=== power_pack_array ===
power_pack_array/closeup.png
Region (40, 102) to (90, 152) um. Cells in gray, sequential cells in the stronger gray; small squares are vias.
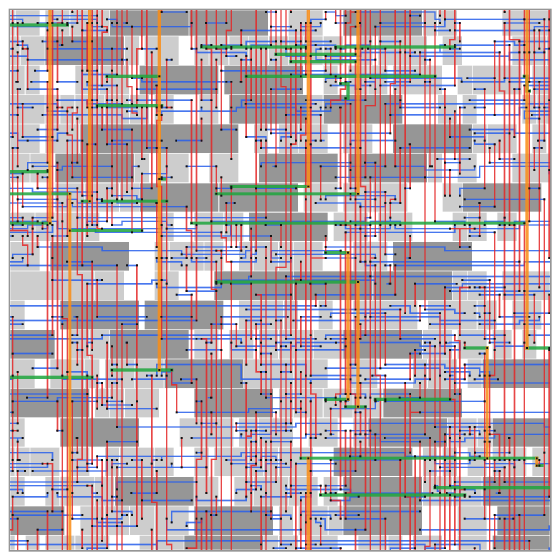
power_pack_array/route_heat.png
Drawn at 2 px/um. The die is cut into 26 by 36 equal tiles; dark purple is low, yellow is high, scaled to the fullest tile. Values are wire area over tile area, all layers added.
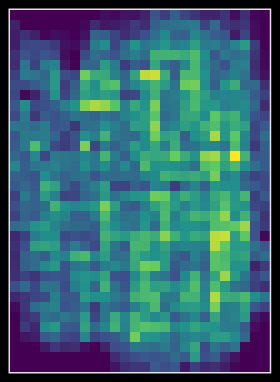
power_pack_array/floorplan.png
Drawn at 2 px/um. Pins as bars on the die edge.
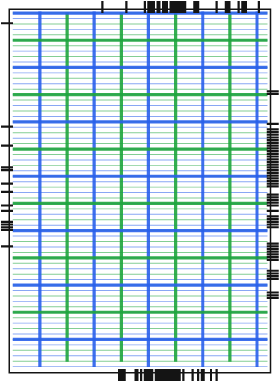
### src/rtl/power_pack_array_pkg.sv
// Shared types and helpers for the power-up box array: slot state encoding,
// LFSR geometry, counter width and the on-screen position fold.
package power_pack_array_pkg;

  typedef enum logic [1:0] {
    SLOT_IDLE   = 2'd0,
    SLOT_ACTIVE = 2'd1,
    SLOT_COOL   = 2'd2
  } slot_state_t;

  localparam int LFSR_W     = 20;
  localparam int LFSR_TAP_A = 19;  // x^20 term
  localparam int LFSR_TAP_B = 16;  // x^17 term
  localparam int CNT_W      = 12;

  // One Fibonacci step: shift left, feed back XOR of the two tap bits.
  function automatic logic [LFSR_W-1:0] lfsr_next(input logic [LFSR_W-1:0] cur);
    return {cur[LFSR_W-2:0], cur[LFSR_TAP_A] ^ cur[LFSR_TAP_B]};
  endfunction

  // Fold a raw 10-bit coordinate into [0, lim) with a single subtraction;
  // valid because lim is at least half of the 10-bit range.
  function automatic logic [10:0] fold_pos(input logic [10:0] raw, input logic [10:0] lim);
    logic [10:0] res;
    if (raw >= lim) begin
      res = raw - lim;
    end else begin
      res = raw;
    end
    return res;
  endfunction

endpackage

### src/rtl/power_pack_array_lfsr.sv
// Free-running 20-bit Fibonacci LFSR supplying spawn positions.
// An all-zero seed would lock up, so it is replaced by 1.
module power_pack_array_lfsr
  import power_pack_array_pkg::*;
#(
  parameter logic [LFSR_W-1:0] SEED = 20'hACE1
) (
  input  logic              clk,
  input  logic              reset,
  output logic [LFSR_W-1:0] rnd
);

  localparam logic [LFSR_W-1:0] SEED_EFF = (SEED == 20'd0) ? 20'd1 : SEED;

  // Load the seed on reset, otherwise advance every clock.
  always_ff @(posedge clk) begin
    if (reset) begin
      rnd <= SEED_EFF;
    end else begin
      rnd <= lfsr_next(rnd);
    end
  end

endmodule

### src/rtl/power_pack_array.sv
// Array of power-up box slots for the Pong playfield. Each slot cycles
// IDLE -> ACTIVE -> COOL -> IDLE; spawns go to the lowest IDLE slot at an
// LFSR-derived position, and visible boxes are merged into one pixel output.
module power_pack_array
  import power_pack_array_pkg::*;
#(
  parameter int          NUM_PACKS = 4,
  parameter int          WIDTH     = 20,
  parameter int          HEIGHT    = 20,
  parameter logic [7:0]  COLOR     = 8'b000_000_11,
  parameter int          H_MAX     = 1024,
  parameter int          V_MAX     = 768,
  parameter int          LIFETIME  = 600,
  parameter int          BLINK     = 120,
  parameter int          COOLDOWN  = 60,
  parameter logic [19:0] SEED      = 20'hACE1
) (
  input  logic                      clk,
  input  logic                      reset,
  input  logic                      frame_tick,
  input  logic                      spawn,
  input  logic [NUM_PACKS-1:0]      eaten,
  input  logic [10:0]               hcount,
  input  logic [9:0]                vcount,
  output logic [NUM_PACKS-1:0]      active,
  output logic [11*NUM_PACKS-1:0]   rx_flat,
  output logic [10*NUM_PACKS-1:0]   ry_flat,
  output logic                      spawn_drop,
  output logic [NUM_PACKS-1:0]      expired,
  output logic [7:0]                r2pixel
);

  localparam logic [10:0]      H_LIM     = 11'(H_MAX - WIDTH);
  localparam logic [10:0]      V_LIM     = 11'(V_MAX - HEIGHT);
  localparam logic [CNT_W-1:0] LIFE_INIT = CNT_W'(LIFETIME);
  localparam logic [CNT_W-1:0] COOL_INIT = CNT_W'(COOLDOWN);
  localparam logic [CNT_W-1:0] BLINK_TH  = CNT_W'(BLINK);
  localparam logic [11:0]      W_EXT     = 12'(WIDTH);
  localparam logic [10:0]      H_EXT     = 11'(HEIGHT);

  logic [LFSR_W-1:0]    rnd_s;
  logic [10:0]          spawn_rx_s;
  logic [9:0]           spawn_ry_s;
  logic [NUM_PACKS-1:0] slot_idle_s;
  logic [NUM_PACKS-1:0] grant_s;
  logic                 any_idle_s;
  logic [NUM_PACKS-1:0] hit_s;
  logic [2:0]           frame_cnt_r;
  logic                 blink_phase_s;

  power_pack_array_lfsr #(.SEED(SEED)) u_lfsr (
    .clk   (clk),
    .reset (reset),
    .rnd   (rnd_s)
  );

  assign spawn_rx_s    = fold_pos({1'b0, rnd_s[9:0]}, H_LIM);
  assign spawn_ry_s    = 10'(fold_pos({1'b0, rnd_s[19:10]}, V_LIM));
  assign blink_phase_s = frame_cnt_r[2];

  // Lowest-index IDLE slot wins the spawn; any_idle_s flags that one exists.
  always_comb begin
    grant_s    = {NUM_PACKS{1'b0}};
    any_idle_s = 1'b0;
    for (int i = 0; i < NUM_PACKS; i++) begin
      if (slot_idle_s[i] && !any_idle_s) begin
        grant_s[i] = 1'b1;
        any_idle_s = 1'b1;
      end else begin
        grant_s[i] = 1'b0;
      end
    end
  end

  for (genvar gi = 0; gi < NUM_PACKS; gi++) begin : g_slot
    slot_state_t      state_r;
    logic [CNT_W-1:0] life_r;
    logic [CNT_W-1:0] cnt_r;
    logic [10:0]      rx_r;
    logic [9:0]       ry_r;
    logic             active_r;
    logic             expired_r;
    logic             visible_s;

    // Slot lifecycle: spawn, frame-based lifetime or eat, cooldown, back to idle.
    always_ff @(posedge clk) begin
      if (reset) begin
        state_r   <= SLOT_IDLE;
        life_r    <= {CNT_W{1'b0}};
        cnt_r     <= {CNT_W{1'b0}};
        rx_r      <= 11'd0;
        ry_r      <= 10'd0;
        active_r  <= 1'b0;
        expired_r <= 1'b0;
      end else begin
        expired_r <= 1'b0;
        case (state_r)
          SLOT_IDLE: begin
            if (spawn && grant_s[gi]) begin
              state_r  <= SLOT_ACTIVE;
              active_r <= 1'b1;
              life_r   <= LIFE_INIT;
              rx_r     <= spawn_rx_s;
              ry_r     <= spawn_ry_s;
            end
          end
          SLOT_ACTIVE: begin
            if (eaten[gi]) begin
              // Eat beats a coincident expiry: no expired pulse.
              state_r  <= SLOT_COOL;
              active_r <= 1'b0;
              cnt_r    <= COOL_INIT;
              rx_r     <= 11'd0;
              ry_r     <= 10'd0;
            end else if (frame_tick) begin
              life_r <= life_r - 12'd1;
              if (life_r == 12'd1) begin
                state_r   <= SLOT_COOL;
                active_r  <= 1'b0;
                cnt_r     <= COOL_INIT;
                expired_r <= 1'b1;
              end
            end
          end
          SLOT_COOL: begin
            if (frame_tick) begin
              if (cnt_r == 12'd1) begin
                state_r <= SLOT_IDLE;
              end else begin
                cnt_r <= cnt_r - 12'd1;
              end
            end
          end
          default: begin
            state_r  <= SLOT_IDLE;
            active_r <= 1'b0;
          end
        endcase
      end
    end

    assign slot_idle_s[gi] = (state_r == SLOT_IDLE);
    assign visible_s       = active_r && ((life_r > BLINK_TH) || blink_phase_s);
    // Extended-width compares so rx+WIDTH / ry+HEIGHT never wrap.
    assign hit_s[gi] = visible_s
                    && ({1'b0, hcount} >= {1'b0, rx_r})
                    && ({1'b0, hcount} <  ({1'b0, rx_r} + W_EXT))
                    && ({1'b0, vcount} >= {1'b0, ry_r})
                    && ({1'b0, vcount} <  ({1'b0, ry_r} + H_EXT));

    assign active[gi]             = active_r;
    assign expired[gi]            = expired_r;
    assign rx_flat[11*gi +: 11]   = rx_r;
    assign ry_flat[10*gi +: 10]   = ry_r;
  end

  // Shared frame counter whose MSB drives the blink phase.
  always_ff @(posedge clk) begin
    if (reset) begin
      frame_cnt_r <= 3'd0;
    end else if (frame_tick) begin
      frame_cnt_r <= frame_cnt_r + 3'd1;
    end
  end

  // Flag a spawn request that found no IDLE slot.
  always_ff @(posedge clk) begin
    if (reset) begin
      spawn_drop <= 1'b0;
    end else begin
      spawn_drop <= spawn && !any_idle_s;
    end
  end

  // Registered pixel: colour when any visible box covers the current pixel.
  always_ff @(posedge clk) begin
    if (reset) begin
      r2pixel <= 8'd0;
    end else begin
      r2pixel <= (|hit_s) ? COLOR : 8'd0;
    end
  end

endmodule
### config.mk
export PLATFORM = sky130hd
export DESIGN_NAME = power_pack_array
export DESIGN_NICKNAME = d
export VERILOG_FILES = /design/src/rtl/power_pack_array_pkg.sv /design/src/rtl/power_pack_array_lfsr.sv /design/src/rtl/power_pack_array.sv
export SDC_FILE = /design/constraint.sdc
export NUM_CORES = 1
export LEC_CHECK = 0
export ABC_CLOCK_PERIOD_IN_PS = 3500
export CAP_MARGIN = 20
export CORE_ASPECT_RATIO = 1.4
export CORE_UTILIZATION = 60
export CTS_BUF_LIST = sky130_fd_sc_hd__clkbuf_4
export DETAILED_ROUTE_END_ITERATION = 10
export PLACE_DENSITY = 0.83
export SLEW_MARGIN = 20
export SYNTH_ARGS = -nofsm -noshare
export SYNTH_HDL_FRONTEND = slang
export SYNTH_SLANG_ARGS = --single-unit
### constraint.sdc
create_clock -name clk -period 3.5 [get_ports clk]
set_input_delay 0.7 -clock clk [delete_from_list [all_inputs] [get_ports clk]]
set_output_delay 0.7 -clock clk [all_outputs]
set_load 0.05 [all_outputs]
==> impl_metrics.json <==
{
  "drt_iter0_drc": 788,
  "fin_setup_tns_ns": 0,
  "setup_viol": 0,
  "synthArstFlopShare_pct": 0,
  "period_used_pct": 82.65,
  "dr_wl_met3_um": 1743,
  "status": "finished, final reports clean",
  "grt_first_pass_wirelength_um": 58820,
  "ys.flop_type": "dfxtp_1",
  "adder_share_pct": 16.67,
  "place.port_buffers": 123,
  "flop_area_um2": 4424,
  "ant_nets": 0,
  "critPathMaxStageDelay_ns": 0.46,
  "largest_registers": "g_slot.cnt_r (48), g_slot.life_r (48), g_slot.rx_r (44)",
  "irDropWorstVdd_uv": 355.9,
  "sh_comb_area_pct": 53.91,
  "grt_pass1_vias": 11991,
  "inverters": 128,
  "crit_end": "r2pixel[0]$_SDFF_PP0_",
  "detail_route.wirelength_um": 36730,
  "die_height_um": 181.0,
  "num-multi-input-gates": 1210,
  "busiest_layer": "met2",
  "maxSlewViolCount": 0,
  "cts_tree": "done"
}
Notes on power_pack_array/closeup.png above:
[blue] M1
[red] M2
[green] M3
[orange] M4
netlist names of flops here include: g_slot.ry_r (28), g_slot.life_r (12), u_lfsr.rnd (6)
cells with their middle in the window: 237
most frequent: dfxtp_1 (46), nor2_1 (28), a21oi_1 (19)
sequential cells in the window: 46

Notes on power_pack_array/route_heat.png above:
nearly empty tiles: 6.8%
mean over tiles: 0.25
fullest tile: 0.67
tiles over half the peak: 28%

Notes on power_pack_array/floorplan.png above:
[green] VDD
[blue] VSS
met5 straps: 13
met4 straps: 9


=== flash_read_arbiter ===
==> src/rtl/flash_arb_pkg.sv <==
// Shared types and constants for the flash read arbiter.
package flash_arb_pkg;

    typedef enum logic [1:0] {
        ST_IDLE      = 2'd0,
        ST_ISSUE     = 2'd1,
        ST_WAIT_DATA = 2'd2
    } arb_state_t;

    localparam int FLASH_DATA_W = 32;
    localparam int FLASH_BE_W   = 4;
    localparam logic [FLASH_DATA_W-1:0] TIMEOUT_DATA = 32'h0000_0000;

    // Width of the data-timeout counter: wide enough for the limit, clamped to 8..16 bits.
    function automatic int timeout_cnt_w(input int timeout_cyc);
        int w;
        w = $clog2(timeout_cyc + 1);
        if (w < 8) begin
            w = 8;
        end else if (w > 16) begin
            w = 16;
        end else begin
            w = w;
        end
        return w;
    endfunction

endpackage

==> src/rtl/flash_read_arbiter_rr_arbiter.sv <==
// Combinational round-robin picker: searches from last_grant+1 upward,
// wrapping modulo NUM_REQ, and reports the first active request.
module rr_arbiter
    import flash_arb_pkg::*;
#(
    parameter int NUM_REQ = 2,
    parameter int GW      = $clog2(NUM_REQ)
)(
    input  logic [NUM_REQ-1:0] req,
    input  logic [GW-1:0]      last_grant,
    output logic               valid,
    output logic [GW-1:0]      winner
);

    logic [GW-1:0] idx_s;

    // Rotating priority search; the first hit after last_grant wins.
    always_comb begin
        valid  = 1'b0;
        winner = {GW{1'b0}};
        idx_s  = {GW{1'b0}};
        for (int i = 1; i <= NUM_REQ; i++) begin
            idx_s = GW'((int'(last_grant) + i) % NUM_REQ);
            if (!valid && req[idx_s]) begin
                valid  = 1'b1;
                winner = idx_s;
            end else begin
                valid = valid;
            end
        end
    end

endmodule

==> src/rtl/flash_read_arbiter.sv <==
// Flash read-port arbiter: round-robin grant between NUM_REQ requesters,
// one outstanding flash read at a time, readdatavalid routed to the owner.
// Optional build macro FLASH_ARB_TIMEOUT_EN adds a data timeout that issues a
// synthetic zero-data valid and sets a sticky timeout_err flag.
module flash_read_arbiter
    import flash_arb_pkg::*;
#(
    parameter int NUM_REQ     = 2,
    parameter int ADDR_W      = 23,
    parameter int TIMEOUT_CYC = 255
)(
    input  logic                           clk,
    input  logic                           reset,
    input  logic [NUM_REQ-1:0]             req_read,
    input  logic [NUM_REQ*ADDR_W-1:0]      req_address,
    input  logic [NUM_REQ*FLASH_BE_W-1:0]  req_byteenable,
    output logic [NUM_REQ-1:0]             req_waitrequest,
    output logic [FLASH_DATA_W-1:0]        req_readdata,
    output logic [NUM_REQ-1:0]             req_readdatavalid,
    output logic                           flsh_read,
    output logic [ADDR_W-1:0]              flsh_address,
    output logic [FLASH_BE_W-1:0]          flsh_byteenable,
    input  logic                           flsh_waitrequest,
    input  logic [FLASH_DATA_W-1:0]        flsh_readdata,
    input  logic                           flsh_readdatavalid,
    output logic [$clog2(NUM_REQ)-1:0]     grant_id,
    output logic                           busy,
    output logic                           timeout_err,
    output logic [15:0]                    debug
);

    localparam int GW = $clog2(NUM_REQ);

    arb_state_t            state_r;
    arb_state_t            state_nxt_s;
    logic [GW-1:0]         last_grant_r;
    logic [GW-1:0]         grant_id_r;
    logic [GW-1:0]         winner_s;
    logic                  pick_valid_s;
    logic [ADDR_W-1:0]     addr_r;
    logic [FLASH_BE_W-1:0] be_r;
    logic                  timeout_fire_s;

    rr_arbiter #(
        .NUM_REQ (NUM_REQ),
        .GW      (GW)
    ) u_rr (
        .req        (req_read),
        .last_grant (last_grant_r),
        .valid      (pick_valid_s),
        .winner     (winner_s)
    );

`ifdef FLASH_ARB_TIMEOUT_EN
    localparam int CNT_W = timeout_cnt_w(TIMEOUT_CYC);

    logic [CNT_W-1:0] to_cnt_r;
    logic             timeout_err_r;

    // Counts cycles spent in WAIT_DATA; held at zero while issuing so entry starts from 0.
    always_ff @(posedge clk or posedge reset) begin
        if (reset) begin
            to_cnt_r <= {CNT_W{1'b0}};
        end else if (state_r == ST_ISSUE) begin
            to_cnt_r <= {CNT_W{1'b0}};
        end else if (state_r == ST_WAIT_DATA) begin
            to_cnt_r <= to_cnt_r + CNT_W'(1);
        end else begin
            to_cnt_r <= to_cnt_r;
        end
    end

    assign timeout_fire_s = (state_r == ST_WAIT_DATA) && !flsh_readdatavalid &&
                            (to_cnt_r == CNT_W'(TIMEOUT_CYC));

    // Sticky error flag, cleared only by reset.
    always_ff @(posedge clk or posedge reset) begin
        if (reset) begin
            timeout_err_r <= 1'b0;
        end else if (timeout_fire_s) begin
            timeout_err_r <= 1'b1;
        end else begin
            timeout_err_r <= timeout_err_r;
        end
    end

    assign timeout_err = timeout_err_r;
`else
    assign timeout_fire_s = 1'b0;
    assign timeout_err    = 1'b0;
`endif

    // State register.
    always_ff @(posedge clk or posedge reset) begin
        if (reset) begin
            state_r <= ST_IDLE;
        end else begin
            state_r <= state_nxt_s;
        end
    end

    // Next-state logic.
    always_comb begin
        state_nxt_s = state_r;
        case (state_r)
            ST_IDLE: begin
                if (pick_valid_s) begin
                    state_nxt_s = ST_ISSUE;
                end else begin
                    state_nxt_s = ST_IDLE;
                end
            end
            ST_ISSUE: begin
                if (!flsh_waitrequest) begin
                    state_nxt_s = ST_WAIT_DATA;
                end else begin
                    state_nxt_s = ST_ISSUE;
                end
            end
            ST_WAIT_DATA: begin
                if (flsh_readdatavalid || timeout_fire_s) begin
                    state_nxt_s = ST_IDLE;
                end else begin
                    state_nxt_s = ST_WAIT_DATA;
                end
            end
            default: begin
                state_nxt_s = ST_IDLE;
            end
        endcase
    end

    // Latch the winning transaction at grant time so a dropped request still completes.
    always_ff @(posedge clk or posedge reset) begin
        if (reset) begin
            last_grant_r <= GW'(NUM_REQ - 1);
            grant_id_r   <= {GW{1'b0}};
            addr_r       <= {ADDR_W{1'b0}};
            be_r         <= {FLASH_BE_W{1'b0}};
        end else if ((state_r == ST_IDLE) && pick_valid_s) begin
            last_grant_r <= winner_s;
            grant_id_r   <= winner_s;
            addr_r       <= req_address[int'(winner_s)*ADDR_W +: ADDR_W];
            be_r         <= req_byteenable[int'(winner_s)*FLASH_BE_W +: FLASH_BE_W];
        end else begin
            last_grant_r <= last_grant_r;
            grant_id_r   <= grant_id_r;
            addr_r       <= addr_r;
            be_r         <= be_r;
        end
    end

    // Output decode: waitrequest and valid are passed straight through to the owner only.
    always_comb begin
        req_waitrequest   = {NUM_REQ{1'b1}};
        req_readdatavalid = {NUM_REQ{1'b0}};
        flsh_read         = 1'b0;
        case (state_r)
            ST_IDLE: begin
                flsh_read = 1'b0;
            end
            ST_ISSUE: begin
                flsh_read                   = 1'b1;
                req_waitrequest[grant_id_r] = flsh_waitrequest;
            end
            ST_WAIT_DATA: begin
                req_readdatavalid[grant_id_r] = flsh_readdatavalid | timeout_fire_s;
            end
            default: begin
                flsh_read = 1'b0;
            end
        endcase
    end

    assign req_readdata    = timeout_fire_s ? TIMEOUT_DATA : flsh_readdata;
    assign flsh_address    = addr_r;
    assign flsh_byteenable = be_r;
    assign grant_id        = grant_id_r;
    assign busy            = (state_r != ST_IDLE);
    assign debug           = {timeout_err, busy, 2'b00, 4'(grant_id_r), 4'b0000, 2'b00, state_r};

endmodule

==> config.mk <==
export PLATFORM = sky130hd
export DESIGN_NAME = flash_read_arbiter
export DESIGN_NICKNAME = d
export VERILOG_FILES = /design/src/rtl/flash_arb_pkg.sv /design/src/rtl/flash_read_arbiter_rr_arbiter.sv /design/src/rtl/flash_read_arbiter.sv
export SDC_FILE = /design/constraint.sdc
export NUM_CORES = 1
export LEC_CHECK = 0
export CAP_MARGIN = 20
export CORE_MARGIN = 2
export CORE_UTILIZATION = 29
export CTS_BUF_LIST = sky130_fd_sc_hd__clkbuf_8
export CTS_CLUSTER_SIZE = 14
export DETAILED_ROUTE_END_ITERATION = 16
export GPL_TIMING_DRIVEN = 0
export PLACE_DENSITY = 0.89
export SLEW_MARGIN = 20
export SYNTH_ARGS = -nofsm -noshare
export SYNTH_HDL_FRONTEND = slang
export SYNTH_SLANG_ARGS = --single-unit
==> constraint.sdc <==
create_clock -name clk -period 1.5 [get_ports clk]
set_clock_uncertainty 0.05 [all_clocks]
set_input_delay 0.3 -clock clk [delete_from_list [all_inputs] [get_ports clk]]
set_output_delay 0.3 -clock clk [all_outputs]
set_load 0.005 [all_outputs]
==> impl_metrics.json <==
{
  "cp_top_family": "multiplexers",
  "htreeDepth": 2,
  "clock_latency_ns": 0.27,
  "top_cell_area_share_pct": 37.81,
  "syn2layout_area_growth_pct": 88.85,
  "dr_wl_met3_um": 475,
  "setup_viol": 30,
  "combPwrFrac_pct": 58.1,
  "worstPathCellList": "a21bo_1, buf_8, buf_12, mux2_4, mux2_2",
  "cts.sinks": 31,
  "rsz0062_at_grt": "yes",
  "place.port_buffers": 129,
  "fin_setup_tns_ns": -4.442,
  "critPathLaunch": "last_grant_r$_DFFE_PP1P_",
  "routed-via-count": 1671,
  "top_logic_kind": "multiplexers",
  "cts_buffers": 5,
  "leakagePower_uw": 0.001954,
  "grt.overflow.total": 0,
  "timing.fmax_mhz": 599.0,
  "drt-met1-wl_um": 1925,
  "cts_buffer_depth": 2,
  "grt_first_pass_wirelength_um": 7562,
  "seq_cells": 31,
  "final_util_pct": 55.81,
  "cts_hold_buffers": 0,
  "netlist_area_um2": 1986,
  "period_used_pct": 111.3,
  "io_pins": 175,
  "core_um2": 6719,
  "place_inst": 379,
  "fin_ws_ns": -0.1696,
  "critPathMaxStageDelay_ns": 0.53,
  "grt_max_degree": 32,
  "fin_cells": 399,
  "yosysChipArea_um2": 1986,
  "gp_congestion": 0.6562,
  "grt_pass1_vias": 1731,
  "tool_warnings": 29,
  "worstHoldEndpoint": "last_grant_r$_DFFE_PP1P_",
  "die_w_um": 86.75,
  "synth.distinct_cells": 23,
  "crit_required_ns": 1.61,
  "top_cell": "buf_4",
  "violations": "negative setup slack",
  "buf_share_pct": 50.22,
  "yosys.area_share.simple_pct": 2.773,
  "status": "finished, violations left",
  "ys_cells": 158
}
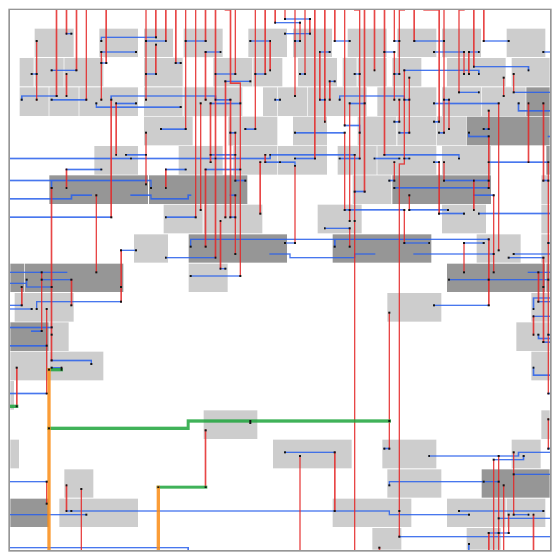
flash_read_arbiter/closeup.png
Region (18, 36) to (68, 86) um. Cells in gray, sequential cells in the stronger gray; small squares are vias.
[red] M2
[blue] M1
[green] M3
[orange] M4
most frequent: clkdlybuf4s50_1 (21), buf_4 (11), mux2_4 (9)
netlist names of flops here include: flsh_address (7)
cells with their middle in the window: 81
sequential cells in the window: 9

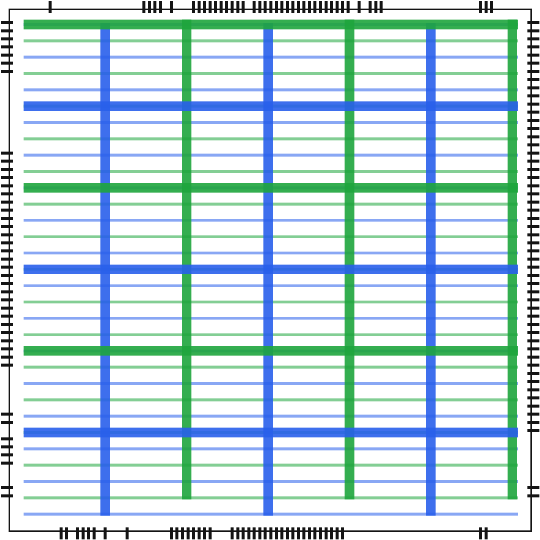
flash_read_arbiter/floorplan.png
Drawn at 6 px/um. Pins as bars on the die edge.
[blue] VSS
[green] VDD
rows: 30
met4 straps: 6
signal pins: 175


=== pyrm_dcache_arbiter_flat ===
`src/rtl/pyrm_dcache_arbiter_if.sv`:
```
// pyrm_dcache_arbiter_if: wb/dbg request-response channels plus the data-cache port, bundled for the arbiter
interface pyrm_dcache_arbiter_if #(parameter int LINE_W = 11, parameter int DATA_W = 64);
  logic              wb_req_valid_pyri, wb_req_retry_pyro, wb_req_we_pyri, wb_req_unsigned_pyri;
  logic [63:0]       wb_req_addr_pyri;
  logic [1:0]        wb_req_size_pyri;
  logic [DATA_W-1:0] wb_req_wdata_pyri, wb_resp_data_pyro;
  logic              wb_resp_valid_pyro, wb_resp_retry_pyri;
  logic              dbg_req_valid_pyri, dbg_req_retry_pyro, dbg_req_we_pyri, dbg_req_unsigned_pyri;
  logic [63:0]       dbg_req_addr_pyri;
  logic [1:0]        dbg_req_size_pyri;
  logic [DATA_W-1:0] dbg_req_wdata_pyri, dbg_resp_data_pyro;
  logic              dbg_resp_valid_pyro, dbg_resp_retry_pyri;
  logic [LINE_W-1:0] dc_addr_pyro;
  logic              dc_write_pyro;
  logic [DATA_W-1:0] dc_wdata1_pyro, dc_wdata2_pyro, dc_rdata1_pyri, dc_rdata2_pyri;
  modport slave (
    input  wb_req_valid_pyri, wb_req_we_pyri, wb_req_addr_pyri, wb_req_size_pyri, wb_req_unsigned_pyri,
    input  wb_req_wdata_pyri, wb_resp_retry_pyri,
    output wb_req_retry_pyro, wb_resp_valid_pyro, wb_resp_data_pyro,
    input  dbg_req_valid_pyri, dbg_req_we_pyri, dbg_req_addr_pyri, dbg_req_size_pyri, dbg_req_unsigned_pyri,
    input  dbg_req_wdata_pyri, dbg_resp_retry_pyri,
    output dbg_req_retry_pyro, dbg_resp_valid_pyro, dbg_resp_data_pyro,
    output dc_addr_pyro, dc_write_pyro, dc_wdata1_pyro, dc_wdata2_pyro,
    input  dc_rdata1_pyri, dc_rdata2_pyri
  );
  modport master (
    output wb_req_valid_pyri, wb_req_we_pyri, wb_req_addr_pyri, wb_req_size_pyri, wb_req_unsigned_pyri,
    output wb_req_wdata_pyri, wb_resp_retry_pyri,
    input  wb_req_retry_pyro, wb_resp_valid_pyro, wb_resp_data_pyro,
    output dbg_req_valid_pyri, dbg_req_we_pyri, dbg_req_addr_pyri, dbg_req_size_pyri, dbg_req_unsigned_pyri,
    output dbg_req_wdata_pyri, dbg_resp_retry_pyri,
    input  dbg_req_retry_pyro, dbg_resp_valid_pyro, dbg_resp_data_pyro,
    input  dc_addr_pyro, dc_write_pyro, dc_wdata1_pyro, dc_wdata2_pyro,
    output dc_rdata1_pyri, dc_rdata2_pyri
  );
endinterface

```
`src/rtl/pyrm_dcache_arbiter.sv`:
```
// pyrm_dcache_arbiter: wb/dbg arbiter and read / read-modify-write sequencer for a dual-line data cache
// Define PYRM_DCACHE_ARB_RR_EN for round-robin arbitration; otherwise wb has fixed priority.
module pyrm_dcache_arbiter #(parameter int LINE_W = 11, parameter int DATA_W = 64) (
  input logic clk,
  input logic reset_n_pyri,
  pyrm_dcache_arbiter_if.slave bus
);
  typedef enum logic [1:0] {IDLE, READ, WRITE, RESP} state_t;
  state_t state;
  logic id, we, uns, wr, rv_wb, rv_dbg, gnt_wb, gnt_dbg, go, sign;
  logic [LINE_W-1:0] idx;
  logic [2:0] off;
  logic [1:0] sz;
  logic [5:0] amt;
  logic [DATA_W-1:0] wdata, wd1, wd2, rdata, szm, lo, ld;
  logic [2*DATA_W-1:0] cat, bm, wsh, merged, sh;
`ifdef PYRM_DCACHE_ARB_RR_EN
  logic rr;
  assign gnt_wb = bus.wb_req_valid_pyri && (!bus.dbg_req_valid_pyri || !rr);
`else
  assign gnt_wb = bus.wb_req_valid_pyri;
`endif
  assign gnt_dbg = bus.dbg_req_valid_pyri && !gnt_wb;
  // Merge and extraction operate on the live read data during READ, so results are registered at that edge
  always_comb begin
    amt = {off, 3'b000};
    szm = sz == 2'd3 ? '1 : (64'd1 << (6'd8 << sz)) - 64'd1;
    cat = {bus.dc_rdata2_pyri, bus.dc_rdata1_pyri};
    bm = {{DATA_W{1'b0}}, szm} << amt;
    wsh = {{DATA_W{1'b0}}, wdata} << amt;
    merged = (cat & ~bm) | (wsh & bm);
    sh = cat >> amt;
    lo = sh[DATA_W-1:0] & szm;
    sign = |(lo & (szm ^ (szm >> 1)));
    ld = lo | ({DATA_W{sign & !uns}} & ~szm);
    go = id ? !bus.dbg_resp_retry_pyri : !bus.wb_resp_retry_pyri;
  end
  assign bus.wb_req_retry_pyro = !(reset_n_pyri && state == IDLE && gnt_wb);
  assign bus.dbg_req_retry_pyro = !(reset_n_pyri && state == IDLE && gnt_dbg);
  assign bus.wb_resp_valid_pyro = rv_wb;
  assign bus.dbg_resp_valid_pyro = rv_dbg;
  assign bus.wb_resp_data_pyro = rdata;
  assign bus.dbg_resp_data_pyro = rdata;
  assign bus.dc_addr_pyro = idx;
  assign bus.dc_write_pyro = wr && reset_n_pyri;
  assign bus.dc_wdata1_pyro = wd1;
  assign bus.dc_wdata2_pyro = wd2;
  always_ff @(posedge clk) begin
    if (!reset_n_pyri) begin
      state <= IDLE;
      {id, we, uns, wr, rv_wb, rv_dbg} <= '0;
      idx <= '0;
      off <= '0;
      sz <= '0;
      wdata <= '0;
      wd1 <= '0;
      wd2 <= '0;
      rdata <= '0;
`ifdef PYRM_DCACHE_ARB_RR_EN
      rr <= 1'b0;
`endif
    end else begin
      case (state)
        IDLE: if (gnt_wb || gnt_dbg) begin
          id <= gnt_dbg;
          we <= gnt_dbg ? bus.dbg_req_we_pyri : bus.wb_req_we_pyri;
          idx <= gnt_dbg ? bus.dbg_req_addr_pyri[LINE_W+2:3] : bus.wb_req_addr_pyri[LINE_W+2:3];
          off <= gnt_dbg ? bus.dbg_req_addr_pyri[2:0] : bus.wb_req_addr_pyri[2:0];
          sz <= gnt_dbg ? bus.dbg_req_size_pyri : bus.wb_req_size_pyri;
          uns <= gnt_dbg ? bus.dbg_req_unsigned_pyri : bus.wb_req_unsigned_pyri;
          wdata <= gnt_dbg ? bus.dbg_req_wdata_pyri : bus.wb_req_wdata_pyri;
`ifdef PYRM_DCACHE_ARB_RR_EN
          rr <= gnt_wb;
`endif
          state <= READ;
        end
        READ: begin
          wd1 <= merged[DATA_W-1:0];
          wd2 <= merged[2*DATA_W-1:DATA_W];
          rdata <= we ? '0 : ld;
          wr <= we;
          {rv_dbg, rv_wb} <= we ? 2'b00 : {id, !id};
          state <= we ? WRITE : RESP;
        end
        WRITE: begin
          wr <= 1'b0;
          {rv_dbg, rv_wb} <= {id, !id};
          state <= RESP;
        end
        default: if (go) begin
          {rv_dbg, rv_wb} <= 2'b00;
          state <= IDLE;
        end
      endcase
    end
  end
endmodule

```
`src/flat_wrapper.sv`:
```
// flat-port wrapper written by rule: the top's interface ports become plain ports
module pyrm_dcache_arbiter_flat 
#(parameter int LINE_W = 11, parameter int DATA_W = 64)
  (clk, reset_n_pyri, bus_wb_req_valid_pyri, bus_wb_req_we_pyri, bus_wb_req_addr_pyri, bus_wb_req_size_pyri, bus_wb_req_unsigned_pyri, bus_wb_req_wdata_pyri, bus_wb_resp_retry_pyri, bus_wb_req_retry_pyro, bus_wb_resp_valid_pyro, bus_wb_resp_data_pyro, bus_dbg_req_valid_pyri, bus_dbg_req_we_pyri, bus_dbg_req_addr_pyri, bus_dbg_req_size_pyri, bus_dbg_req_unsigned_pyri, bus_dbg_req_wdata_pyri, bus_dbg_resp_retry_pyri, bus_dbg_req_retry_pyro, bus_dbg_resp_valid_pyro, bus_dbg_resp_data_pyro, bus_dc_addr_pyro, bus_dc_write_pyro, bus_dc_wdata1_pyro, bus_dc_wdata2_pyro, bus_dc_rdata1_pyri, bus_dc_rdata2_pyri);
  pyrm_dcache_arbiter_if #(.LINE_W(LINE_W), .DATA_W(DATA_W)) bus_i ();
  input logic clk;
  input logic reset_n_pyri;
  input wire logic [$bits(bus_i.wb_req_valid_pyri)-1:0] bus_wb_req_valid_pyri;
  input wire logic [$bits(bus_i.wb_req_we_pyri)-1:0] bus_wb_req_we_pyri;
  input wire logic [$bits(bus_i.wb_req_addr_pyri)-1:0] bus_wb_req_addr_pyri;
  input wire logic [$bits(bus_i.wb_req_size_pyri)-1:0] bus_wb_req_size_pyri;
  input wire logic [$bits(bus_i.wb_req_unsigned_pyri)-1:0] bus_wb_req_unsigned_pyri;
  input wire logic [$bits(bus_i.wb_req_wdata_pyri)-1:0] bus_wb_req_wdata_pyri;
  input wire logic [$bits(bus_i.wb_resp_retry_pyri)-1:0] bus_wb_resp_retry_pyri;
  output wire logic [$bits(bus_i.wb_req_retry_pyro)-1:0] bus_wb_req_retry_pyro;
  output wire logic [$bits(bus_i.wb_resp_valid_pyro)-1:0] bus_wb_resp_valid_pyro;
  output wire logic [$bits(bus_i.wb_resp_data_pyro)-1:0] bus_wb_resp_data_pyro;
  input wire logic [$bits(bus_i.dbg_req_valid_pyri)-1:0] bus_dbg_req_valid_pyri;
  input wire logic [$bits(bus_i.dbg_req_we_pyri)-1:0] bus_dbg_req_we_pyri;
  input wire logic [$bits(bus_i.dbg_req_addr_pyri)-1:0] bus_dbg_req_addr_pyri;
  input wire logic [$bits(bus_i.dbg_req_size_pyri)-1:0] bus_dbg_req_size_pyri;
  input wire logic [$bits(bus_i.dbg_req_unsigned_pyri)-1:0] bus_dbg_req_unsigned_pyri;
  input wire logic [$bits(bus_i.dbg_req_wdata_pyri)-1:0] bus_dbg_req_wdata_pyri;
  input wire logic [$bits(bus_i.dbg_resp_retry_pyri)-1:0] bus_dbg_resp_retry_pyri;
  output wire logic [$bits(bus_i.dbg_req_retry_pyro)-1:0] bus_dbg_req_retry_pyro;
  output wire logic [$bits(bus_i.dbg_resp_valid_pyro)-1:0] bus_dbg_resp_valid_pyro;
  output wire logic [$bits(bus_i.dbg_resp_data_pyro)-1:0] bus_dbg_resp_data_pyro;
  output wire logic [$bits(bus_i.dc_addr_pyro)-1:0] bus_dc_addr_pyro;
  output wire logic [$bits(bus_i.dc_write_pyro)-1:0] bus_dc_write_pyro;
  output wire logic [$bits(bus_i.dc_wdata1_pyro)-1:0] bus_dc_wdata1_pyro;
  output wire logic [$bits(bus_i.dc_wdata2_pyro)-1:0] bus_dc_wdata2_pyro;
  input wire logic [$bits(bus_i.dc_rdata1_pyri)-1:0] bus_dc_rdata1_pyri;
  input wire logic [$bits(bus_i.dc_rdata2_pyri)-1:0] bus_dc_rdata2_pyri;
  assign bus_i.wb_req_valid_pyri = bus_wb_req_valid_pyri;
  assign bus_i.wb_req_we_pyri = bus_wb_req_we_pyri;
  assign bus_i.wb_req_addr_pyri = bus_wb_req_addr_pyri;
  assign bus_i.wb_req_size_pyri = bus_wb_req_size_pyri;
  assign bus_i.wb_req_unsigned_pyri = bus_wb_req_unsigned_pyri;
  assign bus_i.wb_req_wdata_pyri = bus_wb_req_wdata_pyri;
  assign bus_i.wb_resp_retry_pyri = bus_wb_resp_retry_pyri;
  assign bus_wb_req_retry_pyro = bus_i.wb_req_retry_pyro;
  assign bus_wb_resp_valid_pyro = bus_i.wb_resp_valid_pyro;
  assign bus_wb_resp_data_pyro = bus_i.wb_resp_data_pyro;
  assign bus_i.dbg_req_valid_pyri = bus_dbg_req_valid_pyri;
  assign bus_i.dbg_req_we_pyri = bus_dbg_req_we_pyri;
  assign bus_i.dbg_req_addr_pyri = bus_dbg_req_addr_pyri;
  assign bus_i.dbg_req_size_pyri = bus_dbg_req_size_pyri;
  assign bus_i.dbg_req_unsigned_pyri = bus_dbg_req_unsigned_pyri;
  assign bus_i.dbg_req_wdata_pyri = bus_dbg_req_wdata_pyri;
  assign bus_i.dbg_resp_retry_pyri = bus_dbg_resp_retry_pyri;
  assign bus_dbg_req_retry_pyro = bus_i.dbg_req_retry_pyro;
  assign bus_dbg_resp_valid_pyro = bus_i.dbg_resp_valid_pyro;
  assign bus_dbg_resp_data_pyro = bus_i.dbg_resp_data_pyro;
  assign bus_dc_addr_pyro = bus_i.dc_addr_pyro;
  assign bus_dc_write_pyro = bus_i.dc_write_pyro;
  assign bus_dc_wdata1_pyro = bus_i.dc_wdata1_pyro;
  assign bus_dc_wdata2_pyro = bus_i.dc_wdata2_pyro;
  assign bus_i.dc_rdata1_pyri = bus_dc_rdata1_pyri;
  assign bus_i.dc_rdata2_pyri = bus_dc_rdata2_pyri;
  pyrm_dcache_arbiter #(.LINE_W(LINE_W), .DATA_W(DATA_W)) u_core (.clk(clk), .reset_n_pyri(reset_n_pyri), .bus(bus_i));
endmodule
```
`config.mk`:
```
export PLATFORM = sky130hd
export DESIGN_NAME = pyrm_dcache_arbiter_flat
export DESIGN_NICKNAME = d
export VERILOG_FILES = /design/src/rtl/pyrm_dcache_arbiter_if.sv /design/src/rtl/pyrm_dcache_arbiter.sv /design/src/flat_wrapper.sv
export SDC_FILE = /design/constraint.sdc
export NUM_CORES = 1
export LEC_CHECK = 0
export CORE_AREA = 2 2 258 260
export DETAILED_ROUTE_END_ITERATION = 8
export DIE_AREA = 0 0 260 262
export PLACE_DENSITY = 0.53
export SYNTH_ARGS = -nofsm -noshare
export SYNTH_HDL_FRONTEND = slang
export SYNTH_SLANG_ARGS = --single-unit
export TNS_END_PERCENT = 5
```
`constraint.sdc`:
```
create_clock -name clk -period 3.5 [get_ports clk]
set_clock_uncertainty 0.2 [all_clocks]
set_input_delay 0.875 -clock clk [delete_from_list [all_inputs] [get_ports clk]]
set_output_delay 0.875 -clock clk [all_outputs]
set_load 0.005 [all_outputs]
```
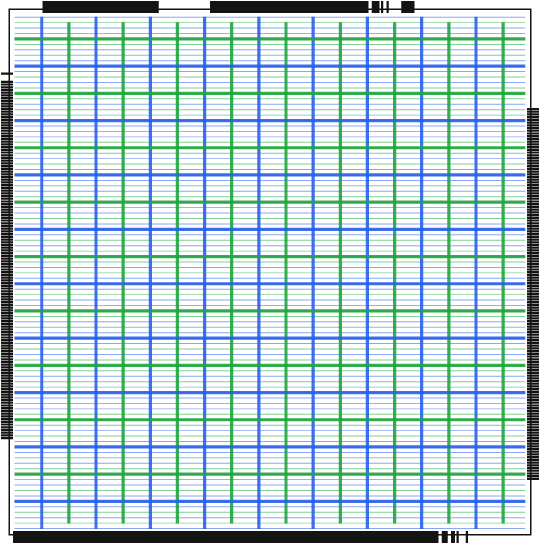
pyrm_dcache_arbiter_flat/floorplan.png
Drawn at 2 px/um. Pins as bars on the die edge.
[blue] VSS
[green] VDD
signal pins: 670
met4 straps: 18
rows: 94
Die Width: 260 um
maximum VDD drop: 342.2 uV
die y size: 262 um
Core Region: 65280 um^2

==> impl_metrics.json <==
{
  "crit_required_ns": 3.82,
  "r2r-start": "u_core.off[1]$_SDFFE_PN0P_",
  "lay_top_cells": "clkdlybuf4s50_1 (568), dfxtp_1 (277), mux2i_1 (239), nor2_1 (224), nand2_1 (158)",
  "yosysChipArea_um2": 17620,
  "seq_cell_power_uw": 5690,
  "dr.pass1.iters": 5,
  "wl_met2_um": 45490,
  "ys.flop_type": "dfxtp_1",
  "setup_viol": 0,
  "ys_warn_count": 0,
  "avgSynthCellArea_um2": 8.977,
  "top_layer": "met5",
  "place.port_buffers": 569,
  "maxSlewViolCount": 0,
  "fin_setup_tns_ns": 0,
  "cp_num_cells": 6,
  "drv_cap": 0,
  "largest_cell_class": "multi-input combinational cells",
  "synthesis.nets": 2365,
  "fin_nets": 2843,
  "hold_violations": 0,
  "rows": 94,
  "critical_path_class": "flop to flop",
  "status": "finished, final reports clean",
  "lay_top_count": "clkdlybuf4s50_1",
  "cts.sinks": 280,
  "antenna_cells": 2,
  "cts_buffers": 37,
  "clock_buffers": 51,
  "fp_util_pct": 27.00,
  "htreeDepth": 2,
  "topCellsByArea": "dfxtp_1 (32%), mux2i_1 (14%), mux4_2 (7.9%), a211oi_1 (5.8%), nor2_1 (4.8%)",
  "use_met1_pct": 35.24,
  "internal_power_uw": 11780,
  "seq_cells": 280,
  "tool_warnings": 131,
  "cts_hold_buffers": 0,
  "synth-seq-cells": 280,
  "final_util_pct": 38.76,
  "netSwitchingFraction_pct": 43.32,
  "timing.fmax_mhz": 310.6
}
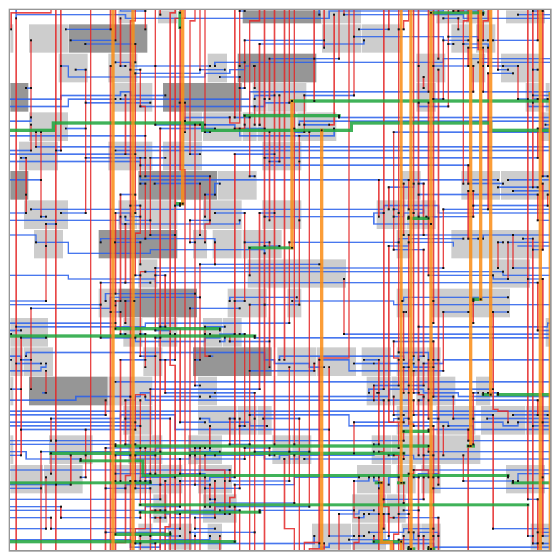
pyrm_dcache_arbiter_flat/closeup.png
Region (105, 158) to (155, 208) um. Cells in gray, sequential cells in the stronger gray; small squares are vias.
[red] M2
[green] M3
[blue] M1
[orange] M4
sequential cells in the window: 8
cells with their middle in the window: 117
most frequent: mux2i_1 (23), clkdlybuf4s50_1 (11)
netlist names of flops here include: u_core.bus.dc_wdata1_pyro (7), u_core.bus.dc_wdata2_pyro (1)


=== csi_rx_packet_sequencer ===
csi_rx_packet_sequencer/closeup.png
Region (25, 45) to (75, 95) um. Cells in gray, sequential cells in the stronger gray; small squares are vias.
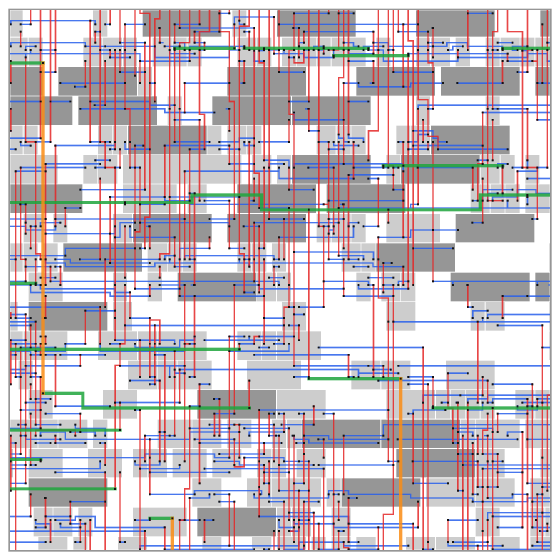
csi_rx_packet_sequencer/sizing.png
Drawn at 3 px/um.
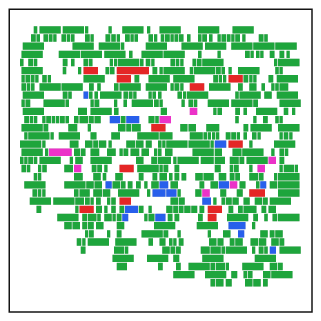
csi_rx_packet_sequencer/floorplan.png
Drawn at 4 px/um. Pins as bars on the die edge.
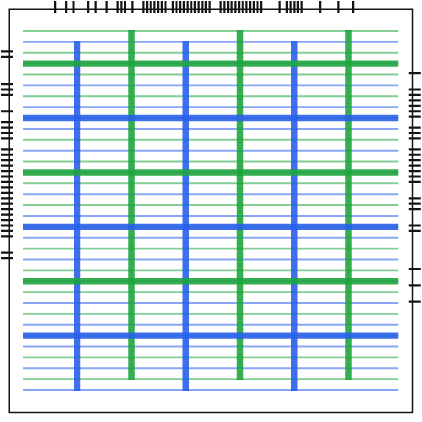
--- src/rtl/csi_rx_packet_sequencer.sv ---
// CSI-2 RX packet sequencer: arms combiner sync, parses packet
// headers, streams long-packet payload and ends each packet.
//
// Ports:
//   clock, reset        byte clock, synchronous active-high reset
//   enable              clock enable; everything holds when low
//   word_in/valid/frame word stream from the word combiner
//   wait_for_sync       to combiner: armed for next sync sequence
//   packet_done         to combiner: end current packet (pulse)
//   hdr_valid/dt/vc/wc  parsed header fields (valid is a pulse)
//   payload/_valid/_last long-packet payload words incl. CRC bytes
//   frame_start/end     short packet sync pulses (DT 0x00/0x01)
//   line_start/end      short packet sync pulses (DT 0x02/0x03)
//   error               oversize WC, frame drop or timeout pulse
module csi_rx_packet_sequencer #(
  parameter logic [15:0] MAX_WC  = 16'd8192,
  parameter int          TIMEOUT = 1024
) (
  input  logic        clock,
  input  logic        reset,
  input  logic        enable,
  input  logic [31:0] word_in,
  input  logic        word_valid,
  input  logic        word_frame,
  output logic        wait_for_sync,
  output logic        packet_done,
  output logic        hdr_valid,
  output logic [5:0]  hdr_dt,
  output logic [1:0]  hdr_vc,
  output logic [15:0] hdr_wc,
  output logic [31:0] payload,
  output logic        payload_valid,
  output logic        payload_last,
  output logic        frame_start,
  output logic        frame_end,
  output logic        line_start,
  output logic        line_end,
  output logic        error
);

  typedef enum logic [1:0] {
    IDLE,
    PAYLOAD,
    DONE
  } state_t;

  localparam int WDW = $clog2(TIMEOUT + 1);
  localparam logic [WDW-1:0] WD_LAST = WDW'(TIMEOUT - 1);

  state_t         state;
  logic [16:0]    rem;
  logic [WDW-1:0] wd;

  // Header decode of the incoming word (ECC byte ignored)
  logic [5:0]  in_dt;
  logic [1:0]  in_vc;
  logic [15:0] in_wc;
  logic        in_long;
  logic        in_wc_ok;
  logic [16:0] in_rem;
  logic        hdr_take;

  always_comb begin
    in_dt    = word_in[5:0];
    in_vc    = word_in[7:6];
    in_wc    = word_in[23:8];
    in_long  = (in_dt >= 6'h10);
    in_wc_ok = (in_wc <= MAX_WC);
    // Words to receive: payload plus 2 CRC bytes, rounded up
    in_rem   = ({1'b0, in_wc} + 17'd5) >> 2;
    hdr_take = word_valid & word_frame;
  end

  always_ff @(posedge clock) begin
    if (reset) begin
      state         <= IDLE;
      rem           <= '0;
      wd            <= '0;
      wait_for_sync <= 1'b1;
      packet_done   <= 1'b0;
      hdr_valid     <= 1'b0;
      hdr_dt        <= '0;
      hdr_vc        <= '0;
      hdr_wc        <= '0;
      payload       <= '0;
      payload_valid <= 1'b0;
      payload_last  <= 1'b0;
      frame_start   <= 1'b0;
      frame_end     <= 1'b0;
      line_start    <= 1'b0;
      line_end      <= 1'b0;
      error         <= 1'b0;
    end else if (enable) begin
      packet_done   <= 1'b0;
      hdr_valid     <= 1'b0;
      payload_valid <= 1'b0;
      payload_last  <= 1'b0;
      frame_start   <= 1'b0;
      frame_end     <= 1'b0;
      line_start    <= 1'b0;
      line_end      <= 1'b0;
      error         <= 1'b0;

      unique case (state)
        IDLE: begin
          wait_for_sync <= 1'b1;
          if (hdr_take) begin
            wait_for_sync <= 1'b0;
            hdr_valid     <= 1'b1;
            hdr_dt        <= in_dt;
            hdr_vc        <= in_vc;
            hdr_wc        <= in_wc;
            if (!in_long) begin
              frame_start <= (in_dt == 6'h00);
              frame_end   <= (in_dt == 6'h01);
              line_start  <= (in_dt == 6'h02);
              line_end    <= (in_dt == 6'h03);
              state       <= DONE;
            end else if (in_wc_ok) begin
              rem   <= in_rem;
              wd    <= '0;
              state <= PAYLOAD;
            end else begin
              error <= 1'b1;
              state <= DONE;
            end
          end
        end

        PAYLOAD: begin
          // A valid word wins over a same-cycle frame drop
          if (word_valid) begin
            payload       <= word_in;
            payload_valid <= 1'b1;
            rem           <= rem - 17'd1;
            wd            <= '0;
            if (rem == 17'd1) begin
              payload_last <= 1'b1;
              state        <= DONE;
            end
          end else if (!word_frame) begin
            error <= 1'b1;
            state <= DONE;
          end else if (wd == WD_LAST) begin
            error <= 1'b1;
            state <= DONE;
          end else begin
            wd <= wd + 1'b1;
          end
        end

        DONE: begin
          packet_done   <= 1'b1;
          wait_for_sync <= 1'b0;
          rem           <= '0;
          wd            <= '0;
          state         <= IDLE;
        end

        default: begin
          wait_for_sync <= 1'b1;
          state         <= IDLE;
        end
      endcase
    end
  end

endmodule

--- config.mk ---
export PLATFORM = sky130hd
export DESIGN_NAME = csi_rx_packet_sequencer
export DESIGN_NICKNAME = d
export VERILOG_FILES = /design/src/rtl/csi_rx_packet_sequencer.sv
export SDC_FILE = /design/constraint.sdc
export NUM_CORES = 1
export LEC_CHECK = 0
export CAP_MARGIN = 20
export CORE_MARGIN = 3
export CORE_UTILIZATION = 50
export CTS_CLUSTER_DIAMETER = 100
export DETAILED_ROUTE_END_ITERATION = 10
export DONT_BUFFER_PORTS = 1
export GPL_TIMING_DRIVEN = 1
export PLACE_DENSITY_LB_ADDON = 0.2
export REMOVE_ABC_BUFFERS = 1
export SYNTH_ARGS = -nofsm -noshare
export SYNTH_HDL_FRONTEND = slang
export SYNTH_SLANG_ARGS = --single-unit
--- constraint.sdc ---
create_clock -name clock -period 5.5 [get_ports clock]
set_input_delay 0.825 -clock clock [delete_from_list [all_inputs] [get_ports clock]]
set_output_delay 0.825 -clock clock [all_outputs]
set_load 0.03 [all_outputs]
==> impl_metrics.json <==
{
  "buf_share_pct": 0.8065,
  "p_comb_uw": 95.5,
  "ys_warn_count": 0,
  "ant_nets": 0,
  "setup_viol": 0,
  "dr.pass1.iters": 5,
  "start_kind": "flop",
  "num_tap_cells": 105,
  "busiest_layer": "met2",
  "grt.overflow.total": 0,
  "sh_comb_area_pct": 49.87,
  "critPathMaxStageDelay_ns": 0.68,
  "hp-start": "rem[5]$_SDFFE_PP0P_",
  "status": "finished, final reports clean",
  "grt_pass1_vias": 3627,
  "rows": 33,
  "postCtsSetupBuffers": 0,
  "post_cts_resized": 0,
  "fin_cells": 655,
  "grt_usage_pct": 21.49,
  "xor_area_share_pct": 1.964,
  "pwr-share-clk_pct": 36.7,
  "power_uw": 1303,
  "antenna_cells": 0,
  "largest_register_ffs": 32,
  "avgSynthCellArea_um2": 7.785,
  "gr-usage-met2_pct": 33.79,
  "drive_gt1_share_pct": 6.909,
  "reg2reg_setup_slack_ns": 2.68,
  "cp_top_family": "AND-OR/OR-AND gates",
  "topCellsByArea": "dfxtp_1 (43%), nand2_1 (11%), a21oi_1 (10%), nor2_1 (3.0%), o21ai_0 (2.7%)",
  "top_cells_by_count": "nand2_1 (129), dfxtp_1 (96), a21oi_1 (89)",
  "grt_antenna_before_repair": 0,
  "logic_area_um2": 2321,
  "cts_buffer_depth": 2,
  "cts_buffers": 9,
  "num-multi-input-gates": 423,
  "critPathLaunch": "state[1]$_SDFFE_PP0P_",
  "inverters": 11,
  "rsz0062_at_grt": "no",
  "top_layer": "met4"
}
Notes on csi_rx_packet_sequencer/closeup.png above:
[red] M2
[green] M3
[blue] M1
[orange] M4
cells with their middle in the window: 185
netlist names of flops here include: payload (14), hdr_wc (7), rem (5)
most frequent: nand2_1 (58), dfxtp_1 (33), a21oi_1 (31)
sequential cells in the window: 33

Notes on csi_rx_packet_sequencer/sizing.png above:
[blue] x2 | cells: 17 | most used: or2_2
[red] x6 and larger | cells: 13 | most used: clkbuf_8
[green] x1 and smaller | cells: 512 | most used: nand2_1
[magenta] x3 and x4 | cells: 8
nonclk buf count: 4
area grow syn2layout: 4.348%

Notes on csi_rx_packet_sequencer/floorplan.png above:
[blue] VSS
[green] VDD
met1 rails: 34
signal pins: 103
met4 straps: 6
rows: 33
met5 straps: 6
Core Region: 8423 um^2
Die Width: 100.5 um


=== spi_txn_ctrl ===
spi_txn_ctrl/closeup.png
Region (34, 58) to (84, 108) um. Cells in gray, sequential cells in the stronger gray; small squares are vias.
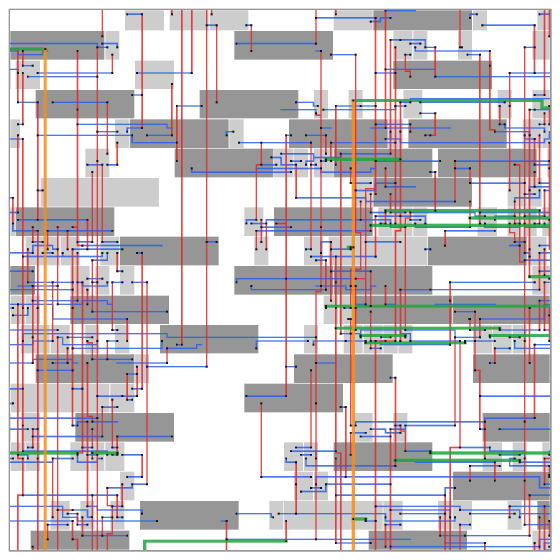
spi_txn_ctrl/route_heat.png
Drawn at 3 px/um. The die is cut into 24 by 24 equal tiles; dark purple is low, yellow is high, scaled to the fullest tile. Values are wire area over tile area, all layers added.
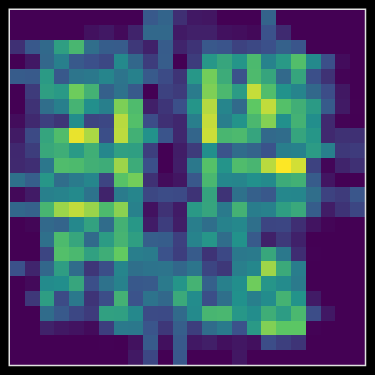
spi_txn_ctrl/sizing.png
Drawn at 2 px/um.
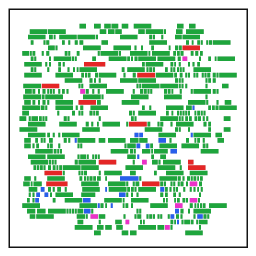
## src/rtl/spi_txn_ctrl.sv

```systemverilog
`default_nettype none
// ============================================================================
// spi_txn_ctrl : host TX/RX byte FIFOs driving one SPI master transfer at a time
// Revision     : 1.0
// ============================================================================
module spi_txn_ctrl #(
  parameter int DEPTH   = 4,
  parameter int TIMEOUT = 255
) (
  input  logic       clk,
  input  logic       rst,
  input  logic       tx_wr,
  input  logic [7:0] tx_data,
  output logic       tx_full,
  input  logic       rx_rd,
  output logic [7:0] rx_data,
  output logic       rx_valid,
  output logic       m_newd,
  output logic [7:0] m_din,
  input  logic       m_cs,
  input  logic [7:0] m_dout,
  output logic       busy,
  output logic       err
);

  localparam int AW = $clog2(DEPTH);
  localparam int TW = $clog2(TIMEOUT + 1);
  localparam logic [AW:0]   FULL_CNT = DEPTH[AW:0];
  localparam logic [TW-1:0] WAIT_MAX = TIMEOUT[TW-1:0];

  typedef enum logic [1:0] {
    S_IDLE = 2'd0,
    S_REQ  = 2'd1,
    S_BUSY = 2'd2,
    S_ERR  = 2'd3
  } state_t;

  state_t          state_q, state_d;
  logic            m_newd_q, m_newd_d;
  logic [7:0]      m_din_q, m_din_d;
  logic            err_q, err_d;
  logic [TW-1:0]   wait_q, wait_d;
  logic            armed_q, armed_d;
  logic            m_cs_q, m_cs_d;
  logic [7:0]      m_dout_q, m_dout_d;

  logic [7:0]      tx_mem_q [DEPTH];
  logic [7:0]      tx_mem_d [DEPTH];
  logic [AW-1:0]   tx_wp_q, tx_wp_d, tx_rp_q, tx_rp_d;
  logic [AW:0]     tx_cnt_q, tx_cnt_d;
  logic [7:0]      rx_mem_q [DEPTH];
  logic [7:0]      rx_mem_d [DEPTH];
  logic [AW-1:0]   rx_wp_q, rx_wp_d, rx_rp_q, rx_rp_d;
  logic [AW:0]     rx_cnt_q, rx_cnt_d;

  logic            tx_push, tx_pop, rx_push, rx_pop;

  assign tx_full  = (tx_cnt_q == FULL_CNT);
  assign rx_valid = (rx_cnt_q != '0);
  assign rx_data  = rx_valid ? rx_mem_q[rx_rp_q] : 8'h00;
  assign m_newd   = m_newd_q;
  assign m_din    = m_din_q;
  assign busy     = (state_q != S_IDLE);
  assign err      = err_q;

  // Controller. armed_q blocks new requests after reset until the master is
  // seen idle, so a transfer that survived the reset cannot be mistaken for ours.
  always_comb begin
    state_d  = state_q;
    m_newd_d = m_newd_q;
    m_din_d  = m_din_q;
    err_d    = err_q;
    wait_d   = wait_q;
    armed_d  = armed_q;
    m_cs_d   = m_cs;
    m_dout_d = m_dout;
    tx_pop   = 1'b0;
    rx_push  = 1'b0;
    case (state_q)
      S_IDLE: begin
        if (m_cs) armed_d = 1'b1;
        // Starting only with a free RX slot keeps the BUSY-state push from overflowing.
        if (armed_q && !err_q && (tx_cnt_q != '0) && (rx_cnt_q != FULL_CNT)) begin
          state_d  = S_REQ;
          tx_pop   = 1'b1;
          m_din_d  = tx_mem_q[tx_rp_q];
          m_newd_d = 1'b1;
          wait_d   = '0;
        end
      end
      S_REQ: begin
        if (!m_cs) begin
          state_d  = S_BUSY;
          m_newd_d = 1'b0;
        end else begin
          wait_d = (wait_q == WAIT_MAX) ? wait_q : wait_q + 1'b1;
          if (wait_d == WAIT_MAX) begin
            state_d  = S_ERR;
            err_d    = 1'b1;
            m_newd_d = 1'b0;
          end
        end
      end
      S_BUSY: begin
        if (m_cs && !m_cs_q) begin
          rx_push = 1'b1;
          state_d = S_IDLE;
        end
      end
      default: ;
    endcase
  end

  always_comb begin
    tx_push  = tx_wr && !tx_full;
    rx_pop   = rx_rd && rx_valid;
    tx_mem_d = tx_mem_q;
    rx_mem_d = rx_mem_q;
    tx_wp_d  = tx_wp_q;
    tx_rp_d  = tx_rp_q;
    tx_cnt_d = tx_cnt_q;
    rx_wp_d  = rx_wp_q;
    rx_rp_d  = rx_rp_q;
    rx_cnt_d = rx_cnt_q;
    if (tx_push) begin
      tx_mem_d[tx_wp_q] = tx_data;
      tx_wp_d           = tx_wp_q + 1'b1;
    end
    if (tx_pop) tx_rp_d = tx_rp_q + 1'b1;
    if (tx_push && !tx_pop)      tx_cnt_d = tx_cnt_q + 1'b1;
    else if (tx_pop && !tx_push) tx_cnt_d = tx_cnt_q - 1'b1;
    if (rx_push) begin
      rx_mem_d[rx_wp_q] = m_dout_q;
      rx_wp_d           = rx_wp_q + 1'b1;
    end
    if (rx_pop) rx_rp_d = rx_rp_q + 1'b1;
    if (rx_push && !rx_pop)      rx_cnt_d = rx_cnt_q + 1'b1;
    else if (rx_pop && !rx_push) rx_cnt_d = rx_cnt_q - 1'b1;
  end

  always_ff @(posedge clk or posedge rst) begin
    if (rst) begin
      state_q  <= S_IDLE;
      m_newd_q <= 1'b0;
      m_din_q  <= 8'h00;
      err_q    <= 1'b0;
      wait_q   <= '0;
      armed_q  <= 1'b0;
      m_cs_q   <= 1'b1;
      m_dout_q <= 8'h00;
      tx_wp_q  <= '0;
      tx_rp_q  <= '0;
      tx_cnt_q <= '0;
      rx_wp_q  <= '0;
      rx_rp_q  <= '0;
      rx_cnt_q <= '0;
      for (int i = 0; i < DEPTH; i++) begin
        tx_mem_q[i] <= 8'h00;
        rx_mem_q[i] <= 8'h00;
      end
    end else begin
      state_q  <= state_d;
      m_newd_q <= m_newd_d;
      m_din_q  <= m_din_d;
      err_q    <= err_d;
      wait_q   <= wait_d;
      armed_q  <= armed_d;
      m_cs_q   <= m_cs_d;
      m_dout_q <= m_dout_d;
      tx_wp_q  <= tx_wp_d;
      tx_rp_q  <= tx_rp_d;
      tx_cnt_q <= tx_cnt_d;
      rx_wp_q  <= rx_wp_d;
      rx_rp_q  <= rx_rp_d;
      rx_cnt_q <= rx_cnt_d;
      tx_mem_q <= tx_mem_d;
      rx_mem_q <= rx_mem_d;
    end
  end

endmodule
`default_nettype wire

```

## config.mk

```make
export PLATFORM = sky130hd
export DESIGN_NAME = spi_txn_ctrl
export DESIGN_NICKNAME = d
export VERILOG_FILES = /design/src/rtl/spi_txn_ctrl.sv
export SDC_FILE = /design/constraint.sdc
export NUM_CORES = 1
export LEC_CHECK = 0
export ABC_AREA = 1
export CORE_MARGIN = 4
export CORE_UTILIZATION = 40
export DETAILED_ROUTE_END_ITERATION = 12
export PLACE_DENSITY_LB_ADDON = 0.05
export SYNTH_ARGS = -nofsm -noshare
export SYNTH_HDL_FRONTEND = slang
export SYNTH_SLANG_ARGS = --single-unit
```

## constraint.sdc

```tcl
create_clock -name clk -period 4.5 [get_ports clk]
set_input_delay 0.675 -clock clk [delete_from_list [all_inputs] [get_ports clk]]
set_output_delay 0.675 -clock clk [all_outputs]
set_load 0.05 [all_outputs]
```

==> impl_metrics.json <==
{
  "status": "finished, final reports clean",
  "pwr-share-clk_pct": 25.5,
  "ys.flop_type": "dfrtp_1",
  "critPathLaunch": "rx_rp_q[0]$_DFFE_PP0P_",
  "r2r-end": "rx_cnt_q[2]$_DFFE_PP0P_",
  "maxPowerGroup": "sequential cells",
  "hold_violations": 0,
  "lay_top_cells": "nand2_1 (108), dfrtp_1 (107), nor2_1 (88), o21ai_1 (77), clkdlybuf4s50_1 (41)",
  "crit_end": "rx_data[1]",
  "netlist_area_um2": 4861,
  "largest_cell_class": "flip-flops and latches",
  "finalInstanceArea_um2": 5705,
  "largest_registers": "rx_mem_q (32), tx_mem_q (32)",
  "root_buffer": "clkbuf_16",
  "rows": 39,
  "die_height_um": 118.2,
  "tool_warnings": 32,
  "cp_max_fo": 18,
  "crit_arrival_ns": 2.36,
  "top_layer": "met4",
  "cts.sinks": 108
}
## Picture notes: spi_txn_ctrl/closeup.png
[blue] M1
[orange] M4
[red] M2
[green] M3
cells with their middle in the window: 128
netlist names of flops here include: rx_mem_q (19), m_dout_q (6), tx_mem_q (5)
most frequent: dfrtp_1 (34), o21ai_1 (27), nand2_1 (24)
sequential cells in the window: 34

## Picture notes: spi_txn_ctrl/route_heat.png
tiles over half the peak: 23%
fullest tile: 0.40
densest ninth of the die: left middle
DR WL/cell: 14.18 um
GRT Util Overall: 16.10%
DR vias: 3646

## Picture notes: spi_txn_ctrl/sizing.png
[magenta] x3 and x4 | cells: 9 | most used: nor2_4
[red] x6 and larger | cells: 12 | most used: clkbuf_16
[green] x1 and smaller | cells: 550 | most used: nand2_1
[blue] x2 | cells: 26 | most used: nand2_2
area grow syn2layout: 17.37%
Final WS setup: 1.468 ns
nonclk buf count: 43


=== avalon_st_packetizer ===
avalon_st_packetizer/closeup.png
Region (22, 65) to (72, 115) um. Cells in gray, sequential cells in the stronger gray; small squares are vias.
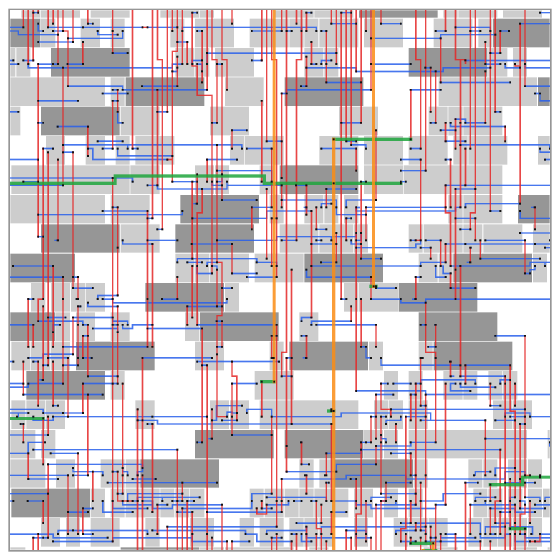
avalon_st_packetizer/sizing.png
Drawn at 2 px/um.
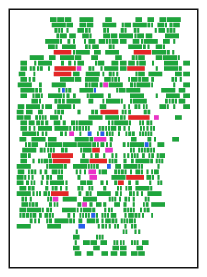
### src/rtl/avalon_st_packetizer.sv
// Avalon-ST framing stage: turns an unframed FIFO word stream into
// sop/eop/empty packets whose byte length arrives on a side handshake.
module avalon_st_packetizer #(
  parameter int DATABITS_PER_SYMBOL = 8,
  parameter int SYMBOLS_PER_BEAT    = 4,
  parameter int WIDTH       = SYMBOLS_PER_BEAT*DATABITS_PER_SYMBOL,
  parameter int EMPTY_WIDTH = $clog2(SYMBOLS_PER_BEAT),
  parameter int LEN_WIDTH   = 16
) (
  input  logic                   clk_i,
  input  logic                   rst_i,
  input  logic [LEN_WIDTH-1:0]   pkt_len_i,
  input  logic                   pkt_len_valid_i,
  output logic                   pkt_len_ready_o,
  input  logic [WIDTH-1:0]       snk_data_i,
  input  logic                   snk_valid_i,
  output logic                   snk_ready_o,
  output logic [WIDTH-1:0]       src_data_o,
  output logic                   src_valid_o,
  input  logic                   src_ready_i,
  output logic                   src_sop_o,
  output logic                   src_eop_o,
  output logic [EMPTY_WIDTH-1:0] src_empty_o,
  output logic [15:0]            pkt_cnt_o,
  output logic                   busy_o
);

  typedef enum logic [1:0] {
    IDLE   = 2'd0,
    ACTIVE = 2'd1,
    DRAIN  = 2'd2
  } state_t;

  state_t                 state_q;
  logic [LEN_WIDTH-1:0]   beats_q;
  logic [EMPTY_WIDTH-1:0] last_empty_q;
  logic                   first_q;
  logic                   len_rdy_q;
  logic [WIDTH-1:0]       data_q;
  logic                   valid_q;
  logic                   sop_q;
  logic                   eop_q;
  logic [EMPTY_WIDTH-1:0] empty_q;
  logic [15:0]            cnt_q;

  logic [EMPTY_WIDTH-1:0] len_rem;
  logic [LEN_WIDTH-1:0]   len_beats_d;
  logic [EMPTY_WIDTH-1:0] len_empty_d;
  logic                   len_hs;
  logic                   snk_rdy;
  logic                   snk_hs;
  logic                   src_hs;
  logic                   beat_last;

  // Length decode: ceil division done as shift plus remainder flag so
  // the maximum length cannot overflow the beat counter.
  assign len_rem     = pkt_len_i[EMPTY_WIDTH-1:0];
  assign len_beats_d = (pkt_len_i >> EMPTY_WIDTH)
                     + {{(LEN_WIDTH-1){1'b0}}, |len_rem};
  assign len_empty_d = (~len_rem)
                     + {{(EMPTY_WIDTH-1){1'b0}}, 1'b1};

  // Handshakes; sink ready never depends on sink valid.
  assign len_hs    = pkt_len_valid_i && len_rdy_q;
  assign snk_rdy   = (state_q == ACTIVE) && (beats_q != '0)
                   && (!valid_q || src_ready_i);
  assign snk_hs    = snk_rdy && snk_valid_i;
  assign src_hs    = valid_q && src_ready_i;
  assign beat_last = (beats_q == {{(LEN_WIDTH-1){1'b0}}, 1'b1});

  // Packet FSM plus registered output beat.
  always_ff @(posedge clk_i) begin
    if (!rst_i) begin
      state_q      <= IDLE;
      beats_q      <= '0;
      last_empty_q <= '0;
      first_q      <= 1'b0;
      len_rdy_q    <= 1'b0;
      data_q       <= '0;
      valid_q      <= 1'b0;
      sop_q        <= 1'b0;
      eop_q        <= 1'b0;
      empty_q      <= '0;
      cnt_q        <= '0;
    end else begin
      unique case (state_q)
        IDLE: begin
          len_rdy_q <= 1'b1;
          if (len_hs && (pkt_len_i != '0)) begin
            state_q      <= ACTIVE;
            len_rdy_q    <= 1'b0;
            beats_q      <= len_beats_d;
            last_empty_q <= len_empty_d;
            first_q      <= 1'b1;
          end
        end
        ACTIVE: begin
          if (snk_hs && beat_last) begin
            state_q <= DRAIN;
          end
        end
        DRAIN: begin
          if (src_hs && eop_q) begin
            state_q   <= IDLE;
            len_rdy_q <= 1'b1;
            cnt_q     <= cnt_q + 16'd1;
          end
        end
        default: begin
          state_q <= IDLE;
        end
      endcase

      if (snk_hs) begin
        data_q  <= snk_data_i;
        valid_q <= 1'b1;
        sop_q   <= first_q;
        eop_q   <= beat_last;
        empty_q <= beat_last ? last_empty_q : '0;
        beats_q <= beats_q - {{(LEN_WIDTH-1){1'b0}}, 1'b1};
        first_q <= 1'b0;
      end else if (src_hs) begin
        valid_q <= 1'b0;
      end
    end
  end

  assign pkt_len_ready_o = len_rdy_q;
  assign snk_ready_o     = snk_rdy;
  assign src_data_o      = data_q;
  assign src_valid_o     = valid_q;
  assign src_sop_o       = sop_q;
  assign src_eop_o       = eop_q;
  assign src_empty_o     = empty_q;
  assign pkt_cnt_o       = cnt_q;
  assign busy_o          = (state_q != IDLE);

endmodule

### config.mk
export PLATFORM = sky130hd
export DESIGN_NAME = avalon_st_packetizer
export DESIGN_NICKNAME = d
export VERILOG_FILES = /design/src/rtl/avalon_st_packetizer.sv
export SDC_FILE = /design/constraint.sdc
export NUM_CORES = 1
export LEC_CHECK = 0
export ABC_AREA = 1
export ABC_CLOCK_PERIOD_IN_PS = 3590
export CAP_MARGIN = 20
export CORE_ASPECT_RATIO = 1.4
export CORE_MARGIN = 3
export CORE_UTILIZATION = 36
export CTS_BUF_LIST = sky130_fd_sc_hd__clkbuf_16
export CTS_CLUSTER_DIAMETER = 100
export DETAILED_ROUTE_END_ITERATION = 8
export HOLD_SLACK_MARGIN = 0.08
export PLACE_DENSITY = 0.65
export SLEW_MARGIN = 20
export SYNTH_ARGS = -nofsm -noshare
export SYNTH_HDL_FRONTEND = slang
export SYNTH_SLANG_ARGS = --single-unit
### constraint.sdc
create_clock -name clk_i -period 3.59 [get_ports clk_i]
set_clock_uncertainty 0.1 [all_clocks]
set_input_delay 0.359 -clock clk_i [delete_from_list [all_inputs] [get_ports clk_i]]
set_output_delay 0.359 -clock clk_i [all_outputs]
set_load 0.02 [all_outputs]
==> impl_metrics.json <==
{
  "status": "finished, final reports clean",
  "cp_num_cells": 6,
  "synth.distinct_cells": 34,
  "drv_cap": 0,
  "wl_met2_um": 5861,
  "hpwl_um": 8042,
  "dr.pass1.iters": 4,
  "grt_antenna_before_repair": 0,
  "synthesis.nets": 640,
  "cp_max_fo": 5,
  "netSwitchingFraction_pct": 27.84,
  "grtUsageMet3_pct": 3.743,
  "cts.clk_slew.worst_paths_ns": 0.06,
  "avgRoutedWirePerCell_um": 13.28,
  "cts.sinks": 75,
  "place.port_buffers": 108,
  "p_switching_uw": 677.0,
  "top_cell": "nand2_1",
  "grt_usage_pct": 18.66,
  "top_cell_area_share_pct": 38.89,
  "syn2layout_area_growth_pct": 38.98,
  "top_layer": "met4",
  "critPathBufInv": 2,
  "fp_util_pct": 37.11,
  "top_area_cell": "dfxtp_1",
  "yosysSeqAreaShare_pct": 38.89,
  "cpMaxStageDelayCell": "clkdlybuf4s50_1",
  "start_kind": "flop",
  "hp-start": "last_empty_q[1]$_SDFFE_PN0P_",
  "worstHoldEndpoint": "last_empty_q[1]$_SDFFE_PN0P_",
  "grt_first_pass_wirelength_um": 18150,
  "final_util_pct": 51.58,
  "topCellsByArea": "dfxtp_1 (39%), nand2_1 (17%), a21oi_1 (8.2%), nor2_1 (7.1%), inv_1 (5.2%)",
  "fin_nets": 743,
  "detail_route.wirelength_um": 10980,
  "xor_area_share_pct": 3.402,
  "lay_top_cells": "nand2_1 (178), clkdlybuf4s50_1 (108), dfxtp_1 (75), nor2_1 (73), a21oi_1 (63)",
  "buf_share_pct": 20.84,
  "rsz0062_at_grt": "no"
}
Notes on avalon_st_packetizer/closeup.png above:
[green] M3
[red] M2
[blue] M1
[orange] M4
netlist names of flops here include: src_data_o (14), beats_q (4), last_empty_q (2)
cells with their middle in the window: 196
sequential cells in the window: 27
most frequent: nand2_1 (55), clkdlybuf4s50_1 (28), dfxtp_1 (27)

Notes on avalon_st_packetizer/sizing.png above:
[magenta] x3 and x4 | cells: 10 | most used: buf_4
[red] x6 and larger | cells: 14 | most used: clkbuf_16
[blue] x2 | cells: 8
[green] x1 and smaller | cells: 657 | most used: nand2_1



==> screenshots <==
Placement view.
shot_01.png
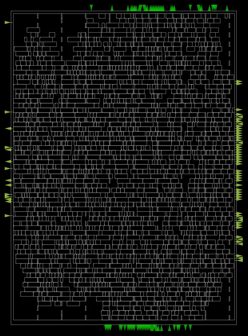
shot_02.png
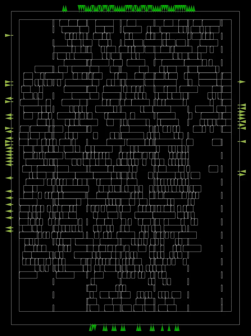
shot_03.png
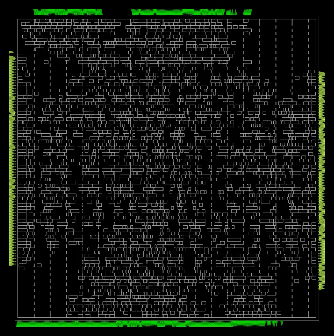
shot_04.png
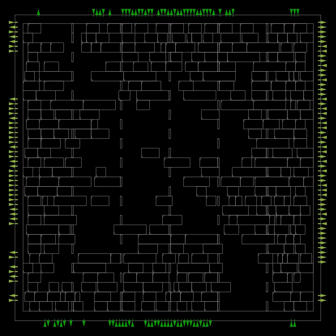
shot_05.png
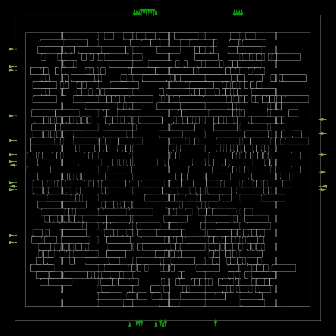
shot_06.png
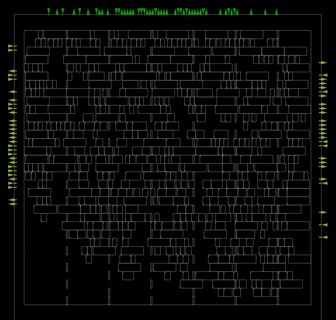
- lowest utilization: shot_03.png
- most cells: shot_03.png
- flash_read_arbiter = shot_04.png
- power_pack_array = shot_01.png
- csi_rx_packet_sequencer = shot_06.png
- pyrm_dcache_arbiter_flat = shot_03.png
- avalon_st_packetizer = shot_02.png
- spi_txn_ctrl = shot_05.png


## Gallery

Wiring heat map.
picture 1
Drawn at 4 px/um. The die is cut into 17 by 17 equal tiles; dark purple is low, yellow is high, scaled to the fullest tile. Values are wire area over tile area, all layers added.
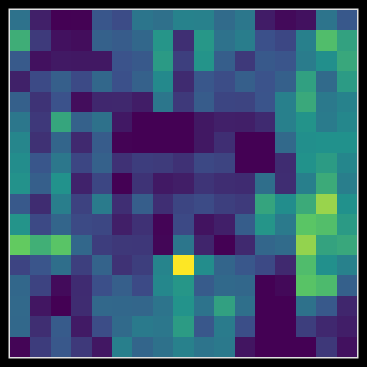
picture 2
Drawn at 1.5 px/um. The die is cut into 26 by 26 equal tiles; dark purple is low, yellow is high, scaled to the fullest tile. Values are wire area over tile area, all layers added.
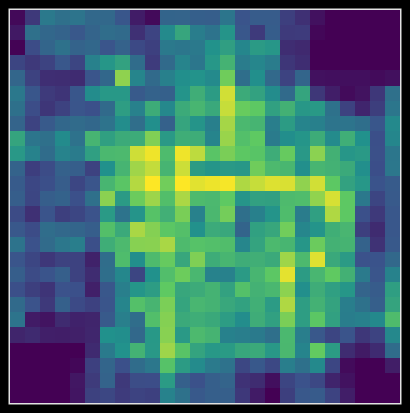
picture 3
Drawn at 4 px/um. The die is cut into 20 by 20 equal tiles; dark purple is low, yellow is high, scaled to the fullest tile. Values are wire area over tile area, all layers added.
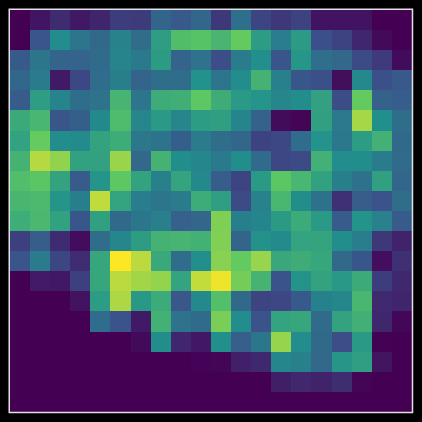
picture 4
Drawn at 3 px/um. The die is cut into 19 by 26 equal tiles; dark purple is low, yellow is high, scaled to the fullest tile. Values are wire area over tile area, all layers added.
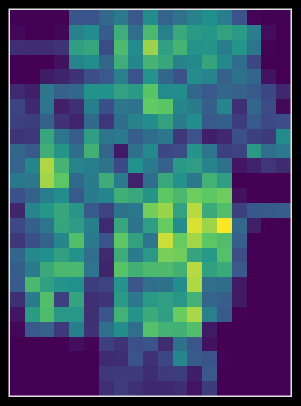
| from | picture |
|---|---|
| avalon_st_packetizer | picture 4 |
| pyrm_dcache_arbiter_flat | picture 2 |
| csi_rx_packet_sequencer | picture 3 |
| flash_read_arbiter | picture 1 |
- smallest die: picture 1
- largest die: picture 2

Power is estimated from default activity; no workload was simulated.
